######## design 1 ########
Design 1, routing congestion map:
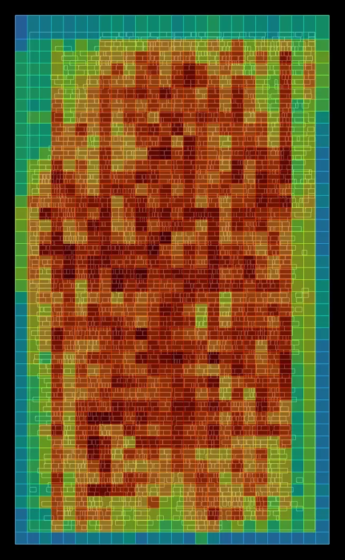

===== config.mk =====
export PLATFORM = sky130hd
export DESIGN_NAME = sprite_compositor
export DESIGN_NICKNAME = d
export VERILOG_FILES = /design/src/rtl/sprite_compositor.sv
export SDC_FILE = /design/constraint.sdc
export NUM_CORES = 1
export LEC_CHECK = 0
export CAP_MARGIN = 20
export CORE_ASPECT_RATIO = 1.75
export CORE_MARGIN = 8
export CORE_UTILIZATION = 68
export CTS_BUF_LIST = sky130_fd_sc_hd__clkbuf_8
export DETAILED_ROUTE_END_ITERATION = 12
export GPL_ROUTABILITY_DRIVEN = 0
export HOLD_SLACK_MARGIN = 0.05
export PLACE_DENSITY = 0.88
export SYNTH_ARGS = -nofsm -noshare
export SYNTH_HDL_FRONTEND = slang
export SYNTH_SLANG_ARGS = --single-unit
export TNS_END_PERCENT = 1

===== constraint.sdc =====
create_clock -name clock -period 4.8 [get_ports clock]
set_input_delay 1.44 -clock clock [delete_from_list [all_inputs] [get_ports clock]]
set_output_delay 1.44 -clock clock [all_outputs]
set_load 0.1 [all_outputs]

===== src/rtl/sprite_compositor.sv =====
// Composites up to NUM_OBJ prioritised rectangular sprites over a background colour.
// MMIO-programmed staging registers are copied to the active set atomically on vblank entry.
module sprite_compositor #(
  parameter int unsigned NUM_OBJ  = 4,
  parameter int unsigned COORD_W  = 10,
  parameter int unsigned H_ACTIVE = 640,
  parameter int unsigned V_ACTIVE = 480,
  parameter logic [23:0] BG_COLOR = 24'h70C5CE,
  parameter int unsigned ADDR_W   = 8
) (
  input  logic               clock,
  input  logic               rst,
  input  logic               mmio_wr_en,
  input  logic               mmio_rd_en,
  input  logic [ADDR_W-1:0]  mmio_addr,
  input  logic [31:0]        mmio_wdata,
  output logic [31:0]        mmio_rdata,
  input  logic [COORD_W-1:0] row,
  input  logic [COORD_W-1:0] col,
  output logic [7:0]         red,
  output logic [7:0]         green,
  output logic [7:0]         blue,
  output logic [15:0]        frame_count
);

  localparam int unsigned SEL_W = ADDR_W - 2;
  localparam int unsigned SUM_W = COORD_W + 1;
  localparam logic [ADDR_W-1:0]  CTRL_ADDR = ADDR_W'(4 * NUM_OBJ);
  localparam logic [COORD_W-1:0] H_LIM     = COORD_W'(H_ACTIVE);
  localparam logic [COORD_W-1:0] V_LIM     = COORD_W'(V_ACTIVE);

  logic [COORD_W-1:0] stg_x_q [NUM_OBJ];
  logic [COORD_W-1:0] stg_y_q [NUM_OBJ];
  logic [COORD_W-1:0] stg_w_q [NUM_OBJ];
  logic [COORD_W-1:0] stg_h_q [NUM_OBJ];
  logic [23:0]        stg_rgb_q [NUM_OBJ];
  logic [NUM_OBJ-1:0] stg_en_q;

  logic [COORD_W-1:0] act_x_q [NUM_OBJ];
  logic [COORD_W-1:0] act_y_q [NUM_OBJ];
  logic [COORD_W-1:0] act_w_q [NUM_OBJ];
  logic [COORD_W-1:0] act_h_q [NUM_OBJ];
  logic [23:0]        act_rgb_q [NUM_OBJ];
  logic [NUM_OBJ-1:0] act_en_q;

  logic               pending_q, pending_d;
  logic [15:0]        frame_q, frame_d;
  logic               vb_q;
  logic [31:0]        rdata_q, rdata_d;
  logic [NUM_OBJ-1:0] hit_q, hit_d;
  logic               blank_q, blank_d;
  logic [23:0]        rgb_q, rgb_d;

  logic               vblank_entry_c;
  logic               wr_obj_c;
  logic               commit_c;
  logic [SEL_W-1:0]   sel_c;
  logic [1:0]         off_c;
  logic               unused_c;

  assign unused_c = ^mmio_wdata[30:24];

  // MMIO decode, pending/frame bookkeeping and read mux
  always_comb begin
    vblank_entry_c = (row >= V_LIM) && !vb_q;
    sel_c          = mmio_addr[ADDR_W-1:2];
    off_c          = mmio_addr[1:0];
    wr_obj_c       = mmio_wr_en && (mmio_addr < CTRL_ADDR);
    commit_c       = mmio_wr_en && (mmio_addr == CTRL_ADDR) && mmio_wdata[0];

    frame_d   = vblank_entry_c ? frame_q + 16'd1 : frame_q;
    pending_d = pending_q;
    if (vblank_entry_c && pending_q) pending_d = 1'b0;
    // A commit landing on the vblank-entry cycle is held for the next frame
    if (commit_c) pending_d = 1'b1;

    rdata_d = '0;
    if (mmio_addr < CTRL_ADDR) begin
      for (int i = 0; i < int'(NUM_OBJ); i++) begin
        if (sel_c == SEL_W'(i)) begin
          case (off_c)
            2'd0: begin
              rdata_d[COORD_W-1:0]  = stg_x_q[i];
              rdata_d[16+:COORD_W]  = stg_y_q[i];
            end
            2'd1: begin
              rdata_d[COORD_W-1:0]  = stg_w_q[i];
              rdata_d[16+:COORD_W]  = stg_h_q[i];
            end
            2'd2: begin
              rdata_d[31]    = stg_en_q[i];
              rdata_d[23:0]  = stg_rgb_q[i];
            end
            default: rdata_d = '0;
          endcase
        end
      end
    end else if (mmio_addr == CTRL_ADDR) begin
      rdata_d = {frame_q, 15'b0, pending_q};
    end
  end

  // Stage 1 hit test against the active set; sums are one bit wider so they never wrap
  always_comb begin
    hit_d   = '0;
    blank_d = (row >= V_LIM) || (col >= H_LIM);
    for (int i = 0; i < int'(NUM_OBJ); i++) begin
      hit_d[i] = act_en_q[i]
              && (col >= act_x_q[i])
              && (SUM_W'(col) < SUM_W'(act_x_q[i]) + SUM_W'(act_w_q[i]))
              && (row >= act_y_q[i])
              && (SUM_W'(row) < SUM_W'(act_y_q[i]) + SUM_W'(act_h_q[i]));
    end
  end

  // Stage 2 priority select: lowest index wins
  always_comb begin
    rgb_d = BG_COLOR;
    for (int i = int'(NUM_OBJ) - 1; i >= 0; i--) begin
      if (hit_q[i]) rgb_d = act_rgb_q[i];
    end
    if (blank_q) rgb_d = '0;
  end

  always_ff @(posedge clock or negedge rst) begin
    if (!rst) begin
      for (int i = 0; i < int'(NUM_OBJ); i++) begin
        stg_x_q[i]   <= '0;
        stg_y_q[i]   <= '0;
        stg_w_q[i]   <= '0;
        stg_h_q[i]   <= '0;
        stg_rgb_q[i] <= '0;
        act_x_q[i]   <= '0;
        act_y_q[i]   <= '0;
        act_w_q[i]   <= '0;
        act_h_q[i]   <= '0;
        act_rgb_q[i] <= '0;
      end
      stg_en_q  <= '0;
      act_en_q  <= '0;
      pending_q <= 1'b0;
      frame_q   <= '0;
      vb_q      <= 1'b0;
      rdata_q   <= '0;
      hit_q     <= '0;
      blank_q   <= 1'b1;
      rgb_q     <= '0;
    end else begin
      vb_q      <= (row >= V_LIM);
      pending_q <= pending_d;
      frame_q   <= frame_d;
      if (mmio_rd_en) rdata_q <= rdata_d;

      for (int i = 0; i < int'(NUM_OBJ); i++) begin
        if (wr_obj_c && (sel_c == SEL_W'(i))) begin
          case (off_c)
            2'd0: begin
              stg_x_q[i] <= mmio_wdata[COORD_W-1:0];
              stg_y_q[i] <= mmio_wdata[16+:COORD_W];
            end
            2'd1: begin
              stg_w_q[i] <= mmio_wdata[COORD_W-1:0];
              stg_h_q[i] <= mmio_wdata[16+:COORD_W];
            end
            2'd2: begin
              stg_en_q[i]  <= mmio_wdata[31];
              stg_rgb_q[i] <= mmio_wdata[23:0];
            end
            default: ;
          endcase
        end
      end

      // Atomic copy uses pre-write staging values
      if (vblank_entry_c && pending_q) begin
        for (int i = 0; i < int'(NUM_OBJ); i++) begin
          act_x_q[i]   <= stg_x_q[i];
          act_y_q[i]   <= stg_y_q[i];
          act_w_q[i]   <= stg_w_q[i];
          act_h_q[i]   <= stg_h_q[i];
          act_rgb_q[i] <= stg_rgb_q[i];
        end
        act_en_q <= stg_en_q;
      end

      hit_q   <= hit_d;
      blank_q <= blank_d;
      rgb_q   <= rgb_d;
    end
  end

  assign mmio_rdata  = rdata_q;
  assign red         = rgb_q[23:16];
  assign green       = rgb_q[15:8];
  assign blue        = rgb_q[7:0];
  assign frame_count = frame_q;

endmodule


######## design 2 ########
$ cat src/rtl/sword_lockout_if.sv
// Bundle of the sword_lockout control, switch and result signals.
// Optional hit counter bus is present only when SWORD_HIT_COUNT_EN is defined.
// master: the side that arms/clears and reads results (scoring logic).
// slave:  the lockout block itself.
interface sword_lockout_if #(
    parameter int N_CH  = 4,
    parameter int CNT_W = 8
);
    localparam int IDX_W = (N_CH > 1) ? $clog2(N_CH) : 1;

    logic                  arm;
    logic                  clear;
    logic [N_CH-1:0]       sw;
    logic [N_CH-1:0]       v;
    logic [IDX_W-1:0]      winner_idx;
    logic                  valid;
    logic                  tie;
    logic                  armed;
`ifdef SWORD_HIT_COUNT_EN
    logic [N_CH*CNT_W-1:0] hit_cnt;
`endif

    modport master (
        output arm, clear, sw,
        input  v, winner_idx, valid, tie, armed
`ifdef SWORD_HIT_COUNT_EN
        , input hit_cnt
`endif
    );

    modport slave (
        input  arm, clear, sw,
        output v, winner_idx, valid, tie, armed
`ifdef SWORD_HIT_COUNT_EN
        , output hit_cnt
`endif
    );
endinterface

$ cat src/rtl/sword_lockout.sv
// sword_lockout: first-hit lockout across N_CH debounced switch channels.
// Once armed, the lowest-index channel asserting in the capture cycle wins;
// the result is held until clear/reset, or for HOLD_CYCLES cycles followed
// by an automatic re-arm once all switches are released.
// Optional feature macro: SWORD_HIT_COUNT_EN (per-channel saturating hit
// counters on the hit_cnt bus). Default build leaves it out.
module sword_lockout #(
    parameter int N_CH        = 4,
    parameter int HOLD_CYCLES = 0,
    parameter int CNT_W       = 8
) (
    input  logic              clk,
    input  logic              reset,
    sword_lockout_if.slave    bus
);
    localparam int IDX_W = (N_CH > 1) ? $clog2(N_CH) : 1;
    localparam int HC_W  = (HOLD_CYCLES > 1) ? $clog2(HOLD_CYCLES) : 1;
    localparam logic [HC_W-1:0] HOLD_LAST = HC_W'((HOLD_CYCLES > 0) ? HOLD_CYCLES - 1 : 0);

    typedef enum logic [1:0] {
        IDLE     = 2'd0,
        WAIT_REL = 2'd1,
        ARMED    = 2'd2,
        LOCKED   = 2'd3
    } state_e;

    state_e           state_q;
    logic [N_CH-1:0]  v_q;
    logic [IDX_W-1:0] idx_q;
    logic             valid_q;
    logic             tie_q;
    logic             armed_q;
    logic [HC_W-1:0]  hold_q;

    logic             sw_any;
    logic             capture;
    logic [IDX_W-1:0] cap_idx;

    // Lowest-index set bit wins; scanning downward leaves the smallest index.
    function automatic logic [IDX_W-1:0] lowest_set(input logic [N_CH-1:0] s);
        logic [IDX_W-1:0] r;
        r = '0;
        for (int i = N_CH - 1; i >= 0; i--) begin
            if (s[i]) r = IDX_W'(i);
        end
        return r;
    endfunction

    assign sw_any  = |bus.sw;
    assign cap_idx = lowest_set(bus.sw);
    // A capture happens only from ARMED, and clear outranks a switch hit.
    assign capture = (state_q == ARMED) && !bus.clear && sw_any;

    // Lockout FSM with registered result outputs.
    always_ff @(posedge clk) begin
        // NOTE: sequential state uses non-blocking assignments so every
        // register samples the pre-edge values, independent of statement order.
        if (reset || bus.clear) begin
            state_q <= IDLE;
            v_q     <= '0;
            idx_q   <= '0;
            valid_q <= 1'b0;
            tie_q   <= 1'b0;
            armed_q <= 1'b0;
            hold_q  <= '0;
        end else begin
            case (state_q)
                IDLE: begin
                    if (bus.arm) begin
                        // A switch already closed at arm time must be released first.
                        if (sw_any) begin
                            state_q <= WAIT_REL;
                        end else begin
                            state_q <= ARMED;
                            armed_q <= 1'b1;
                        end
                    end
                end
                WAIT_REL: begin
                    if (!sw_any) begin
                        state_q <= ARMED;
                        armed_q <= 1'b1;
                    end
                end
                ARMED: begin
                    if (sw_any) begin
                        state_q <= LOCKED;
                        armed_q <= 1'b0;
                        // Isolate the lowest set bit: sw & -sw.
                        v_q     <= bus.sw & (~bus.sw + N_CH'(1));
                        idx_q   <= cap_idx;
                        valid_q <= 1'b1;
                        tie_q   <= (bus.sw & (bus.sw - N_CH'(1))) != '0;
                        hold_q  <= '0;
                    end
                end
                LOCKED: begin
                    // With HOLD_CYCLES == 0 the result is frozen until clear/reset.
                    if (HOLD_CYCLES != 0) begin
                        if (hold_q == HOLD_LAST) begin
                            state_q <= WAIT_REL;
                            v_q     <= '0;
                            idx_q   <= '0;
                            valid_q <= 1'b0;
                            tie_q   <= 1'b0;
                            hold_q  <= '0;
                        end else begin
                            hold_q  <= hold_q + HC_W'(1);
                        end
                    end
                end
                default: state_q <= IDLE;
            endcase
        end
    end

    assign bus.v          = v_q;
    assign bus.winner_idx = idx_q;
    assign bus.valid      = valid_q;
    assign bus.tie        = tie_q;
    assign bus.armed      = armed_q;

`ifdef SWORD_HIT_COUNT_EN
    logic [CNT_W-1:0] cnt_q [N_CH];
    logic [CNT_W-1:0] cnt_d [N_CH];

    // Next-state of the hit counters: bump the winner, saturating at all-ones.
    always_comb begin
        // NOTE: the whole array gets a default first so no path leaves a
        // counter unassigned, which would otherwise infer a latch.
        cnt_d = cnt_q;
        if (capture && (cnt_q[cap_idx] != '1)) begin
            cnt_d[cap_idx] = cnt_q[cap_idx] + CNT_W'(1);
        end
    end

    // Hit counters survive clear and auto-release; only reset zeroes them.
    always_ff @(posedge clk) begin
        // NOTE: this small register array is reset explicitly because its
        // contents are architecturally visible, unlike a RAM left uninitialised.
        if (reset) begin
            cnt_q <= '{default: '0};
        end else begin
            cnt_q <= cnt_d;
        end
    end

    for (genvar g = 0; g < N_CH; g++) begin : g_hit_out
        assign bus.hit_cnt[g*CNT_W +: CNT_W] = cnt_q[g];
    end
`else
    // Without hit counters the capture strobe has no consumer.
    logic unused_capture;
    assign unused_capture = capture;
`endif
endmodule

$ cat src/flat_wrapper.sv
// flat-port wrapper written by rule: the top's interface ports become plain ports
module sword_lockout_flat 
#(
    parameter int N_CH        = 4,
    parameter int HOLD_CYCLES = 0,
    parameter int CNT_W       = 8
)
  (clk, reset, bus_arm, bus_clear, bus_sw, bus_v, bus_winner_idx, bus_valid, bus_tie, bus_armed);
  sword_lockout_if #(.N_CH(N_CH), .CNT_W(CNT_W)) bus_i ();
  input  logic clk;
  input  logic reset;
  input wire logic [$bits(bus_i.arm)-1:0] bus_arm;
  input wire logic [$bits(bus_i.clear)-1:0] bus_clear;
  input wire logic [$bits(bus_i.sw)-1:0] bus_sw;
  output wire logic [$bits(bus_i.v)-1:0] bus_v;
  output wire logic [$bits(bus_i.winner_idx)-1:0] bus_winner_idx;
  output wire logic [$bits(bus_i.valid)-1:0] bus_valid;
  output wire logic [$bits(bus_i.tie)-1:0] bus_tie;
  output wire logic [$bits(bus_i.armed)-1:0] bus_armed;
  assign bus_i.arm = bus_arm;
  assign bus_i.clear = bus_clear;
  assign bus_i.sw = bus_sw;
  assign bus_v = bus_i.v;
  assign bus_winner_idx = bus_i.winner_idx;
  assign bus_valid = bus_i.valid;
  assign bus_tie = bus_i.tie;
  assign bus_armed = bus_i.armed;
  sword_lockout #(.N_CH(N_CH), .HOLD_CYCLES(HOLD_CYCLES), .CNT_W(CNT_W)) u_core (.clk(clk), .reset(reset), .bus(bus_i));
endmodule
$ cat config.mk
export PLATFORM = sky130hd
export DESIGN_NAME = sword_lockout_flat
export DESIGN_NICKNAME = d
export VERILOG_FILES = /design/src/rtl/sword_lockout_if.sv /design/src/rtl/sword_lockout.sv /design/src/flat_wrapper.sv
export SDC_FILE = /design/constraint.sdc
export NUM_CORES = 1
export LEC_CHECK = 0
export CAP_MARGIN = 30
export CORE_AREA = 5 5 42 44
export DETAILED_ROUTE_END_ITERATION = 7
export DIE_AREA = 0 0 47 49
export HOLD_SLACK_MARGIN = 0.1
export MAX_ROUTING_LAYER = met4
export PLACE_DENSITY_LB_ADDON = 0.12
export SLEW_MARGIN = 20
export SYNTH_ARGS = -nofsm -noshare
export SYNTH_HDL_FRONTEND = slang
export SYNTH_SLANG_ARGS = --single-unit
export TNS_END_PERCENT = 50
$ cat constraint.sdc
create_clock -name clk -period 2.39 [get_ports clk]
set_clock_uncertainty 0.05 [all_clocks]
set_input_delay 0.478 -clock clk [delete_from_list [all_inputs] [get_ports clk]]
set_output_delay 0.478 -clock clk [all_outputs]
set_load 0.01 [all_outputs]
######## design 3 ########
`src/rtl/instr_sequencer_if.sv`:
```
// Control bundle between the hardwired sequencer and the Phase 1 datapath:
// memory-ready handshake and IR in, bus/load/ALU strobes out.
interface instr_sequencer_if #(
    parameter int OPW = 5,
    parameter int IRW = 32
);
    logic           Run_req;
    logic           Stop;
    logic [IRW-1:0] IR;
    logic           Mem_ready;

    logic           PCout, Zlowout, MDRout;
    logic           MARin, PCin, MDRin, IRin, Yin, ZLowIn;
    logic           IncPC, Read;
    logic           Gra, Grb, Grc, Rin, Rout;
    logic [OPW-1:0] op_code;
    logic           Run;
    logic           Illegal;

    modport master (
        input  Run_req, Stop, IR, Mem_ready,
        output PCout, Zlowout, MDRout, MARin, PCin, MDRin, IRin, Yin, ZLowIn,
        output IncPC, Read, Gra, Grb, Grc, Rin, Rout, op_code, Run, Illegal
    );

    modport slave (
        output Run_req, Stop, IR, Mem_ready,
        input  PCout, Zlowout, MDRout, MARin, PCin, MDRin, IRin, Yin, ZLowIn,
        input  IncPC, Read, Gra, Grb, Grc, Rin, Rout, op_code, Run, Illegal
    );
endinterface

```
`src/rtl/instr_sequencer.sv`:
```
// Hardwired fetch/decode/execute sequencer: one control step per clock, strobes decoded from state
// (op_code also from IR). Fetch stalls in T1W while Mem_ready is low.
module instr_sequencer #(
    parameter int OPW = 5,
    parameter int IRW = 32
) (
    input  logic                Clock,
    input  logic                Clear,
    instr_sequencer_if.master   ctl
);
    typedef enum logic [3:0] {
        S_IDLE, S_T0, S_T1, S_T1W, S_T2, S_T3, S_T4, S_T5, S_HALT
    } state_t;

    state_t         state_q, state_d;
    logic           illegal_q, illegal_d;
    logic           bin_q, bin_d;

    logic [OPW-1:0] opc;
    logic           is_bin, is_una, is_nop, is_halt;
    logic           ir_unused;

    assign opc       = ctl.IR[IRW-1 -: OPW];
    assign ir_unused = ^ctl.IR[IRW-OPW-1:0];

    assign is_bin  = (opc == OPW'(0)) || (opc == OPW'(1)) || (opc == OPW'(2)) || (opc == OPW'(5));
    assign is_una  = (opc == OPW'(3)) || (opc == OPW'(4));
    assign is_nop  = (opc == OPW'(30));
    assign is_halt = (opc == OPW'(31));

    logic           pcout, zlowout, mdrout, marin, pcin, mdrin, irin, yin, zlowin;
    logic           incpc, rd, gra, grb, grc, rin, rout, run;
    logic [OPW-1:0] op;
    state_t         end_state;

    always_ff @(posedge Clock or negedge Clear) begin
        if (!Clear) begin
            state_q   <= S_IDLE;
            illegal_q <= 1'b0;
            bin_q     <= 1'b0;
        end else begin
            state_q   <= state_d;
            illegal_q <= illegal_d;
            bin_q     <= bin_d;
        end
    end

    always_comb begin
        state_d   = state_q;
        illegal_d = illegal_q;
        bin_d     = bin_q;
        pcout = 1'b0; zlowout = 1'b0; mdrout = 1'b0; marin = 1'b0; pcin = 1'b0;
        mdrin = 1'b0; irin = 1'b0; yin = 1'b0; zlowin = 1'b0; incpc = 1'b0;
        rd = 1'b0; gra = 1'b0; grb = 1'b0; grc = 1'b0; rin = 1'b0; rout = 1'b0;
        run = 1'b0;
        op  = '0;
        // Stop is only honoured at an instruction boundary and beats Run_req there.
        end_state = ctl.Stop ? S_IDLE : S_T0;

        case (state_q)
            S_IDLE: begin
                if (ctl.Run_req) state_d = S_T0;
            end
            S_T0: begin
                run = 1'b1; pcout = 1'b1; marin = 1'b1; incpc = 1'b1; zlowin = 1'b1;
                state_d = S_T1;
            end
            S_T1: begin
                run = 1'b1; zlowout = 1'b1; pcin = 1'b1; rd = 1'b1; mdrin = 1'b1;
                state_d = ctl.Mem_ready ? S_T2 : S_T1W;
            end
            S_T1W: begin
                run = 1'b1; rd = 1'b1; mdrin = 1'b1;
                if (ctl.Mem_ready) state_d = S_T2;
            end
            S_T2: begin
                run = 1'b1; mdrout = 1'b1; irin = 1'b1;
                state_d = S_T3;
            end
            S_T3: begin
                run   = 1'b1;
                bin_d = is_bin;
                if (is_bin) begin
                    grb = 1'b1; rout = 1'b1; yin = 1'b1;
                    state_d = S_T4;
                end else if (is_una) begin
                    grb = 1'b1; rout = 1'b1; zlowin = 1'b1; op = opc;
                    state_d = S_T4;
                end else if (is_nop) begin
                    state_d = end_state;
                end else if (is_halt) begin
                    state_d = S_HALT;
                end else begin
                    illegal_d = 1'b1;
                    state_d   = S_HALT;
                end
            end
            S_T4: begin
                run = 1'b1;
                if (bin_q) begin
                    grc = 1'b1; rout = 1'b1; zlowin = 1'b1; op = opc;
                    state_d = S_T5;
                end else begin
                    zlowout = 1'b1; gra = 1'b1; rin = 1'b1;
                    state_d = end_state;
                end
            end
            S_T5: begin
                run = 1'b1; zlowout = 1'b1; gra = 1'b1; rin = 1'b1;
                state_d = end_state;
            end
            S_HALT: begin
                if (ctl.Run_req) begin
                    state_d   = S_T0;
                    illegal_d = 1'b0;
                end
            end
            default: state_d = S_IDLE;
        endcase
    end

    assign ctl.PCout   = pcout;
    assign ctl.Zlowout = zlowout;
    assign ctl.MDRout  = mdrout;
    assign ctl.MARin   = marin;
    assign ctl.PCin    = pcin;
    assign ctl.MDRin   = mdrin;
    assign ctl.IRin    = irin;
    assign ctl.Yin     = yin;
    assign ctl.ZLowIn  = zlowin;
    assign ctl.IncPC   = incpc;
    assign ctl.Read    = rd;
    assign ctl.Gra     = gra;
    assign ctl.Grb     = grb;
    assign ctl.Grc     = grc;
    assign ctl.Rin     = rin;
    assign ctl.Rout    = rout;
    assign ctl.op_code = op;
    assign ctl.Run     = run;
    assign ctl.Illegal = illegal_q;
endmodule
```
`src/flat_wrapper.sv`:
```
// flat-port wrapper written by rule: the top's interface ports become plain ports
module instr_sequencer_flat 
#(
    parameter int OPW = 5,
    parameter int IRW = 32
)
  (Clock, Clear, ctl_Run_req, ctl_Stop, ctl_IR, ctl_Mem_ready, ctl_PCout, ctl_Zlowout, ctl_MDRout, ctl_MARin, ctl_PCin, ctl_MDRin, ctl_IRin, ctl_Yin, ctl_ZLowIn, ctl_IncPC, ctl_Read, ctl_Gra, ctl_Grb, ctl_Grc, ctl_Rin, ctl_Rout, ctl_op_code, ctl_Run, ctl_Illegal);
  instr_sequencer_if #(.OPW(OPW), .IRW(IRW)) ctl_i ();
  input  logic Clock;
  input  logic Clear;
  input wire logic [$bits(ctl_i.Run_req)-1:0] ctl_Run_req;
  input wire logic [$bits(ctl_i.Stop)-1:0] ctl_Stop;
  input wire logic [$bits(ctl_i.IR)-1:0] ctl_IR;
  input wire logic [$bits(ctl_i.Mem_ready)-1:0] ctl_Mem_ready;
  output wire logic [$bits(ctl_i.PCout)-1:0] ctl_PCout;
  output wire logic [$bits(ctl_i.Zlowout)-1:0] ctl_Zlowout;
  output wire logic [$bits(ctl_i.MDRout)-1:0] ctl_MDRout;
  output wire logic [$bits(ctl_i.MARin)-1:0] ctl_MARin;
  output wire logic [$bits(ctl_i.PCin)-1:0] ctl_PCin;
  output wire logic [$bits(ctl_i.MDRin)-1:0] ctl_MDRin;
  output wire logic [$bits(ctl_i.IRin)-1:0] ctl_IRin;
  output wire logic [$bits(ctl_i.Yin)-1:0] ctl_Yin;
  output wire logic [$bits(ctl_i.ZLowIn)-1:0] ctl_ZLowIn;
  output wire logic [$bits(ctl_i.IncPC)-1:0] ctl_IncPC;
  output wire logic [$bits(ctl_i.Read)-1:0] ctl_Read;
  output wire logic [$bits(ctl_i.Gra)-1:0] ctl_Gra;
  output wire logic [$bits(ctl_i.Grb)-1:0] ctl_Grb;
  output wire logic [$bits(ctl_i.Grc)-1:0] ctl_Grc;
  output wire logic [$bits(ctl_i.Rin)-1:0] ctl_Rin;
  output wire logic [$bits(ctl_i.Rout)-1:0] ctl_Rout;
  output wire logic [$bits(ctl_i.op_code)-1:0] ctl_op_code;
  output wire logic [$bits(ctl_i.Run)-1:0] ctl_Run;
  output wire logic [$bits(ctl_i.Illegal)-1:0] ctl_Illegal;
  assign ctl_i.Run_req = ctl_Run_req;
  assign ctl_i.Stop = ctl_Stop;
  assign ctl_i.IR = ctl_IR;
  assign ctl_i.Mem_ready = ctl_Mem_ready;
  assign ctl_PCout = ctl_i.PCout;
  assign ctl_Zlowout = ctl_i.Zlowout;
  assign ctl_MDRout = ctl_i.MDRout;
  assign ctl_MARin = ctl_i.MARin;
  assign ctl_PCin = ctl_i.PCin;
  assign ctl_MDRin = ctl_i.MDRin;
  assign ctl_IRin = ctl_i.IRin;
  assign ctl_Yin = ctl_i.Yin;
  assign ctl_ZLowIn = ctl_i.ZLowIn;
  assign ctl_IncPC = ctl_i.IncPC;
  assign ctl_Read = ctl_i.Read;
  assign ctl_Gra = ctl_i.Gra;
  assign ctl_Grb = ctl_i.Grb;
  assign ctl_Grc = ctl_i.Grc;
  assign ctl_Rin = ctl_i.Rin;
  assign ctl_Rout = ctl_i.Rout;
  assign ctl_op_code = ctl_i.op_code;
  assign ctl_Run = ctl_i.Run;
  assign ctl_Illegal = ctl_i.Illegal;
  instr_sequencer #(.OPW(OPW), .IRW(IRW)) u_core (.Clock(Clock), .Clear(Clear), .ctl(ctl_i));
endmodule
```
`config.mk`:
```
export PLATFORM = sky130hd
export DESIGN_NAME = instr_sequencer_flat
export DESIGN_NICKNAME = d
export VERILOG_FILES = /design/src/rtl/instr_sequencer_if.sv /design/src/rtl/instr_sequencer.sv /design/src/flat_wrapper.sv
export SDC_FILE = /design/constraint.sdc
export NUM_CORES = 1
export LEC_CHECK = 0
export ABC_AREA = 0
export CELL_PAD_IN_SITES_DETAIL_PLACEMENT = 0
export CELL_PAD_IN_SITES_GLOBAL_PLACEMENT = 1
export CORE_MARGIN = 1
export CORE_UTILIZATION = 18
export DETAILED_ROUTE_END_ITERATION = 8
export PLACE_DENSITY_LB_ADDON = 0.1
export REMOVE_ABC_BUFFERS = 1
export SETUP_SLACK_MARGIN = 0.5
export SYNTH_ARGS = -nofsm -noshare
export SYNTH_HDL_FRONTEND = slang
export SYNTH_SLANG_ARGS = --single-unit
```
`constraint.sdc`:
```
create_clock -name Clock -period 2.1 [get_ports Clock]
set_input_delay 0.315 -clock Clock [delete_from_list [all_inputs] [get_ports Clock]]
set_output_delay 0.315 -clock Clock [all_outputs]
set_load 0.1 [all_outputs]
```
######## design 4 ########
===== src/rtl/ttfs_encoder.sv =====
// ttfs_encoder: time-to-first-spike encoder.
// A start pulse latches one value per neuron. Each neuron then emits a single
// one-cycle spike, delayed by its value in slots after the window opens. A
// full-scale value never matches the slot counter, so that neuron stays silent.
module ttfs_encoder #(
    parameter int DTT_WIDTH = 5,
    parameter int N_NEURONS = 4
) (
    input  logic                 CLK,
    input  logic                 nRES,
    input  logic                 start,
    input  logic [DTT_WIDTH-1:0] input_vectors [N_NEURONS-1:0],
    output logic [N_NEURONS-1:0] spikes,
    output logic                 busy,
    output logic                 finish
);

    // Last slot index is 2^W-2; 2^W-1 is reserved for "no spike".
    localparam logic [DTT_WIDTH-1:0] LAST_T = {{(DTT_WIDTH-1){1'b1}}, 1'b0};
    localparam logic [DTT_WIDTH-1:0] ONE_T  = {{(DTT_WIDTH-1){1'b0}}, 1'b1};

    typedef enum logic [1:0] {
        S_IDLE = 2'd0,
        S_RUN  = 2'd1,
        S_DONE = 2'd2
    } state_t;

    state_t               r_state, w_state_nxt;
    logic [DTT_WIDTH-1:0] r_t, w_t_nxt;
    logic [DTT_WIDTH-1:0] r_val [N_NEURONS-1:0];
    logic                 w_load;
    logic [N_NEURONS-1:0] w_match;
    logic [N_NEURONS-1:0] r_spikes, w_spikes_nxt;
    logic                 r_busy, w_busy_nxt;
    logic                 r_finish, w_finish_nxt;

    // Per-neuron slot compare against the latched value.
    genvar g;
    generate
        for (g = 0; g < N_NEURONS; g++) begin : g_lane
            assign w_match[g] = (r_t == r_val[g]);
        end
    endgenerate

    // Next-state and next-output logic for the window sequencer.
    always_comb begin
        w_state_nxt  = r_state;
        w_t_nxt      = r_t;
        w_load       = 1'b0;
        w_spikes_nxt = '0;
        w_busy_nxt   = r_busy;
        w_finish_nxt = 1'b0;
        case (r_state)
            S_IDLE: begin
                // Sampling start here also covers the cycle after finish:
                // busy simply stays high when a new window is accepted.
                if (start) begin
                    w_state_nxt = S_RUN;
                    w_t_nxt     = '0;
                    w_load      = 1'b1;
                    w_busy_nxt  = 1'b1;
                end else begin
                    w_busy_nxt  = 1'b0;
                end
            end
            S_RUN: begin
                w_spikes_nxt = w_match;
                w_busy_nxt   = 1'b1;
                if (r_t == LAST_T) begin
                    // Counter never reaches full scale inside a window.
                    w_state_nxt = S_DONE;
                    w_t_nxt     = '0;
                end else begin
                    w_t_nxt     = r_t + ONE_T;
                end
            end
            S_DONE: begin
                w_finish_nxt = 1'b1;
                w_busy_nxt   = 1'b1;
                w_state_nxt  = S_IDLE;
            end
            default: begin
                w_state_nxt = S_IDLE;
                w_busy_nxt  = 1'b0;
            end
        endcase
    end

    // State, slot counter and registered outputs.
    always_ff @(posedge CLK or negedge nRES) begin
        if (!nRES) begin
            r_state  <= S_IDLE;
            r_t      <= '0;
            r_spikes <= '0;
            r_busy   <= 1'b0;
            r_finish <= 1'b0;
        end else begin
            r_state  <= w_state_nxt;
            r_t      <= w_t_nxt;
            r_spikes <= w_spikes_nxt;
            r_busy   <= w_busy_nxt;
            r_finish <= w_finish_nxt;
        end
    end

    // Per-neuron value latch, loaded only on the accepting edge.
    always_ff @(posedge CLK or negedge nRES) begin
        if (!nRES) begin
            for (int i = 0; i < N_NEURONS; i++) r_val[i] <= '0;
        end else if (w_load) begin
            for (int i = 0; i < N_NEURONS; i++) r_val[i] <= input_vectors[i];
        end
    end

    assign spikes = r_spikes;
    assign busy   = r_busy;
    assign finish = r_finish;

endmodule


===== config.mk =====
export PLATFORM = sky130hd
export DESIGN_NAME = ttfs_encoder
export DESIGN_NICKNAME = d
export VERILOG_FILES = /design/src/rtl/ttfs_encoder.sv
export SDC_FILE = /design/constraint.sdc
export NUM_CORES = 1
export LEC_CHECK = 0
export CORE_AREA = 3 3 59 83
export CTS_CLUSTER_DIAMETER = 60
export DETAILED_ROUTE_END_ITERATION = 16
export DIE_AREA = 0 0 62 86
export PLACE_DENSITY_LB_ADDON = 0.15
export SLEW_MARGIN = 20
export SYNTH_ARGS = -nofsm -noshare
export SYNTH_HDL_FRONTEND = slang
export SYNTH_SLANG_ARGS = --single-unit
export TNS_END_PERCENT = 1

===== constraint.sdc =====
create_clock -name CLK -period 1.8 [get_ports CLK]
set_input_delay 0.18 -clock CLK [delete_from_list [all_inputs] [get_ports CLK]]
set_output_delay 0.18 -clock CLK [all_outputs]
set_load 0.05 [all_outputs]

Design 2, nets reached from selected ports:
The bar under the picture is 10 um long.
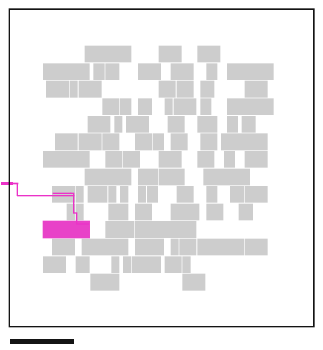
[magenta] bus_valid | bits: 1 | direction: output | end cells: 1 | buffers: 1 | wire: 21.6 um

==> flow_metrics.rpt, design 2 <==
IMPLEMENTATION SUMMARY REPORT
----------------------------------------------------
[Status]
  Result of the run ........................ completed

[Clock network]
  Clock transition time at the flip-flop clock pins of the worst setup and hold paths ........................ about 0.07 ns
  Root cell of the clock tree ........................ sky130_fd_sc_hd__clkbuf_4

[GRT]
  Wire length of the first global-routing pass ........................ 2080 um
  Number of antenna violations at the first check in global routing ........................ 0

[Final layout]
  Final instance count without filler cells ........................ 103

[Power and ir drop]
  Reg power frac ........................ 0.468

[Setup path]
  CP peak stage delay ........................ 0.53 ns
  Family with the most delay on the worst path ........................ simple AND/OR/NAND/NOR gates
  Endpoint of the worst register-to-register path ........................ u_core.bus.armed
  Crit Path Class ........................ in2reg
  Reg2reg path depth ........................ 6

[Die]
  Die H ........................ around 49 um

[Final timing]
  Tightest Pin Transition ........................ about 0.27 ns
  RSZ-0062 raised after global routing ........................ no
  Worst relative slew slack ........................ 0.820
  Max Clock Freq ........................ around 0.47 GHz

[Route]
  Total number of vias ........................ 506

[Synthesis]
  Dominant cell type by area after synthesis ........................ sky130_fd_sc_hd__dfxtp_1
  Area of the synthesized netlist per yosys stat ........................ around 570 um2
  Adder Share, Synth ........................ 0.128

----------------------------------------------------
[design 2: sequential cells by signal, summed over array words and instances (netlist names)]
| register | cells |
|---|---|
| u_core.state_q | 2 |
| u_core.bus.v | 4 |
| u_core.bus.armed | 1 |
| u_core.bus.winner_idx | 2 |
| u_core.bus.valid | 1 |
| u_core.bus.tie | 1 |
[design 2: cell type report]
class | instances | area, um2
Sequential cell | 11 | 220
Inverter | 5 | 18.8
Tap cell | 16 | 20.0
Fill cell | 135 | 568
Clock buffer | 4 | 26.3
Multi-Input combinational cell | 42 | 320
Timing Repair Buffer | 25 | 228
[design 2: power groups by stage]
stage | Combinational, W | Sequential [W] | Clock, W
floorplan | 0.0000477 | 0.000196 | 0
global placement | 0.0000896 | 0.000195 | 0
detailed placement | 0.0000904 | 0.000196 | 0
CTS | 0.0000910 | 0.000191 | 0.000135
global route | 0.0000989 | 0.000192 | 0.000147
finish | 0.0000899 | 0.000192 | 0.000128
[design 2: routing by layer]
metal  up-vias  GRT usage
met5         -          -
met4         0     0.0415
met3         2     0.0443
met2        14      0.192
met1       225      0.150
li1        265          -
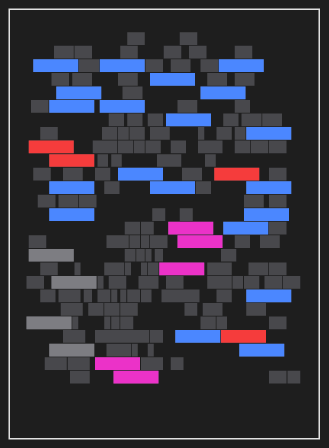
Design 4: sequential cells colored by netlist name
Other sequential cells in the stronger gray, the rest of the logic in the fainter gray.
[red] spikes | flops: 4
[magenta] r_t | flops: 5
[blue] r_val | flops: 20

==> flow_metrics.rpt, design 4 <==
IMPLEMENTATION SUMMARY REPORT
----------------------------------------------------
[Setup path]
  Crit Path Class ........................ reg2reg
  Arrival time of the worst setup path ........................ about 1.8 ns
  Endpoint of the most critical setup path ........................ r_state[0]
  Cells along the critical path ........................ inv_1, ha_1, and2b_1, a21oi_2, mux2_1

[Clock network]
  Maximum level of the CTS H-tree ........................ 2
  TritonCTS Buffers ........................ 5
  Number of buffers inserted by hold repair at cts ........................ 0

[Route]
  Total number of vias ........................ ~1,100

[Placed design]
  Pre-CTS setup slack ........................ 0.135 ns
  Placed instance count ........................ ~220
  Final HPWL from detailed placement ........................ 2350 um
  Number of buffer cells added on primary ports ........................ 28

[Synthesis]
  Synth warn ........................ 0
  Synth flops ........................ 33
  Synthesized area per cell ........................ ~13 um2
  Synthesized cell area ........................ 1690 um2
  Synth top cells by count ........................ 33 x sky130_fd_sc_hd__dfrtp_1, 21 x sky130_fd_sc_hd__mux2_2, 16 x sky130_fd_sc_hd__xor2_1

[Status]
  Result of the run ........................ completed

[Die]
  Effective utilization at floorplan ........................ 0.398
  Die H ........................ 86 um
  Area of the die ........................ roughly 5300 um2

[GRT]
  Wire length of the first global-routing pass ........................ approximately 5200 um
  Via count of the first global-routing pass ........................ 1,115
  Number of antenna violations at the first check in global routing ........................ 0

[Final timing]
  Final setup viols ........................ 0
  Count of final hold-check violations ........................ 0

[Power and ir drop]
  Combinational Power Share ........................ 0.405
  Pwr dens ........................ ~1600 nW/um2

[Final layout]
  Multi-input combinational cell area ........................ between 700 and 800 um2
  Storage cell area ........................ 826 um2
  Combinational share of cell area ........................ 0.356
  CLK BUF ........................ 7

----------------------------------------------------
## design 4: metal layers
layer  share of wire  vias up  wire length (um)  GRT usage
met2            0.49       24              1570      0.205
met4           0.016        0                52     0.0541
li1                -      522                 -          -
met1            0.44      513              1400      0.167
met5               0        -                 0          0
met3           0.053        5               168     0.0512
## design 4: power by group through the flow
stage          Clock (W)  Sequential, W  Combinational, W
4_1_cts         0.000736        0.00131           0.00139
2_1_floorplan          0        0.00133           0.00103
3_5_place_dp           0        0.00132           0.00139
3_3_place_gp           0        0.00130           0.00135
6_report        0.000713        0.00130           0.00137
5_1_grt         0.000768        0.00134           0.00153
## design 4: cells by family after synthesis
logic type | after synthesis | synth area share
flip-flops | 33 | 0.490
multiplexers | 25 | 0.165
AND/OR/NAND/NOR | 23 | 0.0905
XOR/XNOR | 20 | 0.104
buffers and inverters | 15 | 0.0601
AND-OR/OR-AND | 9 | 0.0393
adder cells (fa/ha/maj) | 7 | 0.0519
## design 4: how the worst min path moves through the flow
stage,to,cells after the start,slack [ns]
after global placement,r_val[10],1,0.51
after CTS,r_val[3],2,0.31
after detailed placement,r_val[5],1,0.52
after global routing,r_val[1],2,0.33
final,r_val[1],2,0.29
after floorplan,busy,0,-0.12
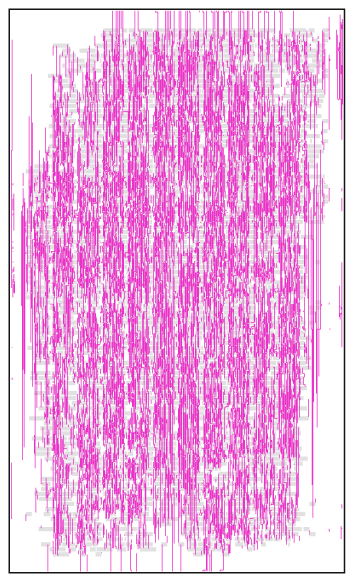
Design 1: M2 wires
main direction: vertical
share of all routed wire: 49%

About 'routing congestion map' of design 1:
post-layout util: 0.767
M3 GR Usage: 0.0663
all-layer global routing usage: 0.343

==> flow_metrics.rpt, design 1 <==
IMPLEMENTATION SUMMARY REPORT
----------------------------------------------------
[Status]
  Result of the run ........................ completed

[Placed design]
  Number of buffer cells added on primary ports ........................ approximately 130
  Final HPWL from detailed placement ........................ between 60,000 and 70,000 um
  Placed instance count ........................ roughly 3,400

[Synthesis]
  Post-synthesis sequential area ratio ........................ 0.467
  Ys flop type ........................ sky130_fd_sc_hd__dfrtp_1
  Count of different cell masters after synthesis ........................ 74
  Fraction of synthesis flops using an asynchronous set or reset pin ........................ 1.00

[Final layout]
  Non-clk bufs ........................ approximately 180
  Synth-to-Final Area Change ........................ 11.7%
  Top cell excl fill/tap ........................ sky130_fd_sc_hd__dfrtp_1
  Storage cell area ........................ 15,000 um2

[Setup path]
  Critical path launch point type ........................ register
  Endpoint of the most critical setup path ........................ frame_count[5]
  Endpoint of the worst register-to-register path ........................ hit_q[3]
  CP peak stage delay ........................ 1.20 ns

[Hold path]
  Endpoint of the worst hold path ........................ act_rgb_q[90]
  Path class of the lowest-slack min-delay path ........................ reg2reg

[Clock network]
  Root cell of the clock tree ........................ sky130_fd_sc_hd__clkbuf_8

[Route]
  Number of DRC violations after detailed-routing iteration 0 ........................ about 1,800

[Die]
  Area of the die ........................ 54,700 um2

[Final timing]
  Fin worst setup slack ........................ 0.975 ns

----------------------------------------------------
## design 1: flip-flops by register name, indices dropped and copies added (netlist names)
| signal | cells |
|---|---|
| act_w_q | 40 |
| stg_h_q | 40 |
| act_y_q | 40 |
| hit_q | 4 |
| stg_en_q | 4 |
| blank_q | 1 |
| act_x_q | 40 |
| act_rgb_q | 96 |
| vb_q | 1 |
| stg_x_q | 40 |
| stg_w_q | 40 |
| stg_rgb_q | 96 |
| pending_q | 1 |
| act_en_q | 4 |
| rgb_q | 24 |
| stg_y_q | 40 |
| mmio_rdata | 32 |
| act_h_q | 40 |
| frame_count | 16 |
## design 1: cells by family (layout without fill, tap and decap cells)
group / after synthesis / after routing / share of synthesized area
adders and majority gates: 241 / 241 / 0.0958
buffers and inverters: 278 / 470 / 0.0423
AOI/OAI and AO/OA: 514 / 514 / 0.0983
other: 0 / 1 / 0
xor gates and xnor gates: 68 / 68 / 0.0186
DFF: 599 / 599 / 0.467
muxes: 552 / 552 / 0.207
and+or+nand+nor: 475 / 475 / 0.0706
## design 1: report_power, final
part	switching [W]	internal (W)	total [W]
Clock	0.00208	0.00268	0.00477
Combinational	0.00114	0.000682	0.00182
Sequential	0.000181	0.00523	0.00541
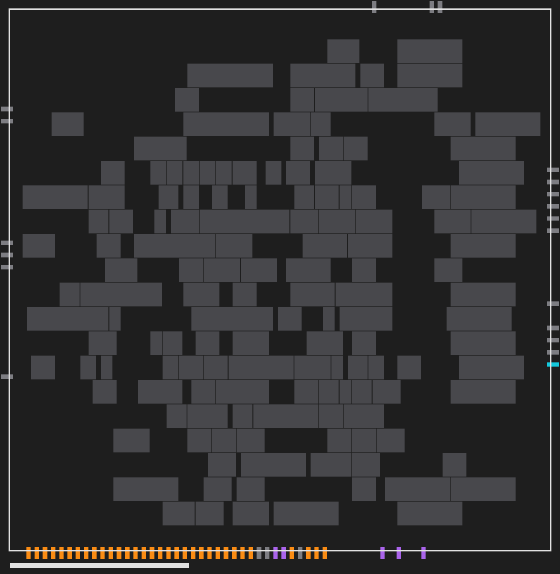
Design 3: pin placement
The bar under the picture is 20 um long. Pins as bars across the die edge, other pins in gray.
[cyan] ctl_ZLowIn | pins: 1 | direction: output | edge: east
[orange] ctl_IR | pins: 32 | direction: input | edge: south
[purple] ctl_op_code | pins: 5 | direction: output | edge: south
all pins by edge: 40 south, 11 east, 6 west, 3 north
Die W: 60.4 um
number of buffer cells added on primary ports: 32
Die H: 60.4 um

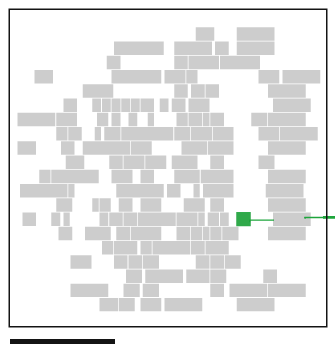
Design 3: nets reached from selected ports
The bar under the picture is 20 um long.
[green] ctl_ZLowIn | bits: 1 | direction: output | end cells: 1 | buffers: 1 | wire: 8.70 um
top-level port count: 60

==> flow_metrics.rpt, design 3 <==
IMPLEMENTATION SUMMARY REPORT
----------------------------------------------------
[Final layout]
  Final Cell Area ........................ 1660 um2
  Post-layout util ........................ 0.525
  Multi-input combinational cell area ........................ ~560 um2

[Final timing]
  Crit share post-route ........................ 0.993
  Count of final hold-check violations ........................ 0
  Final setup viols ........................ 0

[Clock network]
  Number of buffers inserted by hold repair at cts ........................ 0
  CTS tree ........................ built
  Root cell of the clock tree ........................ sky130_fd_sc_hd__clkbuf_4

[Status]
  Result of the run ........................ completed

[Synthesis]
  Synthesized cell area ........................ just over 600 um2
  Synth top cells by count ........................ 7 x sky130_fd_sc_hd__nor2_1, 6 x sky130_fd_sc_hd__dfrtp_1, 6 x sky130_fd_sc_hd__nor2b_1
  Most frequent cell after synthesis ........................ sky130_fd_sc_hd__nor2_1
  Area fraction in xor and xnor cells ........................ 0
  Ys flop type ........................ sky130_fd_sc_hd__dfrtp_1
  Count of mapped cells out of synthesis ........................ slightly above 80

[GRT]
  Fraction of met2 tracks used by global routing ........................ 0.228
  M3 GR Usage ........................ 0.0128
  Met1 Track Usage GR ........................ 0.153

[Power and ir drop]
  Peak supply drop ........................ 1110 uV
  Combinational Power Share ........................ 0.878

[Setup path]
  Endpoint of the most critical setup path ........................ ctl_op_code[2]
  Reg2reg path depth ........................ 8
  Endpoint type of the worst setup path ........................ output port

[Route]
  Number of DRC violations after detailed-routing iteration 0 ........................ 9
  Met2 routed wirelength ........................ between 1000 and 1500 um

[Die]
  Area of the die ........................ approximately 3600 um2

[Placed design]
  Area post-placement ........................ about 1300 um2

[Flow run]
  Tool warning count ........................ roughly 54

----------------------------------------------------
## design 3: timing repair
item / 4_1_cts / 5_1_grt
endpoints found under the setup margin: 23 / 23
gates resized: 48 / 14
hold endpoints to repair: 0 / 0
setup buffers: 9 / 6
pin swaps: 7 / 4
## design 3: critical path, delay by kind of cell, from the launching register on
family          cells  cell delay [ns]
compound gates      1             0.18
buf+inv             1             0.16
flops               1             0.38
simple gates        3             0.81
## design 3: area by class of cell
type,instances,area share
multi-input combinational,63,0.336
clock buffer,3,0.0136
inverter,4,0.0136
tap,44,0.0333
timing repair buffer,66,0.511
sequential,6,0.0922
## design 3: power groups by stage
stage,Clock (W),Sequential [W],Combinational (W)
2_1_floorplan,0,0.000295,0.00111
3_3_place_gp,0,0.000213,0.00194
3_5_place_dp,0,0.000211,0.00195
4_1_cts,0.000111,0.000227,0.00218
5_1_grt,0.000119,0.000226,0.00244
6_report,0.000106,0.000220,0.00234
## design 3: sequential cells by signal (all words and copies together) (netlist names)
signal              flops
u_core.bin_q            1
u_core.ctl.Illegal      1
u_core.state_q          4

==> gallery <==
Signal wires on met1.
Supply wires on this layer in gray.
Plate I
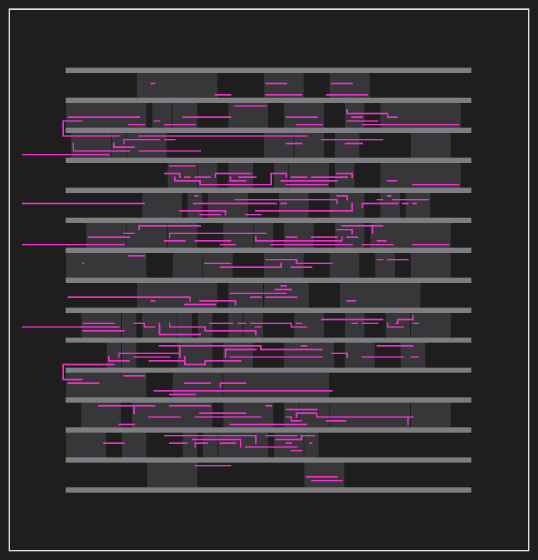
Plate II
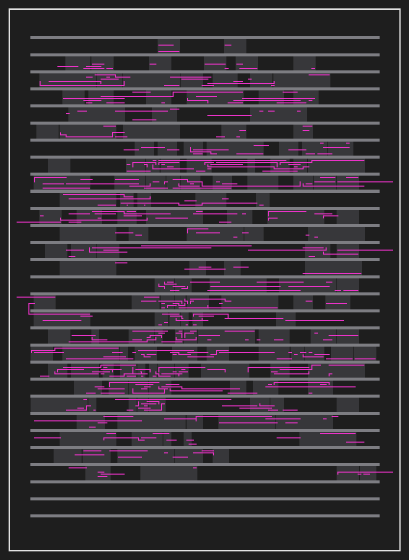
Plate III
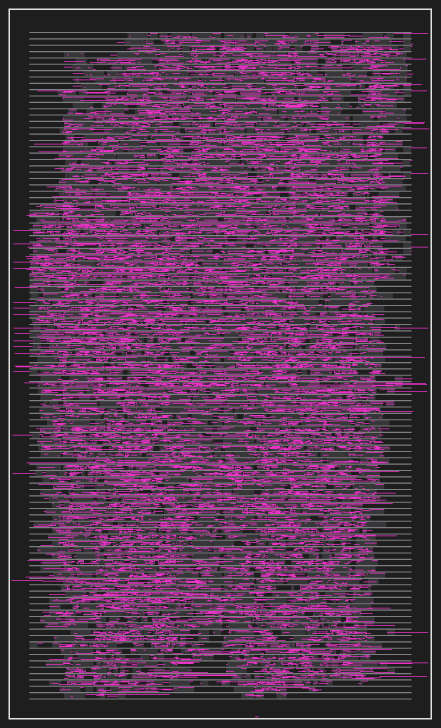
Plate IV
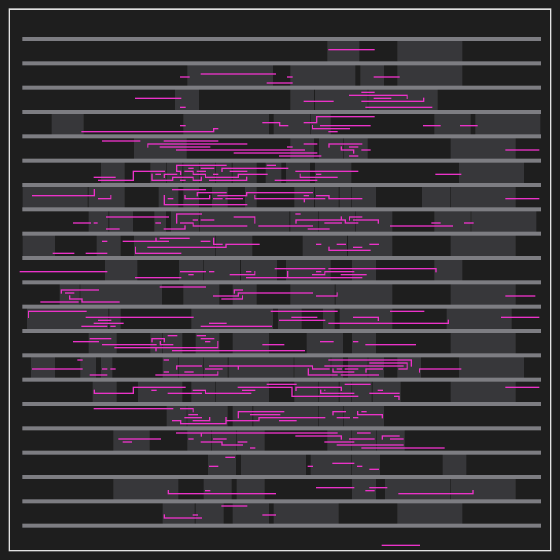
For design 1, see Plate III.
For design 4, see Plate II.
For design 3, see Plate IV.
For design 2, see Plate I.


######## design 5 ########
Design 5, signal wires on met1:
Supply wires on this layer in gray.
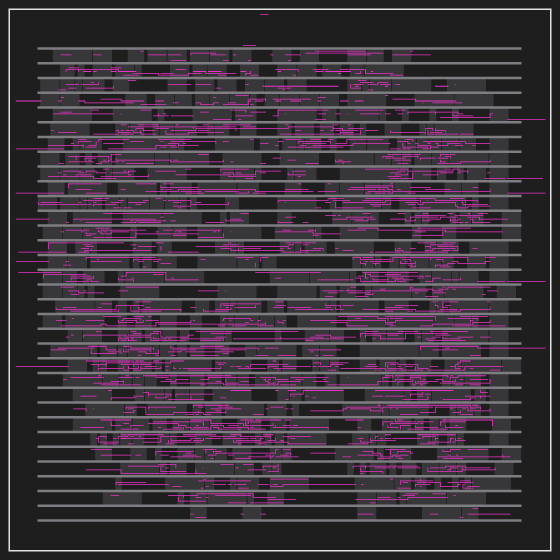

`config.mk`:
```
export PLATFORM = sky130hd
export DESIGN_NAME = instr_assembler
export DESIGN_NICKNAME = d
export VERILOG_FILES = /design/src/rtl/hack_pkg.sv /design/src/rtl/instr_skid_fifo.sv /design/src/rtl/instr_assembler.sv
export SDC_FILE = /design/constraint.sdc
export NUM_CORES = 1
export LEC_CHECK = 0
export CORE_MARGIN = 5
export CORE_UTILIZATION = 50
export CTS_BUF_LIST = sky130_fd_sc_hd__clkbuf_4
export CTS_CLUSTER_DIAMETER = 100
export DETAILED_ROUTE_END_ITERATION = 8
export PLACE_DENSITY = 0.75
export SETUP_SLACK_MARGIN = 0.02
export SLEW_MARGIN = 10
export SYNTH_ARGS = -nofsm -noshare
export SYNTH_HDL_FRONTEND = slang
export SYNTH_SLANG_ARGS = --single-unit
```
`constraint.sdc`:
```
create_clock -name clk -period 2.1 [get_ports clk]
set_input_delay 0.42 -clock clk [delete_from_list [all_inputs] [get_ports clk]]
set_output_delay 0.42 -clock clk [all_outputs]
set_load 0.02 [all_outputs]
```
`src/rtl/hack_pkg.sv`:
```
// hack_pkg: shared types and helpers for the Hack instruction assembler.
//   instr_t       16-bit Hack instruction word
//   asm_state_e   assembler load FSM states
//   encode_instr  packs decoded fields into a Hack word
package hack_pkg;

   localparam int INSTR_W = 16;
   localparam int VALUE_W = 15;
   localparam int COMP_W  = 6;
   localparam int DEST_W  = 3;
   localparam int JUMP_W  = 3;

   typedef logic [INSTR_W-1:0] instr_t;

   localparam logic       A_INSTR  = 1'b0;
   localparam logic       C_INSTR  = 1'b1;
   localparam logic [2:0] C_PREFIX = 3'b111;

   typedef enum logic [1:0] {
      IDLE  = 2'd0,
      LOAD  = 2'd1,
      DRAIN = 2'd2,
      DONE  = 2'd3
   } asm_state_e;

   // A-instruction: MSB 0 followed by the 15-bit constant.
   // C-instruction: the two spare bits after the opcode are driven 1.
   function automatic instr_t encode_instr(
      input logic               typ,
      input logic [VALUE_W-1:0] value,
      input logic               a,
      input logic [COMP_W-1:0]  c,
      input logic [DEST_W-1:0]  d,
      input logic [JUMP_W-1:0]  j
   );
      instr_t w;
      if (typ == A_INSTR) begin
         w = {1'b0, value};
      end else begin
         w = {C_PREFIX, a, c, d, j};
      end
      return w;
   endfunction

endpackage

```
`src/rtl/instr_skid_fifo.sv`:
```
// instr_skid_fifo: 2-entry synchronous FIFO with valid/ready on both sides.
//   clk, rst                  clock and synchronous active-high reset
//   in_valid/in_ready/in_data write side; accepted when in_valid & in_ready
//   out_valid/out_ready/out_data read side; head popped when both high
//   count                     number of stored entries (0..2)
// in_ready depends only on the stored count, so a full FIFO never accepts
// a push even when a pop happens in the same cycle.
module instr_skid_fifo #(
   parameter int DW = 16
) (
   input  logic          clk,
   input  logic          rst,
   input  logic          in_valid,
   output logic          in_ready,
   input  logic [DW-1:0] in_data,
   output logic          out_valid,
   input  logic          out_ready,
   output logic [DW-1:0] out_data,
   output logic [1:0]    count
);

   logic       wr_ptr_reg;
   logic       rd_ptr_reg;
   logic [1:0] count_reg;
   logic       push;
   logic       pop;

   assign in_ready  = (count_reg != 2'd2);
   assign out_valid = (count_reg != 2'd0);
   assign push      = in_valid && in_ready;
   assign pop       = out_valid && out_ready;
   assign count     = count_reg;

   genvar gi;
   generate
      for (gi = 0; gi < 2; gi++) begin : g_entry
         logic [DW-1:0] entry_reg;
         always_ff @(posedge clk) begin
            if (rst) begin
               entry_reg <= '0;
            end else if (push && (wr_ptr_reg == 1'(gi))) begin
               entry_reg <= in_data;
            end
         end
      end
   endgenerate

   assign out_data = rd_ptr_reg ? g_entry[1].entry_reg : g_entry[0].entry_reg;

   always_ff @(posedge clk) begin
      if (rst) begin
         wr_ptr_reg <= 1'b0;
         rd_ptr_reg <= 1'b0;
         count_reg  <= 2'd0;
      end else begin
         if (push) wr_ptr_reg <= ~wr_ptr_reg;
         if (pop)  rd_ptr_reg <= ~rd_ptr_reg;
         case ({push, pop})
            2'b10:   count_reg <= count_reg + 2'd1;
            2'b01:   count_reg <= count_reg - 2'd1;
            default: count_reg <= count_reg;
         endcase
      end
   end

endmodule

```
`src/rtl/instr_assembler.sv`:
```
// instr_assembler: packs decoded Hack instruction fields into 16-bit words
// and emits them with sequential ROM addresses for the instruction ROM writer.
//   clk, rst        clock and synchronous active-high reset
//   start           pulse: begin a program load at address 0 (IDLE/DONE only)
//   in_valid/in_ready, in_type/in_value/in_a/in_c/in_d/in_j/in_last
//                   decoded field set handshake
//   out_valid/out_ready, out_instr/out_addr
//                   encoded word handshake toward the ROM writer
//   done            level: program fully emitted, held until start or rst
//   err_overflow    sticky: capacity filled without in_last
//   instr_cnt       words emitted since start
module instr_assembler
   import hack_pkg::*;
#(
   parameter int DW = 16,
   parameter int AW = 15
) (
   input  logic          clk,
   input  logic          rst,
   input  logic          start,
   input  logic          in_valid,
   output logic          in_ready,
   input  logic          in_type,
   input  logic [DW-2:0] in_value,
   input  logic          in_a,
   input  logic [5:0]    in_c,
   input  logic [2:0]    in_d,
   input  logic [2:0]    in_j,
   input  logic          in_last,
   output logic          out_valid,
   input  logic          out_ready,
   output logic [DW-1:0] out_instr,
   output logic [AW-1:0] out_addr,
   output logic          done,
   output logic          err_overflow,
   output logic [AW:0]   instr_cnt
);

   // Accept count value just before the final slot of a full-capacity load.
   localparam logic [AW:0] LAST_SLOT = {1'b0, {AW{1'b1}}};

   asm_state_e    state_reg;
   logic [AW-1:0] addr_reg;
   logic [AW:0]   cnt_reg;
   logic [AW:0]   acc_reg;
   logic          done_reg;
   logic          ovf_reg;

   logic          fifo_in_ready;
   logic          fifo_out_valid;
   logic [1:0]    fifo_count;
   logic [DW-1:0] word;
   logic          accept;
   logic          pop;

   assign in_ready = (state_reg == LOAD) && fifo_in_ready;
   assign accept   = in_valid && in_ready;
   assign pop      = fifo_out_valid && out_ready;
   assign word     = encode_instr(in_type, in_value, in_a, in_c, in_d, in_j);

   instr_skid_fifo #(
      .DW (DW)
   ) u_fifo (
      .clk       (clk),
      .rst       (rst),
      .in_valid  (accept),
      .in_ready  (fifo_in_ready),
      .in_data   (word),
      .out_valid (fifo_out_valid),
      .out_ready (out_ready),
      .out_data  (out_instr),
      .count     (fifo_count)
   );

   assign out_valid    = fifo_out_valid;
   assign out_addr     = addr_reg;
   assign instr_cnt    = cnt_reg;
   assign done         = done_reg;
   assign err_overflow = ovf_reg;

   always_ff @(posedge clk) begin
      if (rst) begin
         state_reg <= IDLE;
         addr_reg  <= '0;
         cnt_reg   <= '0;
         acc_reg   <= '0;
         done_reg  <= 1'b0;
         ovf_reg   <= 1'b0;
      end else begin
         // Pops can happen in LOAD and DRAIN. The address holds at its top
         // value after the last word of a full-capacity load instead of
         // wrapping back to 0.
         if (pop) begin
            cnt_reg <= cnt_reg + 1'b1;
            if (addr_reg != {AW{1'b1}}) addr_reg <= addr_reg + 1'b1;
         end

         case (state_reg)
            IDLE, DONE: begin
               // FIFO is empty here, so clearing the counters cannot race a pop.
               if (start) begin
                  state_reg <= LOAD;
                  addr_reg  <= '0;
                  cnt_reg   <= '0;
                  acc_reg   <= '0;
                  done_reg  <= 1'b0;
                  ovf_reg   <= 1'b0;
               end
            end
            LOAD: begin
               if (accept) begin
                  acc_reg <= acc_reg + 1'b1;
                  if (in_last) begin
                     state_reg <= DRAIN;
                  end else if (acc_reg == LAST_SLOT) begin
                     ovf_reg   <= 1'b1;
                     state_reg <= DRAIN;
                  end
               end
            end
            DRAIN: begin
               if (fifo_count == 2'd0) begin
                  state_reg <= DONE;
                  done_reg  <= 1'b1;
               end
            end
            default: state_reg <= IDLE;
         endcase
      end
   end

endmodule

```
######## design 6 ########
## src/rtl/gates_seq.sv

```systemverilog
// Bitwise gate sequencer: emits one result beat (single mode) or a six-op sweep over latched operands.
// Optional build macro GATES_SEQ_PARITY_EN adds a registered out_parity output (XOR-reduction of z).
module gates_seq #(
  parameter int unsigned WIDTH = 8
) (
  input  logic             clk,
  input  logic             rst_n,
  input  logic             in_valid,
  output logic             in_ready,
  input  logic [WIDTH-1:0] a,
  input  logic [WIDTH-1:0] b,
  input  logic [2:0]       op,
  input  logic             mode,
  output logic             out_valid,
  input  logic             out_ready,
  output logic [WIDTH-1:0] z,
  output logic [2:0]       out_op,
  output logic             out_last,
  output logic             out_err
`ifdef GATES_SEQ_PARITY_EN
  ,
  output logic             out_parity
`endif
);

  localparam int unsigned OPW     = 3;
  localparam logic [OPW-1:0] OP_AND  = OPW'(0);
  localparam logic [OPW-1:0] OP_NAND = OPW'(1);
  localparam logic [OPW-1:0] OP_OR   = OPW'(2);
  localparam logic [OPW-1:0] OP_NOR  = OPW'(3);
  localparam logic [OPW-1:0] OP_XOR  = OPW'(4);
  localparam logic [OPW-1:0] OP_XNOR = OPW'(5);
  localparam logic [OPW-1:0] OP_LAST = OP_XNOR;

  typedef enum logic {
    IDLE = 1'b0,
    EMIT = 1'b1
  } state_t;

  // Bitwise op on two operands; illegal codes yield zero.
  function automatic logic [WIDTH-1:0] gate_eval(input logic [OPW-1:0] sel,
                                                 input logic [WIDTH-1:0] x,
                                                 input logic [WIDTH-1:0] y);
    logic [WIDTH-1:0] r;
    r = '0;
    case (sel)
      OP_AND:  r = x & y;
      OP_NAND: r = ~(x & y);
      OP_OR:   r = x | y;
      OP_NOR:  r = ~(x | y);
      OP_XOR:  r = x ^ y;
      OP_XNOR: r = ~(x ^ y);
      default: r = '0;
    endcase
    return r;
  endfunction

  state_t           state_q, state_d;
  logic [WIDTH-1:0] a_q, a_d;
  logic [WIDTH-1:0] b_q, b_d;
  logic             valid_d;
  logic [WIDTH-1:0] z_d;
  logic [OPW-1:0]   op_d;
  logic             last_d;
  logic             err_d;
  logic             accept;
  logic             consume;
  logic [OPW-1:0]   op_inc;

  // State and beat registers.
  always_ff @(posedge clk or negedge rst_n) begin
    if (!rst_n) begin
      state_q   <= IDLE;
      a_q       <= '0;
      b_q       <= '0;
      out_valid <= 1'b0;
      z         <= '0;
      out_op    <= '0;
      out_last  <= 1'b0;
      out_err   <= 1'b0;
    end else begin
      state_q   <= state_d;
      a_q       <= a_d;
      b_q       <= b_d;
      out_valid <= valid_d;
      z         <= z_d;
      out_op    <= op_d;
      out_last  <= last_d;
      out_err   <= err_d;
    end
  end

  // Next-state and next-beat logic; a new acceptance always wins over going idle.
  always_comb begin
    state_d  = state_q;
    a_d      = a_q;
    b_d      = b_q;
    valid_d  = out_valid;
    z_d      = z;
    op_d     = out_op;
    last_d   = out_last;
    err_d    = out_err;
    consume  = out_valid & out_ready;
    in_ready = (state_q == IDLE) | (consume & out_last);
    accept   = in_valid & in_ready;
    op_inc   = out_op + OPW'(1);

    case (state_q)
      IDLE: begin
        if (accept) begin
          state_d = EMIT;
        end
      end
      EMIT: begin
        if (consume) begin
          if (!out_last) begin
            op_d   = op_inc;
            z_d    = gate_eval(op_inc, a_q, b_q);
            last_d = (op_inc == OP_LAST);
            err_d  = 1'b0;
          end else if (!accept) begin
            state_d = IDLE;
            valid_d = 1'b0;
          end
        end
      end
      default: begin
        state_d = IDLE;
        valid_d = 1'b0;
      end
    endcase

    if (accept) begin
      state_d = EMIT;
      valid_d = 1'b1;
      a_d     = a;
      b_d     = b;
      if (mode) begin
        op_d   = OP_AND;
        z_d    = gate_eval(OP_AND, a, b);
        last_d = 1'b0;
        err_d  = 1'b0;
      end else begin
        op_d   = op;
        z_d    = gate_eval(op, a, b);
        last_d = 1'b1;
        err_d  = (op > OP_LAST);
      end
    end
  end

`ifdef GATES_SEQ_PARITY_EN
  // Parity tracks z exactly, so it is computed from the next-z value.
  always_ff @(posedge clk or negedge rst_n) begin
    if (!rst_n) begin
      out_parity <= 1'b0;
    end else begin
      out_parity <= ^z_d;
    end
  end
`endif

endmodule

```

## config.mk

```make
export PLATFORM = sky130hd
export DESIGN_NAME = gates_seq
export DESIGN_NICKNAME = d
export VERILOG_FILES = /design/src/rtl/gates_seq.sv
export SDC_FILE = /design/constraint.sdc
export NUM_CORES = 1
export LEC_CHECK = 0
export CAP_MARGIN = 10
export CORE_UTILIZATION = 35
export CTS_CLUSTER_DIAMETER = 50
export CTS_CLUSTER_SIZE = 30
export DETAILED_ROUTE_END_ITERATION = 6
export SKIP_LAST_GASP = 1
export SYNTH_ARGS = -nofsm -noshare
export SYNTH_HDL_FRONTEND = slang
export SYNTH_SLANG_ARGS = --single-unit
```

## constraint.sdc

```tcl
create_clock -name clk -period 4.3 [get_ports clk]
set_clock_uncertainty 0.05 [all_clocks]
set_input_delay 0.645 -clock clk [delete_from_list [all_inputs] [get_ports clk]]
set_output_delay 0.645 -clock clk [all_outputs]
set_load 0.03 [all_outputs]
```

Design 6, nets reached from selected ports:
The bar under the picture is 20 um long.
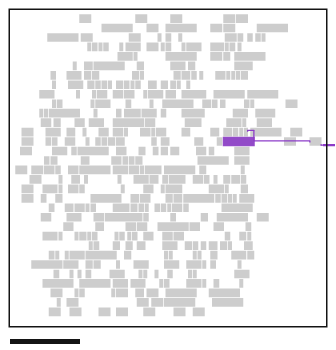
[purple] out_err | bits: 1 | direction: output | end cells: 1 | buffers: 1 | wire: 23.0 um

==> flow_metrics.rpt, design 6 <==
IMPLEMENTATION SUMMARY REPORT
----------------------------------------------------
[Setup path]
  Cell mode on critical path ........................ sky130_fd_sc_hd__clkdlybuf4s50_1
  Largest fanout on the critical path ........................ 3
  Arrival time of the worst setup path ........................ a little over 2 ns
  Critical path data required time ........................ around 3.6 ns
  Endpoint of the worst register-to-register path ........................ z[5]

[Clock network]
  Number of buffers inserted by hold repair at cts ........................ 0
  Worst-Skew Late Latency ........................ approximately 0.29 ns

[Synthesis]
  Number of nets in the synthesized netlist ........................ 396
  Synthesized cell area ........................ between 2000 and 3000 um2
  Area fraction in xor and xnor cells ........................ 0.0566
  Count of mapped cells out of synthesis ........................ between 300 and 400
  Adder Share, Synth ........................ 0.167
  Count of different cell masters after synthesis ........................ 33
  Number of synthesized flops with an enable pin ........................ 0
  Synth flops ........................ 31
  Dominant cell type by area after synthesis ........................ sky130_fd_sc_hd__dfrtp_1

[Final layout]
  Post-layout util ........................ 0.430
  Final Cell Area ........................ 3310 um2

[Placed design]
  Pre-CTS setup slack ........................ between 1 and 1.5 ns

[Route]
  Number of vias per cell ........................ approximately 5.0
  Routed length on met1 ........................ between 3000 and 4000 um
  Iteration tally of the first detailed-router pass ........................ 4
  Uppermost routed layer ........................ met4

[Die]
  Total number of placement rows ........................ 32
  Effective utilization at floorplan ........................ 0.360

[Status]
  Result of the run ........................ completed

[GRT]
  Number of antenna violations at the first check in global routing ........................ 0
  All-layer global routing usage ........................ 0.171
  Via count of the first global-routing pass ........................ ~2,400

[Final timing]
  RSZ-0062 raised after global routing ........................ no
  Crit share post-route ........................ 0.642
  Fin crit period ........................ about 2.8 ns

----------------------------------------------------
[design 6: worst max-delay path by stage]
stage                         start  endpoint  slack (ns)  cells past startpoint
after detailed placement      op[2]      z[1]        1.44                      5
final                     out_ready  in_ready        1.54                      4
after global placement        op[2]      z[3]        1.49                      5
after floorplan           out_op[0]      z[0]        2.37                      6
after global routing      out_ready  in_ready        1.46                      4
after CTS                 out_ready  in_ready        1.53                      4
[design 6: where the power goes]
part | switching, W | total [W] | internal, W
sequential | 0.0000939 | 0.000508 | 0.000414
combinational | 0.000610 | 0.00107 | 0.000460
clock | 0.000121 | 0.000309 | 0.000188
total | 0.000825 | 0.00189 | 0.00106
[design 6: layout make-up]
| type | count | area, um2 |
|---|---|---|
| Inverter | 36 | 135 |
| Tap cell | 102 | 128 |
| Timing Repair Buffer | 41 | 403 |
| Clock buffer | 6 | 82.6 |
| Fill cell | 801 | 4380 |
| Clock inverter | 2 | 35.0 |
| Multi-Input combinational cell | 248 | 1750 |
| Sequential cell | 31 | 776 |
[design 6: flip-flops by register name, summed over array words and instances (netlist names)]
register   count
state_q        1
z              8
out_valid      1
out_last       1
out_op         3
b_q            8
a_q            8
out_err        1
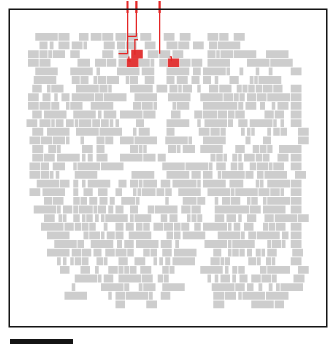
Design 5: nets reached from selected ports
The bar under the picture is 20 um long.
[red] in_j | bits: 3 | direction: input | end cells: 3 | buffers: 3 | wire: 49.8 um

About 'signal wires on met1' of design 5:
main direction: horizontal
nets with wire on the layer: 517
wire length on this layer: 3,990 um
longest straight run: 20.2 um
share of all routed wire: 46%

==> flow_metrics.rpt, design 5 <==
IMPLEMENTATION SUMMARY REPORT
----------------------------------------------------
[Synthesis]
  Count of mapped cells out of synthesis ........................ roughly 440
  Count of different cell masters after synthesis ........................ approximately 50
  Logic family by area ........................ simple AND/OR/NAND/NOR gates

[Final timing]
  Count of final hold-check violations ........................ 0
  Hold WS ........................ a little under 0.5 ns

[Die]
  Effective utilization at floorplan ........................ 0.516
  Die W ........................ between 90 and 100 um
  Die H ........................ ~100 um

[Setup path]
  CP peak stage delay ........................ 0.36 ns

[Clock network]
  Clock transition time at the flip-flop clock pins of the worst setup and hold paths ........................ approximately 0.13 ns
  TritonCTS Buffers ........................ 9

[Power and ir drop]
  Clock network fraction of design power ........................ 0.246
  Combinational Power Share ........................ 0.324

[Final layout]
  Layout filler cell count ........................ about 650
  # nets final ........................ 575

[Route]
  Total number of vias ........................ 3,425

[Status]
  Result of the run ........................ completed

----------------------------------------------------
[design 5: what timing repair did]
| action | in CTS | in global routing |
|---|---|---|
| resized | 23 | 5 |
| endpoints found under the setup margin | 18 | 6 |
| gates cloned | 0 | 0 |
| setup buffers | 0 | 0 |
[design 5: per-stage QoR]
| stage | utilization | cell area (um2) |
|---|---|---|
| floorplan | - | 4010 |
| global placement | 0.651 | 5060 |
| detailed placement | 0.651 | 5060 |
| CTS | 0.671 | 5210 |
| global route | 0.672 | 5220 |
| finish | 0.672 | 5220 |
[design 5: final cells by class]
class / count / area (um2) / area share
Inverter: 6 / 22.5 / 0.00431
Tap cell: 102 / 128 / 0.0244
Sequential cell: 87 / 1740 / 0.334
Multi-Input combinational cell: 325 / 2130 / 0.408
Timing Repair Buffer: 104 / 1030 / 0.197
Clock buffer: 10 / 75.1 / 0.0144
Clock inverter: 6 / 92.6 / 0.0177
[design 5: routing by layer]
layer / wire length, um / up-vias / global-route usage / part of all wire
met5: 0 / - / 0 / 0
met4: 137 / 0 / 0.0672 / 0.016
met3: 319 / 12 / 0.0238 / 0.036
met2: 4300 / 62 / 0.312 / 0.49
met1: 3990 / 1612 / 0.212 / 0.46
li1: - / 1739 / - / -

==> notes/layouts.md <==
Pictures saved along the way, in no particular order.

Routing congestion map.
panel A
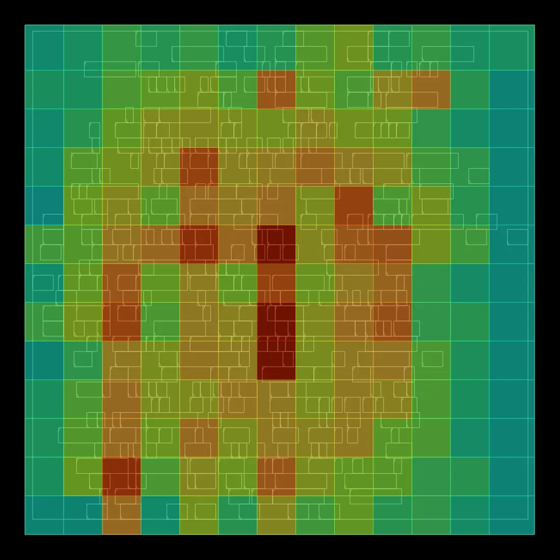
panel B
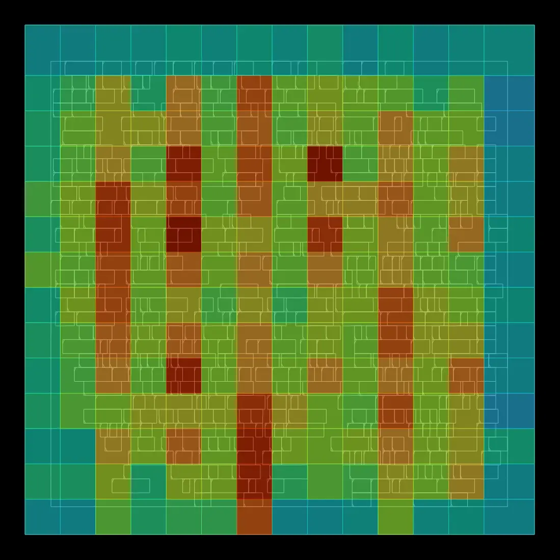
| picture | from |
|---|---|
| panel B | design 5 |
| panel A | design 6 |
The one with the highest utilization is panel B.


######## design 7 ########
Design 7, routing congestion map:
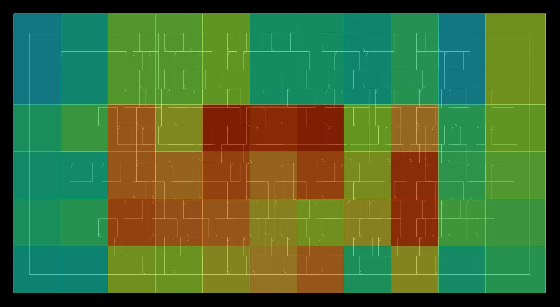

File: src/rtl/mips_multicycle_control_pkg.sv
// Shared encodings for the multicycle MIPS main controller: state codes,
// opcode/funct values, datapath select codes and the control-vector type.
`timescale 1ns/1ps
package mips_multicycle_control_pkg;

  // State encodings (14 and 15 are unreachable)
  localparam logic [3:0] S_FETCH   = 4'd0;
  localparam logic [3:0] S_DECODE  = 4'd1;
  localparam logic [3:0] S_MEMADR  = 4'd2;
  localparam logic [3:0] S_MEMRD   = 4'd3;
  localparam logic [3:0] S_MEMWB   = 4'd4;
  localparam logic [3:0] S_MEMWR   = 4'd5;
  localparam logic [3:0] S_EXECUTE = 4'd6;
  localparam logic [3:0] S_ALUWB   = 4'd7;
  localparam logic [3:0] S_BRANCH  = 4'd8;
  localparam logic [3:0] S_ADDIEX  = 4'd9;
  localparam logic [3:0] S_ADDIWB  = 4'd10;
  localparam logic [3:0] S_JUMP    = 4'd11;
  localparam logic [3:0] S_JAL     = 4'd12;
  localparam logic [3:0] S_JR      = 4'd13;

  // Opcodes and funct
  localparam logic [5:0] OP_RTYPE = 6'b000000;
  localparam logic [5:0] OP_LW    = 6'b100011;
  localparam logic [5:0] OP_SW    = 6'b101011;
  localparam logic [5:0] OP_BEQ   = 6'b000100;
  localparam logic [5:0] OP_BNE   = 6'b000101;
  localparam logic [5:0] OP_ADDI  = 6'b001000;
  localparam logic [5:0] OP_J     = 6'b000010;
  localparam logic [5:0] OP_JAL   = 6'b000011;
  localparam logic [5:0] FUNCT_JR = 6'b001000;

  // ALUOp codes
  localparam logic [1:0] ALUOP_ADD   = 2'b00;
  localparam logic [1:0] ALUOP_SUB   = 2'b01;
  localparam logic [1:0] ALUOP_RTYPE = 2'b10;

  // ALUSrcB selects
  localparam logic [1:0] SRCB_REGB  = 2'b00;
  localparam logic [1:0] SRCB_FOUR  = 2'b01;
  localparam logic [1:0] SRCB_IMM   = 2'b10;
  localparam logic [1:0] SRCB_IMMSH = 2'b11;

  // RegDst selects
  localparam logic [1:0] REGDST_RT  = 2'b00;
  localparam logic [1:0] REGDST_RD  = 2'b01;
  localparam logic [1:0] REGDST_R31 = 2'b10;

  // MemtoReg selects
  localparam logic [1:0] M2R_ALUOUT = 2'b00;
  localparam logic [1:0] M2R_MDR    = 2'b01;
  localparam logic [1:0] M2R_PC     = 2'b10;

  // PCSrc selects
  localparam logic [1:0] PCSRC_ALU    = 2'b00;
  localparam logic [1:0] PCSRC_ALUOUT = 2'b01;
  localparam logic [1:0] PCSRC_JUMP   = 2'b10;
  localparam logic [1:0] PCSRC_REGA   = 2'b11;

  // Moore control vector decoded from the state register
  typedef struct packed {
    logic [1:0] alu_op;
    logic       alu_src_a;
    logic [1:0] alu_src_b;
    logic       iord;
    logic       ir_write;
    logic       mem_write;
    logic       reg_write;
    logic       pc_write;
    logic [1:0] reg_dst;
    logic [1:0] mem_to_reg;
    logic [1:0] pc_src;
    logic       branch;
  } ctrl_t;

endpackage

File: src/rtl/mips_multicycle_control_decode.sv
// State-to-control-vector table. Purely combinational; any field not set
// for a state stays 0.
`timescale 1ns/1ps
module mips_multicycle_control_decode
  import mips_multicycle_control_pkg::*;
(
  input  logic [3:0] state,
  output ctrl_t      ctrl
);

  // Moore output table indexed by state
  always_comb begin
    ctrl = '0;
    case (state)
      S_FETCH: begin
        ctrl.ir_write  = 1'b1;
        ctrl.pc_write  = 1'b1;
        ctrl.alu_src_b = SRCB_FOUR;
        ctrl.alu_op    = ALUOP_ADD;
      end
      S_DECODE: begin
        ctrl.alu_src_b = SRCB_IMMSH;
        ctrl.alu_op    = ALUOP_ADD;
      end
      S_MEMADR, S_ADDIEX: begin
        ctrl.alu_src_a = 1'b1;
        ctrl.alu_src_b = SRCB_IMM;
        ctrl.alu_op    = ALUOP_ADD;
      end
      S_MEMRD: ctrl.iord = 1'b1;
      S_MEMWB: begin
        ctrl.reg_write  = 1'b1;
        ctrl.mem_to_reg = M2R_MDR;
        ctrl.reg_dst    = REGDST_RT;
      end
      S_MEMWR: begin
        ctrl.iord      = 1'b1;
        ctrl.mem_write = 1'b1;
      end
      S_EXECUTE: begin
        ctrl.alu_src_a = 1'b1;
        ctrl.alu_src_b = SRCB_REGB;
        ctrl.alu_op    = ALUOP_RTYPE;
      end
      S_ALUWB: begin
        ctrl.reg_write  = 1'b1;
        ctrl.reg_dst    = REGDST_RD;
        ctrl.mem_to_reg = M2R_ALUOUT;
      end
      S_BRANCH: begin
        ctrl.alu_src_a = 1'b1;
        ctrl.alu_src_b = SRCB_REGB;
        ctrl.alu_op    = ALUOP_SUB;
        ctrl.pc_src    = PCSRC_ALUOUT;
        ctrl.branch    = 1'b1;
      end
      S_ADDIWB: begin
        ctrl.reg_write  = 1'b1;
        ctrl.reg_dst    = REGDST_RT;
        ctrl.mem_to_reg = M2R_ALUOUT;
      end
      S_JUMP: begin
        ctrl.pc_write = 1'b1;
        ctrl.pc_src   = PCSRC_JUMP;
      end
      S_JAL: begin
        // PC already holds PC+4 here, so it is the link value
        ctrl.pc_write   = 1'b1;
        ctrl.pc_src     = PCSRC_JUMP;
        ctrl.reg_write  = 1'b1;
        ctrl.reg_dst    = REGDST_R31;
        ctrl.mem_to_reg = M2R_PC;
      end
      S_JR: begin
        ctrl.pc_write = 1'b1;
        ctrl.pc_src   = PCSRC_REGA;
      end
      default: ctrl = '0;
    endcase
  end

endmodule

File: src/rtl/mips_multicycle_control.sv
// Main control FSM for the multicycle MIPS datapath.
//
// state   | meaning
// FETCH   | read instruction into IR, PC <= PC+4
// DECODE  | register read, branch target into ALUOut, dispatch on opcode
// MEMADR  | compute load/store address
// MEMRD   | read data memory into MDR
// MEMWB   | write MDR to rt
// MEMWR   | write reg B to data memory
// EXECUTE | R-type ALU operation
// ALUWB   | write ALUOut to rd
// BRANCH  | compare A/B, conditionally load PC from ALUOut
// ADDIEX  | A + sign-extended immediate
// ADDIWB  | write ALUOut to rt
// JUMP    | PC <= jump target
// JAL     | PC <= jump target, r31 <= PC
// JR      | PC <= reg A
`timescale 1ns/1ps
module mips_multicycle_control
  import mips_multicycle_control_pkg::*;
(
  input  logic       clk,
  input  logic       rstb,
  input  logic [5:0] opcode,
  input  logic [5:0] funct,
  input  logic       zero,
  output logic [1:0] ALUOp,
  output logic       ALUSrcA,
  output logic [1:0] ALUSrcB,
  output logic       IorD,
  output logic       IRWrite,
  output logic       MemWrite,
  output logic       RegWrite,
  output logic       PCWrite,
  output logic [1:0] RegDst,
  output logic [1:0] MemtoReg,
  output logic [1:0] PCSrc,
  output logic       PCEn,
  output logic       illegal_op,
  output logic [3:0] state
);

  logic [3:0] state_q;
  logic [3:0] next_state;
  logic       illegal;
  logic       taken;
  ctrl_t      ctrl;

  mips_multicycle_control_decode u_decode (
    .state (state_q),
    .ctrl  (ctrl)
  );

  // State register; reset abandons any instruction in flight
  always_ff @(posedge clk or negedge rstb) begin
    if (!rstb) state_q <= S_FETCH;
    else       state_q <= next_state;
  end

  // Next-state and illegal-opcode detection
  always_comb begin
    next_state = S_FETCH;
    illegal    = 1'b0;
    case (state_q)
      S_FETCH:  next_state = S_DECODE;
      S_DECODE: begin
        case (opcode)
          OP_RTYPE:       next_state = (funct == FUNCT_JR) ? S_JR : S_EXECUTE;
          OP_LW, OP_SW:   next_state = S_MEMADR;
          OP_BEQ, OP_BNE: next_state = S_BRANCH;
          OP_ADDI:        next_state = S_ADDIEX;
          OP_J:           next_state = S_JUMP;
          OP_JAL:         next_state = S_JAL;
          default: begin
            next_state = S_FETCH;
            illegal    = 1'b1;
          end
        endcase
      end
      S_MEMADR:  next_state = (opcode == OP_SW) ? S_MEMWR : S_MEMRD;
      S_MEMRD:   next_state = S_MEMWB;
      S_EXECUTE: next_state = S_ALUWB;
      S_ADDIEX:  next_state = S_ADDIWB;
      S_MEMWB, S_MEMWR, S_ALUWB, S_BRANCH,
      S_ADDIWB, S_JUMP, S_JAL, S_JR: next_state = S_FETCH;
      default: begin
        next_state = S_FETCH;
        illegal    = 1'b1;
      end
    endcase
  end

  // BNE branches on inequality, BEQ on equality
  assign taken = (opcode == OP_BNE) ? ~zero : zero;

  // Write enables are held off while reset is asserted
  assign IRWrite    = rstb & ctrl.ir_write;
  assign PCWrite    = rstb & ctrl.pc_write;
  assign MemWrite   = rstb & ctrl.mem_write;
  assign RegWrite   = rstb & ctrl.reg_write;
  assign PCEn       = rstb & (ctrl.pc_write | (ctrl.branch & taken));
  assign illegal_op = rstb & illegal;

  assign ALUOp    = ctrl.alu_op;
  assign ALUSrcA  = ctrl.alu_src_a;
  assign ALUSrcB  = ctrl.alu_src_b;
  assign IorD     = ctrl.iord;
  assign RegDst   = ctrl.reg_dst;
  assign MemtoReg = ctrl.mem_to_reg;
  assign PCSrc    = ctrl.pc_src;
  assign state    = state_q;

endmodule
File: config.mk
export PLATFORM = sky130hd
export DESIGN_NAME = mips_multicycle_control
export DESIGN_NICKNAME = d
export VERILOG_FILES = /design/src/rtl/mips_multicycle_control_pkg.sv /design/src/rtl/mips_multicycle_control_decode.sv /design/src/rtl/mips_multicycle_control.sv
export SDC_FILE = /design/constraint.sdc
export NUM_CORES = 1
export LEC_CHECK = 0
export CAP_MARGIN = 10
export CELL_PAD_IN_SITES_DETAIL_PLACEMENT = 1
export CELL_PAD_IN_SITES_GLOBAL_PLACEMENT = 1
export CORE_ASPECT_RATIO = 0.5
export CORE_MARGIN = 2
export CORE_UTILIZATION = 26
export CTS_CLUSTER_SIZE = 12
export DETAILED_ROUTE_END_ITERATION = 10
export PLACE_DENSITY = 0.83
export SYNTH_ARGS = -nofsm -noshare
export SYNTH_HDL_FRONTEND = slang
export SYNTH_SLANG_ARGS = --single-unit
File: constraint.sdc
create_clock -name clk -period 2.45 [get_ports clk]
set_input_delay 0.6125 -clock clk [delete_from_list [all_inputs] [get_ports clk]]
set_output_delay 0.6125 -clock clk [all_outputs]
set_load 0.03 [all_outputs]
######## design 8 ########
===== src/rtl/ula_seq_driver_if.sv =====
// Command/response channel bundle of ula_seq_driver.
// The block sits on the slave modport; the command producer / response consumer uses master.
interface ula_seq_driver_if #(
  parameter int WIDTH = 16
);
  // Both channels are valid/ready: a transfer happens on a rising edge where valid
  // and ready are both high; valid holds and its payload stays stable until then.
  logic             cmd_valid;
  logic             cmd_ready;
  logic [3:0]       cmd_op;
  logic [WIDTH-1:0] cmd_a;
  logic [WIDTH-1:0] cmd_b;
  logic             rsp_valid;
  logic             rsp_ready;
  logic [WIDTH-1:0] rsp_data;
  logic             rsp_cout;
  logic             rsp_err;

  modport slave (
    input  cmd_valid, cmd_op, cmd_a, cmd_b, rsp_ready,
    output cmd_ready, rsp_valid, rsp_data, rsp_cout, rsp_err
  );

  modport master (
    output cmd_valid, cmd_op, cmd_a, cmd_b, rsp_ready,
    input  cmd_ready, rsp_valid, rsp_data, rsp_cout, rsp_err
  );
endinterface


===== src/rtl/ula_seq_driver.sv =====
// Sequencing master for the combinational Ula: one command in flight, registered Ula drive.
// Define ULA_SEQ_MUL_EN to build the shift-add multiply (op 1000); otherwise op 1000 is illegal.
module ula_seq_driver #(
  parameter int WIDTH     = 16,
  parameter int MUL_STEPS = 16
) (
  input  logic             clk,
  input  logic             rst_n,
  ula_seq_driver_if.slave  bus,
  output logic [WIDTH-1:0] alu_a,
  output logic [WIDTH-1:0] alu_b,
  output logic [2:0]       alu_select,
  input  logic [WIDTH-1:0] alu_result,
  input  logic             alu_cout,
  output logic [1:0]       dbg_state
);

  typedef enum logic [1:0] {
    IDLE = 2'd0,
    EXEC = 2'd1,
    MUL  = 2'd2,
    RESP = 2'd3
  } state_t;

  if (MUL_STEPS != WIDTH) begin : g_steps_mismatch
    $error("ula_seq_driver: MUL_STEPS must equal WIDTH");
  end

  state_t           state_q;
  logic             cmd_ready_q;
  logic             rsp_valid_q;
  logic [WIDTH-1:0] rsp_data_q;
  logic             rsp_cout_q;
  logic             rsp_err_q;
  logic [WIDTH-1:0] alu_a_q;
  logic [WIDTH-1:0] alu_b_q;
  logic [2:0]       alu_select_q;

`ifdef ULA_SEQ_MUL_EN
  localparam int CNT_W = (MUL_STEPS > 1) ? $clog2(MUL_STEPS) : 1;

  logic [WIDTH-1:0] mcand_q;
  logic [WIDTH-1:0] mplier_q;
  logic [CNT_W-1:0] cnt_q;
  logic             lost_q;
  logic             ovf_q;
  logic             ovf_d;

  // Overflow: the adder carried out, or a multiplier bit selects a shifted
  // multiplicand that has already lost a set bit off the top.
  assign ovf_d = ovf_q | alu_cout | (mplier_q[0] & lost_q);
`endif

  always_ff @(posedge clk or negedge rst_n) begin
    if (!rst_n) begin
      state_q      <= IDLE;
      cmd_ready_q  <= 1'b0;
      rsp_valid_q  <= 1'b0;
      rsp_data_q   <= '0;
      rsp_cout_q   <= 1'b0;
      rsp_err_q    <= 1'b0;
      alu_a_q      <= '0;
      alu_b_q      <= '0;
      alu_select_q <= '0;
`ifdef ULA_SEQ_MUL_EN
      mcand_q      <= '0;
      mplier_q     <= '0;
      cnt_q        <= '0;
      lost_q       <= 1'b0;
      ovf_q        <= 1'b0;
`endif
    end else begin
      case (state_q)
        IDLE: begin
          if (!cmd_ready_q) begin
            cmd_ready_q <= 1'b1;
          end else if (bus.cmd_valid) begin
            cmd_ready_q <= 1'b0;
            if (!bus.cmd_op[3]) begin
              alu_a_q      <= bus.cmd_a;
              alu_b_q      <= bus.cmd_b;
              alu_select_q <= bus.cmd_op[2:0];
              state_q      <= EXEC;
`ifdef ULA_SEQ_MUL_EN
            end else if (bus.cmd_op == 4'b1000) begin
              alu_a_q      <= '0;
              alu_b_q      <= bus.cmd_b[0] ? bus.cmd_a : '0;
              alu_select_q <= 3'b000;
              mcand_q      <= bus.cmd_a;
              mplier_q     <= bus.cmd_b;
              cnt_q        <= '0;
              lost_q       <= 1'b0;
              ovf_q        <= 1'b0;
              state_q      <= MUL;
`endif
            end else begin
              rsp_data_q  <= '0;
              rsp_cout_q  <= 1'b0;
              rsp_err_q   <= 1'b1;
              rsp_valid_q <= 1'b1;
              state_q     <= RESP;
            end
          end
        end
        EXEC: begin
          rsp_data_q  <= alu_result;
          rsp_cout_q  <= alu_cout;
          rsp_err_q   <= 1'b0;
          rsp_valid_q <= 1'b1;
          state_q     <= RESP;
        end
`ifdef ULA_SEQ_MUL_EN
        MUL: begin
          // The Ula sum this cycle is the new accumulator; the next partial is set up alongside it.
          alu_a_q  <= alu_result;
          alu_b_q  <= mplier_q[1] ? (mcand_q << 1) : '0;
          mcand_q  <= mcand_q << 1;
          mplier_q <= mplier_q >> 1;
          lost_q   <= lost_q | mcand_q[WIDTH-1];
          ovf_q    <= ovf_d;
          cnt_q    <= cnt_q + 1'b1;
          if (cnt_q == CNT_W'(MUL_STEPS - 1)) begin
            rsp_data_q  <= alu_result;
            rsp_cout_q  <= ovf_d;
            rsp_err_q   <= 1'b0;
            rsp_valid_q <= 1'b1;
            state_q     <= RESP;
          end
        end
`endif
        RESP: begin
          if (bus.rsp_ready) begin
            rsp_valid_q <= 1'b0;
            cmd_ready_q <= 1'b1;
            state_q     <= IDLE;
          end
        end
        default: state_q <= IDLE;
      endcase
    end
  end

  assign bus.cmd_ready = cmd_ready_q;
  assign bus.rsp_valid = rsp_valid_q;
  assign bus.rsp_data  = rsp_data_q;
  assign bus.rsp_cout  = rsp_cout_q;
  assign bus.rsp_err   = rsp_err_q;
  assign alu_a         = alu_a_q;
  assign alu_b         = alu_b_q;
  assign alu_select    = alu_select_q;
  assign dbg_state     = state_q;

endmodule


===== src/flat_wrapper.sv =====
// flat-port wrapper written by rule: the top's interface ports become plain ports
module ula_seq_driver_flat 
#(
  parameter int WIDTH     = 16,
  parameter int MUL_STEPS = 16
)
  (clk, rst_n, alu_a, alu_b, alu_select, alu_result, alu_cout, dbg_state, bus_cmd_valid, bus_cmd_op, bus_cmd_a, bus_cmd_b, bus_rsp_ready, bus_cmd_ready, bus_rsp_valid, bus_rsp_data, bus_rsp_cout, bus_rsp_err);
  ula_seq_driver_if #(.WIDTH(WIDTH)) bus_i ();
  input  logic clk;
  input  logic rst_n;
  output logic [WIDTH-1:0] alu_a;
  output logic [WIDTH-1:0] alu_b;
  output logic [2:0] alu_select;
  input  logic [WIDTH-1:0] alu_result;
  input  logic alu_cout;
  output logic [1:0] dbg_state;
  input wire logic [$bits(bus_i.cmd_valid)-1:0] bus_cmd_valid;
  input wire logic [$bits(bus_i.cmd_op)-1:0] bus_cmd_op;
  input wire logic [$bits(bus_i.cmd_a)-1:0] bus_cmd_a;
  input wire logic [$bits(bus_i.cmd_b)-1:0] bus_cmd_b;
  input wire logic [$bits(bus_i.rsp_ready)-1:0] bus_rsp_ready;
  output wire logic [$bits(bus_i.cmd_ready)-1:0] bus_cmd_ready;
  output wire logic [$bits(bus_i.rsp_valid)-1:0] bus_rsp_valid;
  output wire logic [$bits(bus_i.rsp_data)-1:0] bus_rsp_data;
  output wire logic [$bits(bus_i.rsp_cout)-1:0] bus_rsp_cout;
  output wire logic [$bits(bus_i.rsp_err)-1:0] bus_rsp_err;
  assign bus_i.cmd_valid = bus_cmd_valid;
  assign bus_i.cmd_op = bus_cmd_op;
  assign bus_i.cmd_a = bus_cmd_a;
  assign bus_i.cmd_b = bus_cmd_b;
  assign bus_i.rsp_ready = bus_rsp_ready;
  assign bus_cmd_ready = bus_i.cmd_ready;
  assign bus_rsp_valid = bus_i.rsp_valid;
  assign bus_rsp_data = bus_i.rsp_data;
  assign bus_rsp_cout = bus_i.rsp_cout;
  assign bus_rsp_err = bus_i.rsp_err;
  ula_seq_driver #(.WIDTH(WIDTH), .MUL_STEPS(MUL_STEPS)) u_core (.clk(clk), .rst_n(rst_n), .bus(bus_i), .alu_a(alu_a), .alu_b(alu_b), .alu_select(alu_select), .alu_result(alu_result), .alu_cout(alu_cout), .dbg_state(dbg_state));
endmodule

===== config.mk =====
export PLATFORM = sky130hd
export DESIGN_NAME = ula_seq_driver_flat
export DESIGN_NICKNAME = d
export VERILOG_FILES = /design/src/rtl/ula_seq_driver_if.sv /design/src/rtl/ula_seq_driver.sv /design/src/flat_wrapper.sv
export SDC_FILE = /design/constraint.sdc
export NUM_CORES = 1
export LEC_CHECK = 0
export CAP_MARGIN = 20
export CORE_AREA = 4 4 86 88
export CTS_CLUSTER_SIZE = 12
export DETAILED_ROUTE_END_ITERATION = 8
export DIE_AREA = 0 0 90 92
export PLACE_DENSITY = 0.72
export SLEW_MARGIN = 10
export SYNTH_ARGS = -nofsm -noshare
export SYNTH_HDL_FRONTEND = slang
export SYNTH_SLANG_ARGS = --single-unit

===== constraint.sdc =====
create_clock -name clk -period 2.3 [get_ports clk]
set_clock_uncertainty 0.05 [all_clocks]
set_input_delay 0.23 -clock clk [delete_from_list [all_inputs] [get_ports clk]]
set_output_delay 0.23 -clock clk [all_outputs]
set_load 0.02 [all_outputs]

######## design 9 ########
File: config.mk
export PLATFORM = sky130hd
export DESIGN_NAME = multi_chan_scoreboard
export DESIGN_NICKNAME = d
export VERILOG_FILES = /design/src/rtl/multi_chan_scoreboard.sv
export SDC_FILE = /design/constraint.sdc
export NUM_CORES = 1
export LEC_CHECK = 0
export ABC_CLOCK_PERIOD_IN_PS = 3930
export CELL_PAD_IN_SITES_DETAIL_PLACEMENT = 0
export CELL_PAD_IN_SITES_GLOBAL_PLACEMENT = 2
export CORE_MARGIN = 3
export CORE_UTILIZATION = 25
export CTS_CLUSTER_SIZE = 14
export DETAILED_ROUTE_END_ITERATION = 7
export PLACE_DENSITY_LB_ADDON = 0.1
export SLEW_MARGIN = 0
export SYNTH_ARGS = -nofsm -noshare
export SYNTH_HDL_FRONTEND = slang
export SYNTH_SLANG_ARGS = --single-unit
File: constraint.sdc
create_clock -name clk -period 3.93 [get_ports clk]
set_input_delay 0.786 -clock clk [delete_from_list [all_inputs] [get_ports clk]]
set_output_delay 0.786 -clock clk [all_outputs]
set_load 0.005 [all_outputs]
File: src/rtl/multi_chan_scoreboard.sv
// Multi-channel expected-data scoreboard: per-channel circular FIFOs of expected words,
// popped and compared against actual data. Optional macro SB_FATAL_EN halts simulation on any error event.
module multi_chan_scoreboard #(
  parameter int unsigned CHANNELS = 4,
  parameter int unsigned ADDR     = 3,
  parameter int unsigned DEPTH    = 2**ADDR,
  parameter int unsigned WIDTH    = 32,
  parameter int unsigned CH_W     = 2,
  parameter int unsigned CNT_W    = 16
) (
  input  logic                         clk,
  input  logic                         rstn,
  input  logic                         exp_push,
  input  logic [CH_W-1:0]              exp_ch,
  input  logic [WIDTH-1:0]             exp_data,
  input  logic                         act_valid,
  input  logic [CH_W-1:0]              act_ch,
  input  logic [WIDTH-1:0]             act_data,
  output logic [CHANNELS*(ADDR+1)-1:0] level,
  output logic [CHANNELS-1:0]          empty,
  output logic [CHANNELS-1:0]          full,
  output logic                         mismatch,
  output logic [CNT_W-1:0]             match_cnt,
  output logic [CNT_W-1:0]             mismatch_cnt,
  output logic                         err_overflow,
  output logic                         err_underflow,
  output logic                         err_badch,
  output logic                         drained
);

  localparam int unsigned LW = ADDR + 1;

  logic [WIDTH-1:0] mem    [CHANNELS][DEPTH];
  logic [ADDR-1:0]  wr_ptr [CHANNELS];
  logic [ADDR-1:0]  rd_ptr [CHANNELS];
  logic [LW-1:0]    cnt    [CHANNELS];

  logic                exp_ok, act_ok;
  logic [CHANNELS-1:0] sel_push, sel_pop, push_c, pop_c;
  logic [WIDTH-1:0]    head;
  logic                cmp_c, miss_c, ovf_c, unf_c, bad_c;

  // Occupancy decodes
  for (genvar gc = 0; gc < CHANNELS; gc++) begin : g_lvl
    assign level[gc*LW +: LW] = cnt[gc];
    assign empty[gc]          = (cnt[gc] == '0);
    assign full[gc]           = (cnt[gc] == LW'(DEPTH));
  end
  assign drained = &empty;

  // Channel decode, accept logic and head selection
  always_comb begin
    exp_ok   = 32'(exp_ch) < CHANNELS;
    act_ok   = 32'(act_ch) < CHANNELS;
    sel_push = '0;
    sel_pop  = '0;
    push_c   = '0;
    pop_c    = '0;
    head     = '0;
    for (int c = 0; c < CHANNELS; c++) begin
      sel_push[c] = exp_push && exp_ok && (exp_ch == CH_W'(c));
      sel_pop[c]  = act_valid && act_ok && (act_ch == CH_W'(c));
      pop_c[c]    = sel_pop[c] && !empty[c];
      // a full channel still accepts a push when the same edge pops it
      push_c[c]   = sel_push[c] && (!full[c] || pop_c[c]);
      if (sel_pop[c]) head = mem[c][rd_ptr[c]];
    end
    cmp_c  = |pop_c;
    miss_c = cmp_c && (act_data != head);
    ovf_c  = |(sel_push & full & ~pop_c);
    unf_c  = |(sel_pop & empty);
    bad_c  = (exp_push && !exp_ok) || (act_valid && !act_ok);
  end

  // Queue storage, intentionally not reset
  always_ff @(posedge clk) begin
    for (int c = 0; c < CHANNELS; c++) begin
      if (push_c[c]) mem[c][wr_ptr[c]] <= exp_data;
    end
  end

  always_ff @(posedge clk or negedge rstn) begin
    if (!rstn) begin
      for (int c = 0; c < CHANNELS; c++) begin
        wr_ptr[c] <= '0;
        rd_ptr[c] <= '0;
        cnt[c]    <= '0;
      end
      mismatch      <= 1'b0;
      match_cnt     <= '0;
      mismatch_cnt  <= '0;
      err_overflow  <= 1'b0;
      err_underflow <= 1'b0;
      err_badch     <= 1'b0;
    end else begin
      for (int c = 0; c < CHANNELS; c++) begin
        if (push_c[c])
          wr_ptr[c] <= (wr_ptr[c] == ADDR'(DEPTH-1)) ? '0 : wr_ptr[c] + ADDR'(1);
        if (pop_c[c])
          rd_ptr[c] <= (rd_ptr[c] == ADDR'(DEPTH-1)) ? '0 : rd_ptr[c] + ADDR'(1);
        if (push_c[c] && !pop_c[c])      cnt[c] <= cnt[c] + LW'(1);
        else if (pop_c[c] && !push_c[c]) cnt[c] <= cnt[c] - LW'(1);
      end
      mismatch <= miss_c;
      if (cmp_c && !miss_c && (match_cnt != '1))   match_cnt    <= match_cnt + CNT_W'(1);
      if (miss_c && (mismatch_cnt != '1))          mismatch_cnt <= mismatch_cnt + CNT_W'(1);
      if (ovf_c) err_overflow  <= 1'b1;
      if (unf_c) err_underflow <= 1'b1;
      if (bad_c) err_badch     <= 1'b1;
    end
  end

`ifdef SB_FATAL_EN
  // Halt on the first error event, naming the offending channel
  always_ff @(posedge clk) begin
    if (rstn) begin
      if (miss_c) $fatal(1, "%0t %m: data mismatch on channel %0d", $time, act_ch);
      if (ovf_c)  $fatal(1, "%0t %m: overflow on channel %0d", $time, exp_ch);
      if (unf_c)  $fatal(1, "%0t %m: underflow on channel %0d", $time, act_ch);
      if (bad_c)  $fatal(1, "%0t %m: bad channel exp %0d act %0d", $time, exp_ch, act_ch);
    end
  end
`else
  // Error events only update the sticky flags and counters
`endif

endmodule

Design 9, M2 wires:
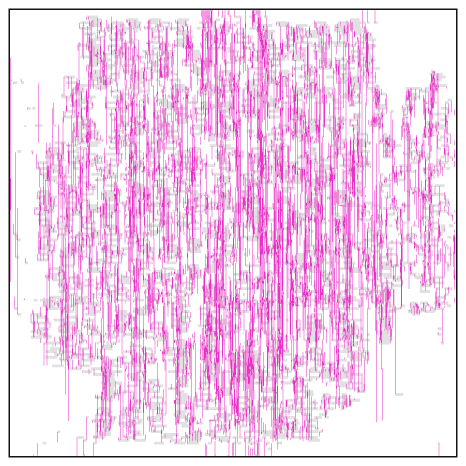
main direction: vertical
share of all routed wire: 49%
nets with wire on the layer: 2,482

==> flow_metrics.rpt, design 9 <==
IMPLEMENTATION SUMMARY REPORT
----------------------------------------------------
[Setup path]
  Largest fanout on the critical path ........................ 7
  CP peak stage delay ........................ approximately 0.48 ns
  Arrival time of the worst setup path ........................ 4.57 ns
  Bufs and invs on worst path ........................ 4
  Critical path data required time ........................ about 4.6 ns

[Synthesis]
  Synth warn ........................ 0
  Ys flop type ........................ sky130_fd_sc_hd__edfxtp_1
  Synth flops ........................ roughly 1,100
  AND-OR/OR-AND Cells, Area Fraction ........................ 0.0346
  Count of mapped cells out of synthesis ........................ 2,175
  Number of nets in the synthesized netlist ........................ between 2,000 and 2,500

[Clock network]
  CTS tree ........................ built
  Total clock sinks ........................ about 1,100
  Maximum level of the CTS H-tree ........................ 4

[Final layout]
  Seq/total area ........................ 0.580
  Final-layout clock-cell area share ........................ 0.0782
  Number of non-clock inverters in the layout ........................ 19
  Final instance count without filler cells ........................ around 5,100
  Combinational share of cell area ........................ 0.197

[GRT]
  Via count of the first global-routing pass ........................ around 25,000
  Fraction of met2 tracks used by global routing ........................ 0.270

[Final timing]
  Fin worst setup slack ........................ between 0.04 and 0.05 ns
  Count of final hold-check violations ........................ 0
  Fin crit period ........................ around 3.9 ns

[Placed design]
  Placed instance count ........................ between 4,000 and 5,000

[Route]
  Total number of vias ........................ roughly 23,000
  Total wire length after detailed routing ........................ about 150,000 um

[Power and ir drop]
  P_int ........................ 0.0257 W
  Reported net switching power ........................ approximately 0.011 W
  Reg power frac ........................ 0.385

[Status]
  Result of the run ........................ completed

----------------------------------------------------
design 9: state kept, by name, summed over array words and instances, names as in the netlist:
register       count
rd_ptr            12
match_cnt         16
level             16
mismatch_cnt      16
mem             1024
err_underflow      1
mismatch           1
wr_ptr            12
err_overflow       1
design 9: metal layers:
| layer | up-vias | wire, um |
|---|---|---|
| met3 | 169 | 4900 |
| met2 | 445 | 71300 |
| met1 | 12641 | 65900 |
| li1 | 10054 | - |
| met4 | 0 | 3870 |
| met5 | - | 0 |
design 9: path summary, 6_finish.rpt:
path | depth (start not counted) | to | slack [ns]
max in group asynchronous | 2 | match_cnt[14] | 2.99
worst min register to register | 1 | err_overflow | 0.49
min in group clk | 1 | err_overflow | 0.49
worst max register to register | 14 | match_cnt[13] | 0.05
worst min-delay path | 1 | level[5] | 0.14
worst max-delay path | 14 | match_cnt[13] | 0.05
design 9: power by group through the flow:
stage               logic [W]  clock network (W)  registers (W)
floorplan             0.00536                  0         0.0141
global placement      0.00976                  0         0.0144
detailed placement    0.00979                  0         0.0144
CTS                    0.0103             0.0128         0.0141
global route           0.0108             0.0132         0.0142
finish                 0.0101             0.0124         0.0141
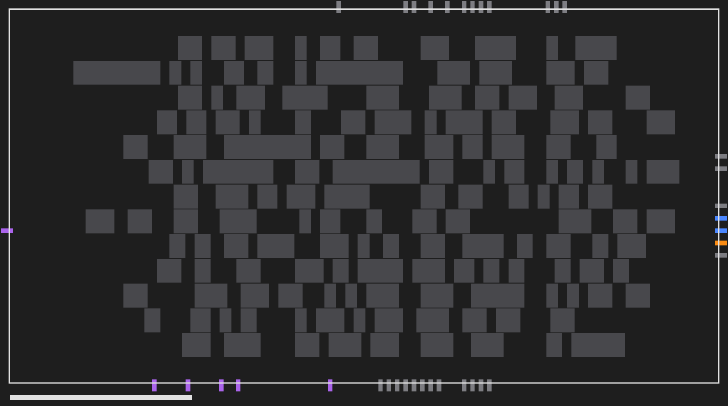
Design 7: pin placement
The bar under the picture is 20 um long. Pins as bars across the die edge, other pins in gray.
[orange] PCWrite | pins: 1 | direction: output | edge: east
[blue] ALUOp | pins: 2 | direction: output | edge: east
[purple] opcode | pins: 6 | direction: input | edge: 5 south, 1 west
all pins by edge: 17 south, 12 north, 7 east, 1 west
Die W: 77.8 um
number of buffer cells added on primary ports: 36
Die H: 40.9 um

Notes on 'routing congestion map' of design 7 above:
gr busiest metal: met2
post-layout util: 0.485
all-layer global routing usage: 0.212

==> flow_metrics.rpt, design 7 <==
IMPLEMENTATION SUMMARY REPORT
----------------------------------------------------
[Final layout]
  # nets final ........................ ~170
  Share of post-route cells with drive strength above 1 ........................ 0.367

[Power and ir drop]
  Combinational Power Share ........................ 0.732
  Switching power as a share of total power ........................ 0.519

[Clock network]
  Maximum level of the CTS H-tree ........................ 1

[Die]
  Area of the die ........................ about 3200 um2
  Effective utilization at floorplan ........................ 0.274

[Synthesis]
  Cell count listed in synth_stat.txt ........................ approximately 96
  Area of the synthesized netlist per yosys stat ........................ roughly 700 um2
  Synth flops ........................ 4
  Most frequent cell after synthesis ........................ sky130_fd_sc_hd__nor2_1
  Leading cell types by total area after synthesis ........................ sky130_fd_sc_hd__dfrtp_1 14%, sky130_fd_sc_hd__clkbuf_8 9.7%, sky130_fd_sc_hd__nor3_1 7.1%, sky130_fd_sc_hd__nor2_1 6.4%, sky130_fd_sc_hd__nor3b_1 5.3%
  Synth warn ........................ 0
  Post-synthesis sequential area ratio ........................ 0.141
  Dominant cell type by area after synthesis ........................ sky130_fd_sc_hd__dfrtp_1

[Route]
  Remaining DRCs ........................ 0
  Total wire length after detailed routing ........................ approximately 3300 um

[Setup path]
  Endpoint type of the worst setup path ........................ output port

[Status]
  Result of the run ........................ completed

[Final timing]
  Hold WS ........................ ~0.44 ns

----------------------------------------------------
-- design 7: worst max-delay path, cell delays in order --
cell	delay, ns
sky130_fd_sc_hd__clkbuf_2	0.12
sky130_fd_sc_hd__nor4_4	0.31
sky130_fd_sc_hd__nand3_2	0.18
sky130_fd_sc_hd__xor2_2	0.21
sky130_fd_sc_hd__o32ai_2	0.19
sky130_fd_sc_hd__buf_4	0.20
-- design 7: per-layer routing --
layer,track usage,routed length [um]
met4,0.116,37
met5,0,0
met3,0.0132,82
met2,0.420,1690
met1,0.249,1460
-- design 7: cell type report --
class	instances	area [um2]	share of cell area
multi-input cells	80	541	0.431
well taps	37	46.3	0.0369
repair buffers	61	513	0.409
flip-flops and latches	4	105	0.0838
inverters	2	7.51	0.00599
clock buffers	3	41.3	0.0329
-- design 7: kinds of logic (layout without fill, tap and decap cells) --
logic type             after synthesis  in the layout  share of synthesized area
AND/OR/NAND/NOR                     56             56                      0.438
AND-OR/OR-AND                       17             17                      0.170
buffers and inverters               12             66                      0.161
XOR/XNOR                             5              5                     0.0618
flip-flops                           4              4                      0.141
multiplexers                         2              2                     0.0283
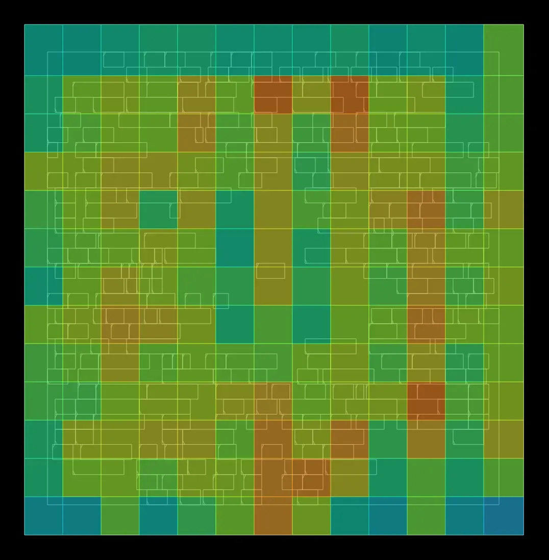
Design 8: routing congestion map
all-layer global routing usage: 0.136
fraction of met2 tracks used by global routing: 0.203
gr busiest metal: met2
M3 GR Usage: 0.0541
post-layout util: 0.551

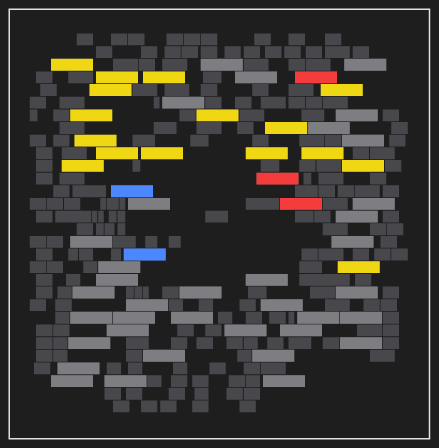
Design 8: sequential cells colored by netlist name
Other sequential cells in the stronger gray, the rest of the logic in the fainter gray.
[blue] u_core.dbg_state | flops: 2
[red] u_core.alu_select | flops: 3
[yellow] u_core.alu_b | flops: 16
Seq. pwr: 0.00182 W
Storage cell area: 1430 um2
Seq/total area: 0.390

==> flow_metrics.rpt, design 8 <==
IMPLEMENTATION SUMMARY REPORT
----------------------------------------------------
[Status]
  Result of the run ........................ completed

[Power and ir drop]
  Combinational Power Share ........................ 0.501
  Pwr Total ........................ 0.00536 W
  Power dissipated in the clock network ........................ between 0.0008 and 0.0009 W
  Pwr dens ........................ ~1500 nW/um2
  Clock network fraction of design power ........................ 0.160
  Combinational power ........................ around 0.0027 W

[Setup path]
  Endpoint of the most critical setup path ........................ dbg_state[1]
  Crit path launch ........................ u_core.dbg_state[1]
  Stages on worst setup path ........................ 1
  Bufs and invs on worst path ........................ 1
  Critical path launch point type ........................ register

[Clock network]
  Total clock sinks ........................ 57
  TritonCTS Buffers ........................ 9

[Route]
  Remaining DRCs ........................ 0
  Total number of vias ........................ 1,560

[Final layout]
  Commonest cells after routing, fill and taps aside ........................ 112 x sky130_fd_sc_hd__clkdlybuf4s50_1, 57 x sky130_fd_sc_hd__dfrtp_1, 30 x sky130_fd_sc_hd__mux2_4
  Inserted Diodes ........................ 0
  Top cell excl fill/tap ........................ sky130_fd_sc_hd__clkdlybuf4s50_1
  # nets final ........................ approximately 310

[Placed design]
  Area post-placement ........................ 3470 um2
  Placed instance count ........................ between 300 and 400
  Pre-CTS setup slack ........................ roughly 0.34 ns

[Synthesis]
  Count of different cell masters after synthesis ........................ 19
  Synth warn ........................ 0

[Die]
  Effective utilization at floorplan ........................ 0.341
  Die W ........................ approximately 90 um

[Flow run]
  Tool warning count ........................ 26

[Final timing]
  Count of final hold-check violations ........................ 0

----------------------------------------------------
[design 8: metal layers]
layer | share of wire | GRT usage | vias up
met1 | 0.45 | 0.176 | 762
met2 | 0.47 | 0.203 | 66
met5 | 0 | 0 | -
met4 | 0.014 | 0.0574 | 0
met3 | 0.062 | 0.0541 | 8
li1 | - | - | 724
[design 8: area by class of cell]
| cell class | count | share of cell area |
|---|---|---|
| Timing Repair Buffer | 117 | 0.323 |
| Clock buffer | 11 | 0.0359 |
| Tap cell | 80 | 0.0274 |
| Sequential cell | 57 | 0.390 |
| Multi-Input combinational cell | 68 | 0.209 |
| Clock inverter | 4 | 0.0123 |
| Inverter | 2 | 0.00205 |
[design 8: synthesized netlist by cell type (all sizes together)]
| master | number |
|---|---|
| a31oi | 1 |
| a22o | 17 |
| nor4 | 1 |
| o21ai | 1 |
| nand4b | 1 |
| nand2b | 1 |
| clkbuf | 1 |
| a22oi | 1 |
| o32a | 1 |
| nand2 | 3 |
| and2b | 1 |
| a21oi | 4 |
| inv | 2 |
| dfrtp | 57 |
| buf | 7 |
| mux2 | 35 |
| or2 | 1 |

## Gallery

Signal wires on met1.
Supply wires on this layer in gray.
shot_01.png
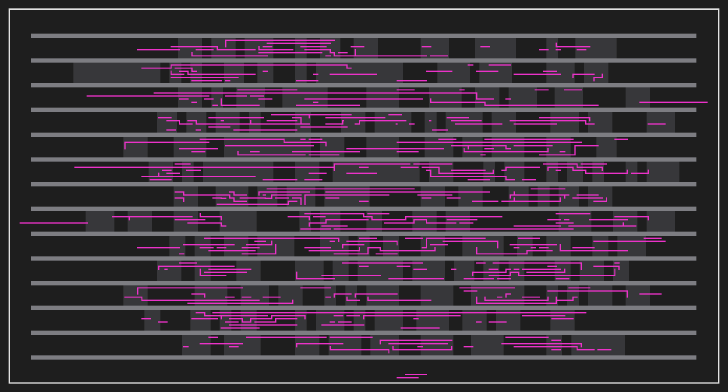
shot_02.png
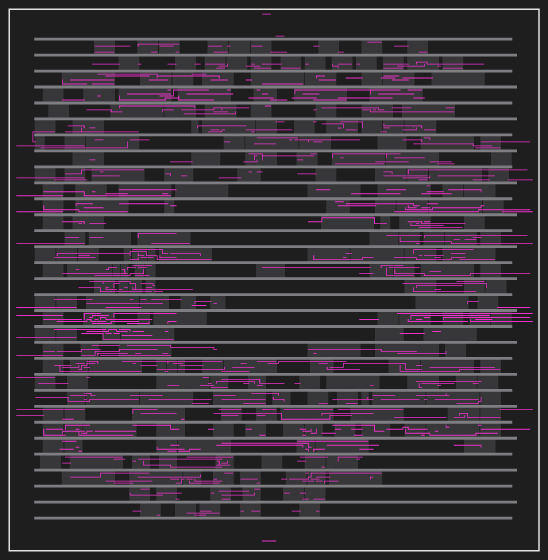
shot_03.png
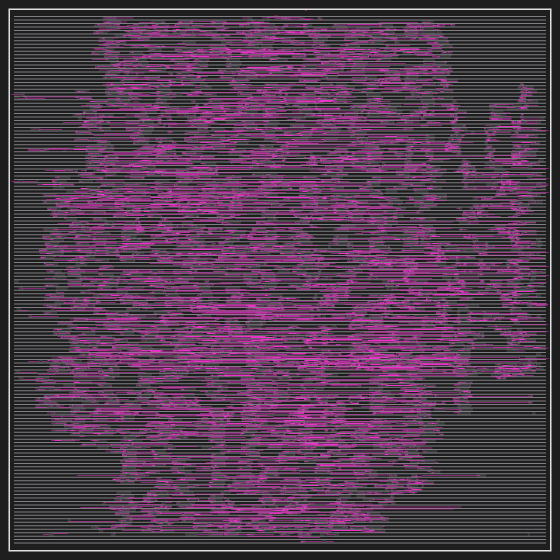
shot_03.png comes from design 9.
shot_01.png comes from design 7.
shot_02.png comes from design 8.

Key to shot_02.png:
nets with wire on the layer: 273
share of all routed wire: 45%
main direction: horizontal


######## design 10 ########
$ cat config.mk
export PLATFORM = sky130hd
export DESIGN_NAME = matpair_loader_2x2
export DESIGN_NICKNAME = d
export VERILOG_FILES = /design/src/rtl/matpair_loader_2x2.sv
export SDC_FILE = /design/constraint.sdc
export NUM_CORES = 1
export LEC_CHECK = 0
export CELL_PAD_IN_SITES_DETAIL_PLACEMENT = 0
export CELL_PAD_IN_SITES_GLOBAL_PLACEMENT = 1
export CORE_MARGIN = 1.5
export CORE_UTILIZATION = 25
export DETAILED_ROUTE_END_ITERATION = 10
export DONT_BUFFER_PORTS = 1
export PLACE_DENSITY = 0.53
export SLEW_MARGIN = 40
export SYNTH_ARGS = -nofsm -noshare
export SYNTH_HDL_FRONTEND = slang
export SYNTH_SLANG_ARGS = --single-unit
$ cat constraint.sdc
create_clock -name clk -period 2.63 [get_ports clk]
set_input_delay 0.3945 -clock clk [delete_from_list [all_inputs] [get_ports clk]]
set_output_delay 0.3945 -clock clk [all_outputs]
set_load 0.02 [all_outputs]
$ cat src/rtl/matpair_loader_2x2.sv
// matpair_loader_2x2: deserialises a stream of signed elements into a pair of
// N x N matrices (A then B, row-major) for the matrix add/subtract datapath.
// Handshake: in_valid/in_ready upstream, out_valid/out_ready downstream.
// err_o pulses for one cycle when the in_last position does not match the
// frame length.
//
// Optional build macro: MATPAIR_LOADER_DBUF_EN
//   When defined, a separate collect buffer gathers the next frame while the
//   output register holds the current pair. This gives one pair per 2*N*N
//   cycles.
//   When undefined, the elements are written straight into the output
//   register, and in_ready stays low while a pair is held.
module matpair_loader_2x2 #(
    parameter int unsigned BIT_PREC = 8,
    parameter int unsigned N        = 2
) (
    input  logic                       clk,
    input  logic                       rst,
    input  logic signed [BIT_PREC-1:0] in_data,
    input  logic                       in_valid,
    input  logic                       in_last,
    output logic                       in_ready,
    output logic signed [BIT_PREC-1:0] A_o [N][N],
    output logic signed [BIT_PREC-1:0] B_o [N][N],
    output logic                       out_valid,
    input  logic                       out_ready,
    output logic                       err_o
);

    localparam int unsigned Frame = 2 * N * N;
    localparam int unsigned CntW  = $clog2(Frame);
    localparam logic [CntW-1:0] LastSlot = CntW'(Frame - 1);

    typedef enum logic {StCollect, StHold} state_e;

    state_e                     state_q, state_d;
    logic [CntW-1:0]            cnt_q, cnt_d;
    logic                       err_q, err_d;
    logic signed [BIT_PREC-1:0] out_q [Frame];
    logic signed [BIT_PREC-1:0] out_d [Frame];

    logic accept;
    logic at_last;
    logic frame_done;
    logic frame_err;

    assign at_last    = (cnt_q == LastSlot);
    assign accept     = in_valid & in_ready;
    assign frame_done = accept & at_last & in_last;
    // A misplaced in_last, or a missing in_last on the final slot, discards the frame.
    assign frame_err  = accept & (at_last ^ in_last);
    assign out_valid  = (state_q == StHold);
    assign err_o      = err_q;

    // Element slot counter and framing-error pulse
    always_comb begin
        cnt_d = cnt_q;
        err_d = 1'b0;
        if (accept) begin
            cnt_d = (at_last || in_last) ? '0 : cnt_q + CntW'(1);
            err_d = frame_err;
        end
    end

    // Flat element k maps to A for k < N*N, otherwise to B, both row-major
    for (genvar r = 0; r < N; r++) begin : g_row
        for (genvar c = 0; c < N; c++) begin : g_col
            assign A_o[r][c] = out_q[r * N + c];
            assign B_o[r][c] = out_q[N * N + r * N + c];
        end
    end

`ifdef MATPAIR_LOADER_DBUF_EN

    logic signed [BIT_PREC-1:0] col_q [Frame];
    logic signed [BIT_PREC-1:0] col_d [Frame];
    logic                       full_q, full_d;
    logic                       out_free;

    // The output register can take a new pair when it is empty or being consumed now.
    assign out_free = (state_q == StCollect) | out_ready;
    // Stall only when a whole frame is parked in the collect buffer and cannot move on.
    assign in_ready = ~rst & ~(full_q & ~out_free);

    // Collect-buffer writes and hand-off of complete frames into the output register
    always_comb begin
        col_d   = col_q;
        out_d   = out_q;
        full_d  = full_q;
        state_d = state_q;
        if (accept) begin
            col_d[cnt_q] = in_data;
        end
        if (out_valid && out_ready) begin
            state_d = StCollect;
        end
        // A parked frame implies cnt is back at 0, so frame_done cannot coincide with it.
        if (full_q && out_free) begin
            out_d   = col_q;
            full_d  = 1'b0;
            state_d = StHold;
        end else if (frame_done) begin
            if (out_free) begin
                // Bypass: the final element goes straight into the output with the rest.
                out_d   = col_d;
                state_d = StHold;
            end else begin
                full_d = 1'b1;
            end
        end
    end

    // Collect buffer state
    always_ff @(posedge clk or posedge rst) begin
        if (rst) begin
            col_q  <= '{default: '0};
            full_q <= 1'b0;
        end else begin
            col_q  <= col_d;
            full_q <= full_d;
        end
    end

`else

    assign in_ready = ~rst & (state_q == StCollect);

    // Single buffer: elements land directly in the output register while collecting
    always_comb begin
        out_d   = out_q;
        state_d = state_q;
        if (accept) begin
            out_d[cnt_q] = in_data;
        end
        case (state_q)
            StCollect: if (frame_done) state_d = StHold;
            StHold:    if (out_ready)  state_d = StCollect;
            default:   state_d = StCollect;
        endcase
    end

`endif

    // State, counter, error pulse and output register
    always_ff @(posedge clk or posedge rst) begin
        if (rst) begin
            state_q <= StCollect;
            cnt_q   <= '0;
            err_q   <= 1'b0;
            out_q   <= '{default: '0};
        end else begin
            state_q <= state_d;
            cnt_q   <= cnt_d;
            err_q   <= err_d;
            out_q   <= out_d;
        end
    end

endmodule

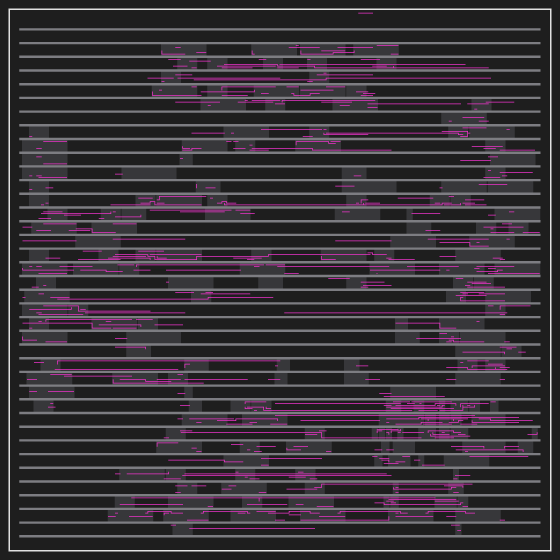
Design 10: signal wires on met1
Supply wires on this layer in gray.
longest straight run: 60.3 um
share of all routed wire: 41%
main direction: horizontal
wire length on this layer: 2,710 um
total number of vias: 1,413
met1 Track Usage GR: 0.148

==> flow_metrics.rpt <==
IMPLEMENTATION SUMMARY REPORT
----------------------------------------------------
[Status]
  Result of the run ........................ finished with violations
  Violated checks ........................ hold timing

[Clock network]
  TritonCTS Buffers ........................ 9
  Worst-Skew Late Latency ........................ roughly 0.34 ns

[Final timing]
  Worst relative slew slack ........................ 0.578
  Number of slew-limit violations in the final report ........................ 0
  Accumulated negative setup slack ........................ 0 ns
  Hold WS ........................ -0.00813 ns
  Count of final hold-check violations ........................ 28

[Power and ir drop]
  P_int ........................ 0.00219 W
  Pwr dens ........................ 1050 nW/um2
  Clock network fraction of design power ........................ 0.316

[Final layout]
  Non-clk bufs ........................ 4
  Storage cell area ........................ about 1700 um2
  Number of non-clock inverters in the layout ........................ 4
  Layout filler cell count ........................ around 1,100
  Final Cell Area ........................ between 3000 and 4000 um2

[Setup path]
  CP peak stage delay ........................ 0.56 ns
  Arrival time of the worst setup path ........................ 2.31 ns

[Synthesis]
  Synthesized area per cell ........................ roughly 16 um2
  Post-synthesis sequential area ratio ........................ 0.636
  Fraction of synthesis flops using an asynchronous set or reset pin ........................ 1.00
  Most frequent cell after synthesis ........................ sky130_fd_sc_hd__dfrtp_1
  Logic family by area ........................ multiplexers
  Count of different cell masters after synthesis ........................ 21

[Placed design]
  Pre-CTS setup slack ........................ 0.544 ns
  Placed instance count ........................ between 300 and 400

[GRT]
  All-layer global routing usage ........................ 0.124

[Route]
  Number of vias per cell ........................ about 4.4
  Number of DRC violations after detailed-routing iteration 0 ........................ approximately 52
  Metal3 WL ........................ roughly 590 um

[Die]
  Effective utilization at floorplan ........................ 0.261

----------------------------------------------------
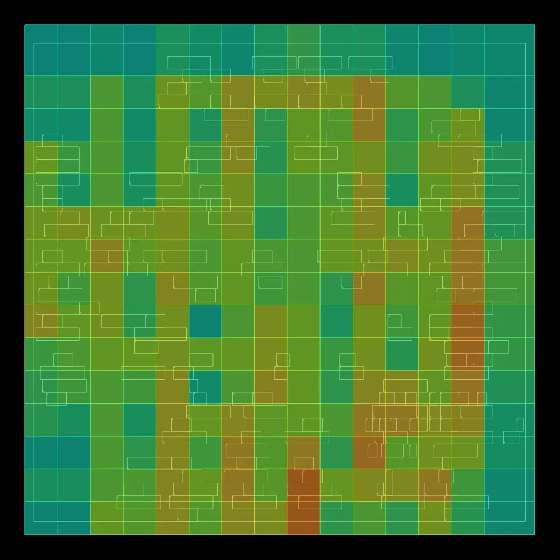
Design 10: routing congestion map
gr busiest metal: met2
post-layout util: 0.300
M3 GR Usage: 0.0565
fraction of met2 tracks used by global routing: 0.194

## worst max path at each step
stage | from | end | slack, ns
after CTS | out_valid | A_o[1] | 0.53
final | out_valid | A_o[1] | 0.55
after detailed placement | out_valid | A_o[3] | 0.54
after global routing | out_valid | A_o[1] | 0.44
after floorplan | rst | A_o[0] | 0.50
after global placement | out_valid | A_o[1] | 0.59
## power by group through the flow
stage / clock [W] / sequential [W] / combinational (W)
finish: 0.00104 / 0.00191 / 0.000344
global route: 0.00112 / 0.00195 / 0.000387
CTS: 0.00108 / 0.00192 / 0.000354
detailed placement: 0 / 0.00194 / 0.000351
global placement: 0 / 0.00194 / 0.000337
floorplan: 0 / 0.00185 / 0.000306
## worst register-to-register path, delay by kind of cell, from the launching register on
family | cells | cell delay (ns)
AND/OR/NAND/NOR | 2 | 1.03
flip-flops | 1 | 0.54
multiplexers | 1 | 0.40
## registers in the layout (all words and copies together), names as in the netlist
name / cells
A_o: 32
B_o: 32
cnt_q: 3
err_o: 1
out_valid: 1
## kinds of logic after synthesis
group,after synthesis
flops,69
fa+ha+maj,3
mux,64
compound gates,2
buf+inv,7
simple gates,24


==> screenshots <==
M2 wires.
image #1
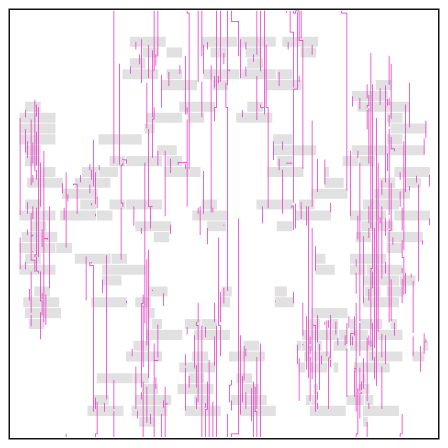
image #2
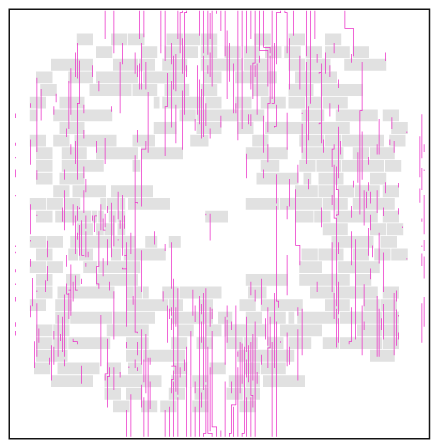
image #3
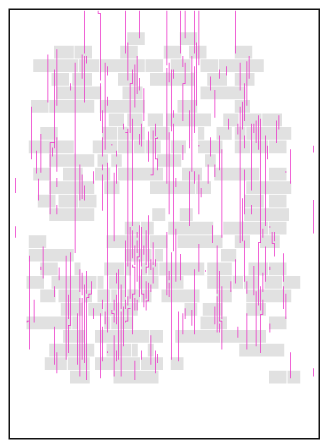
image #4
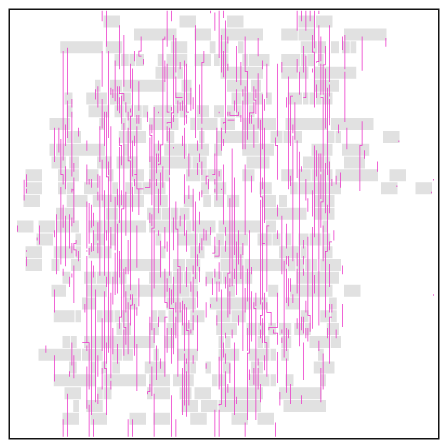
image #5
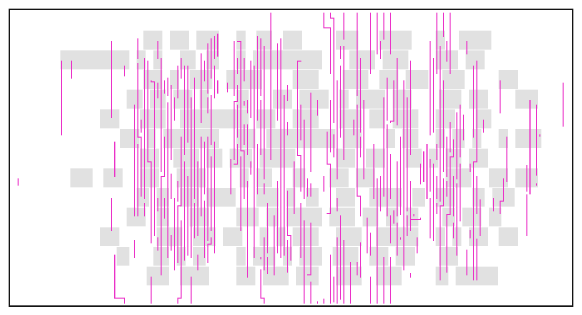
image #6
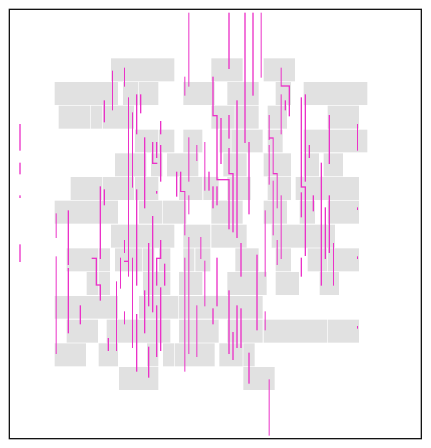
design 7 -> image #5
design 10 -> image #1
design 6 -> image #4
design 4 -> image #3
design 8 -> image #2
design 2 -> image #6


## Gallery

Routing congestion map.
picture 1
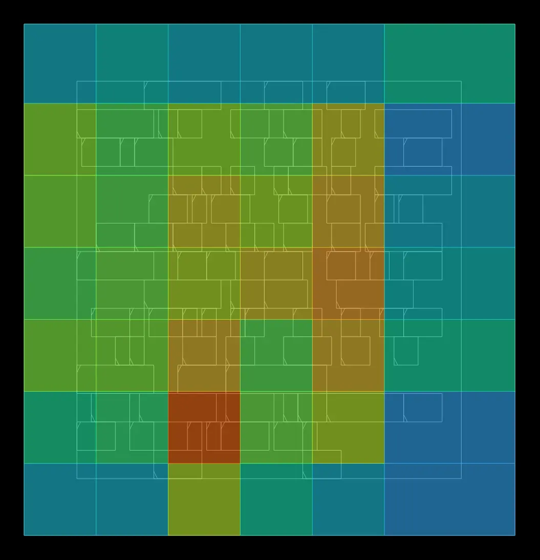
picture 2
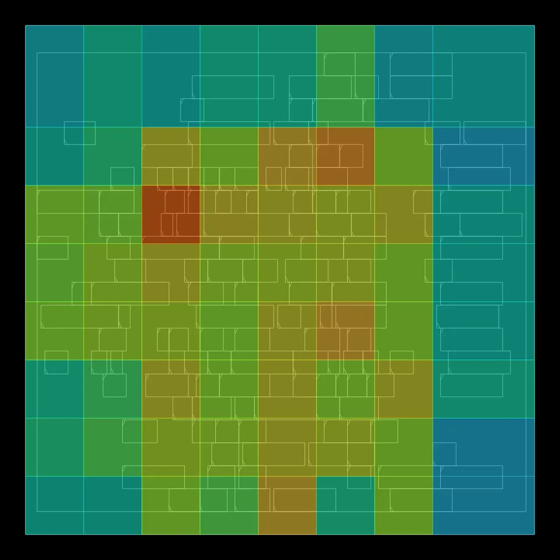
picture 3
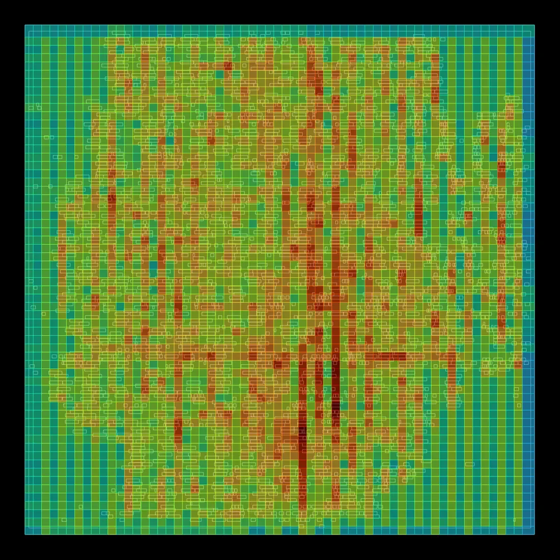
picture 3 -> design 9
picture 2 -> design 3
picture 1 -> design 2
- lowest utilization: picture 3

No activity file was given, so power comes from the tool's default toggle rates.
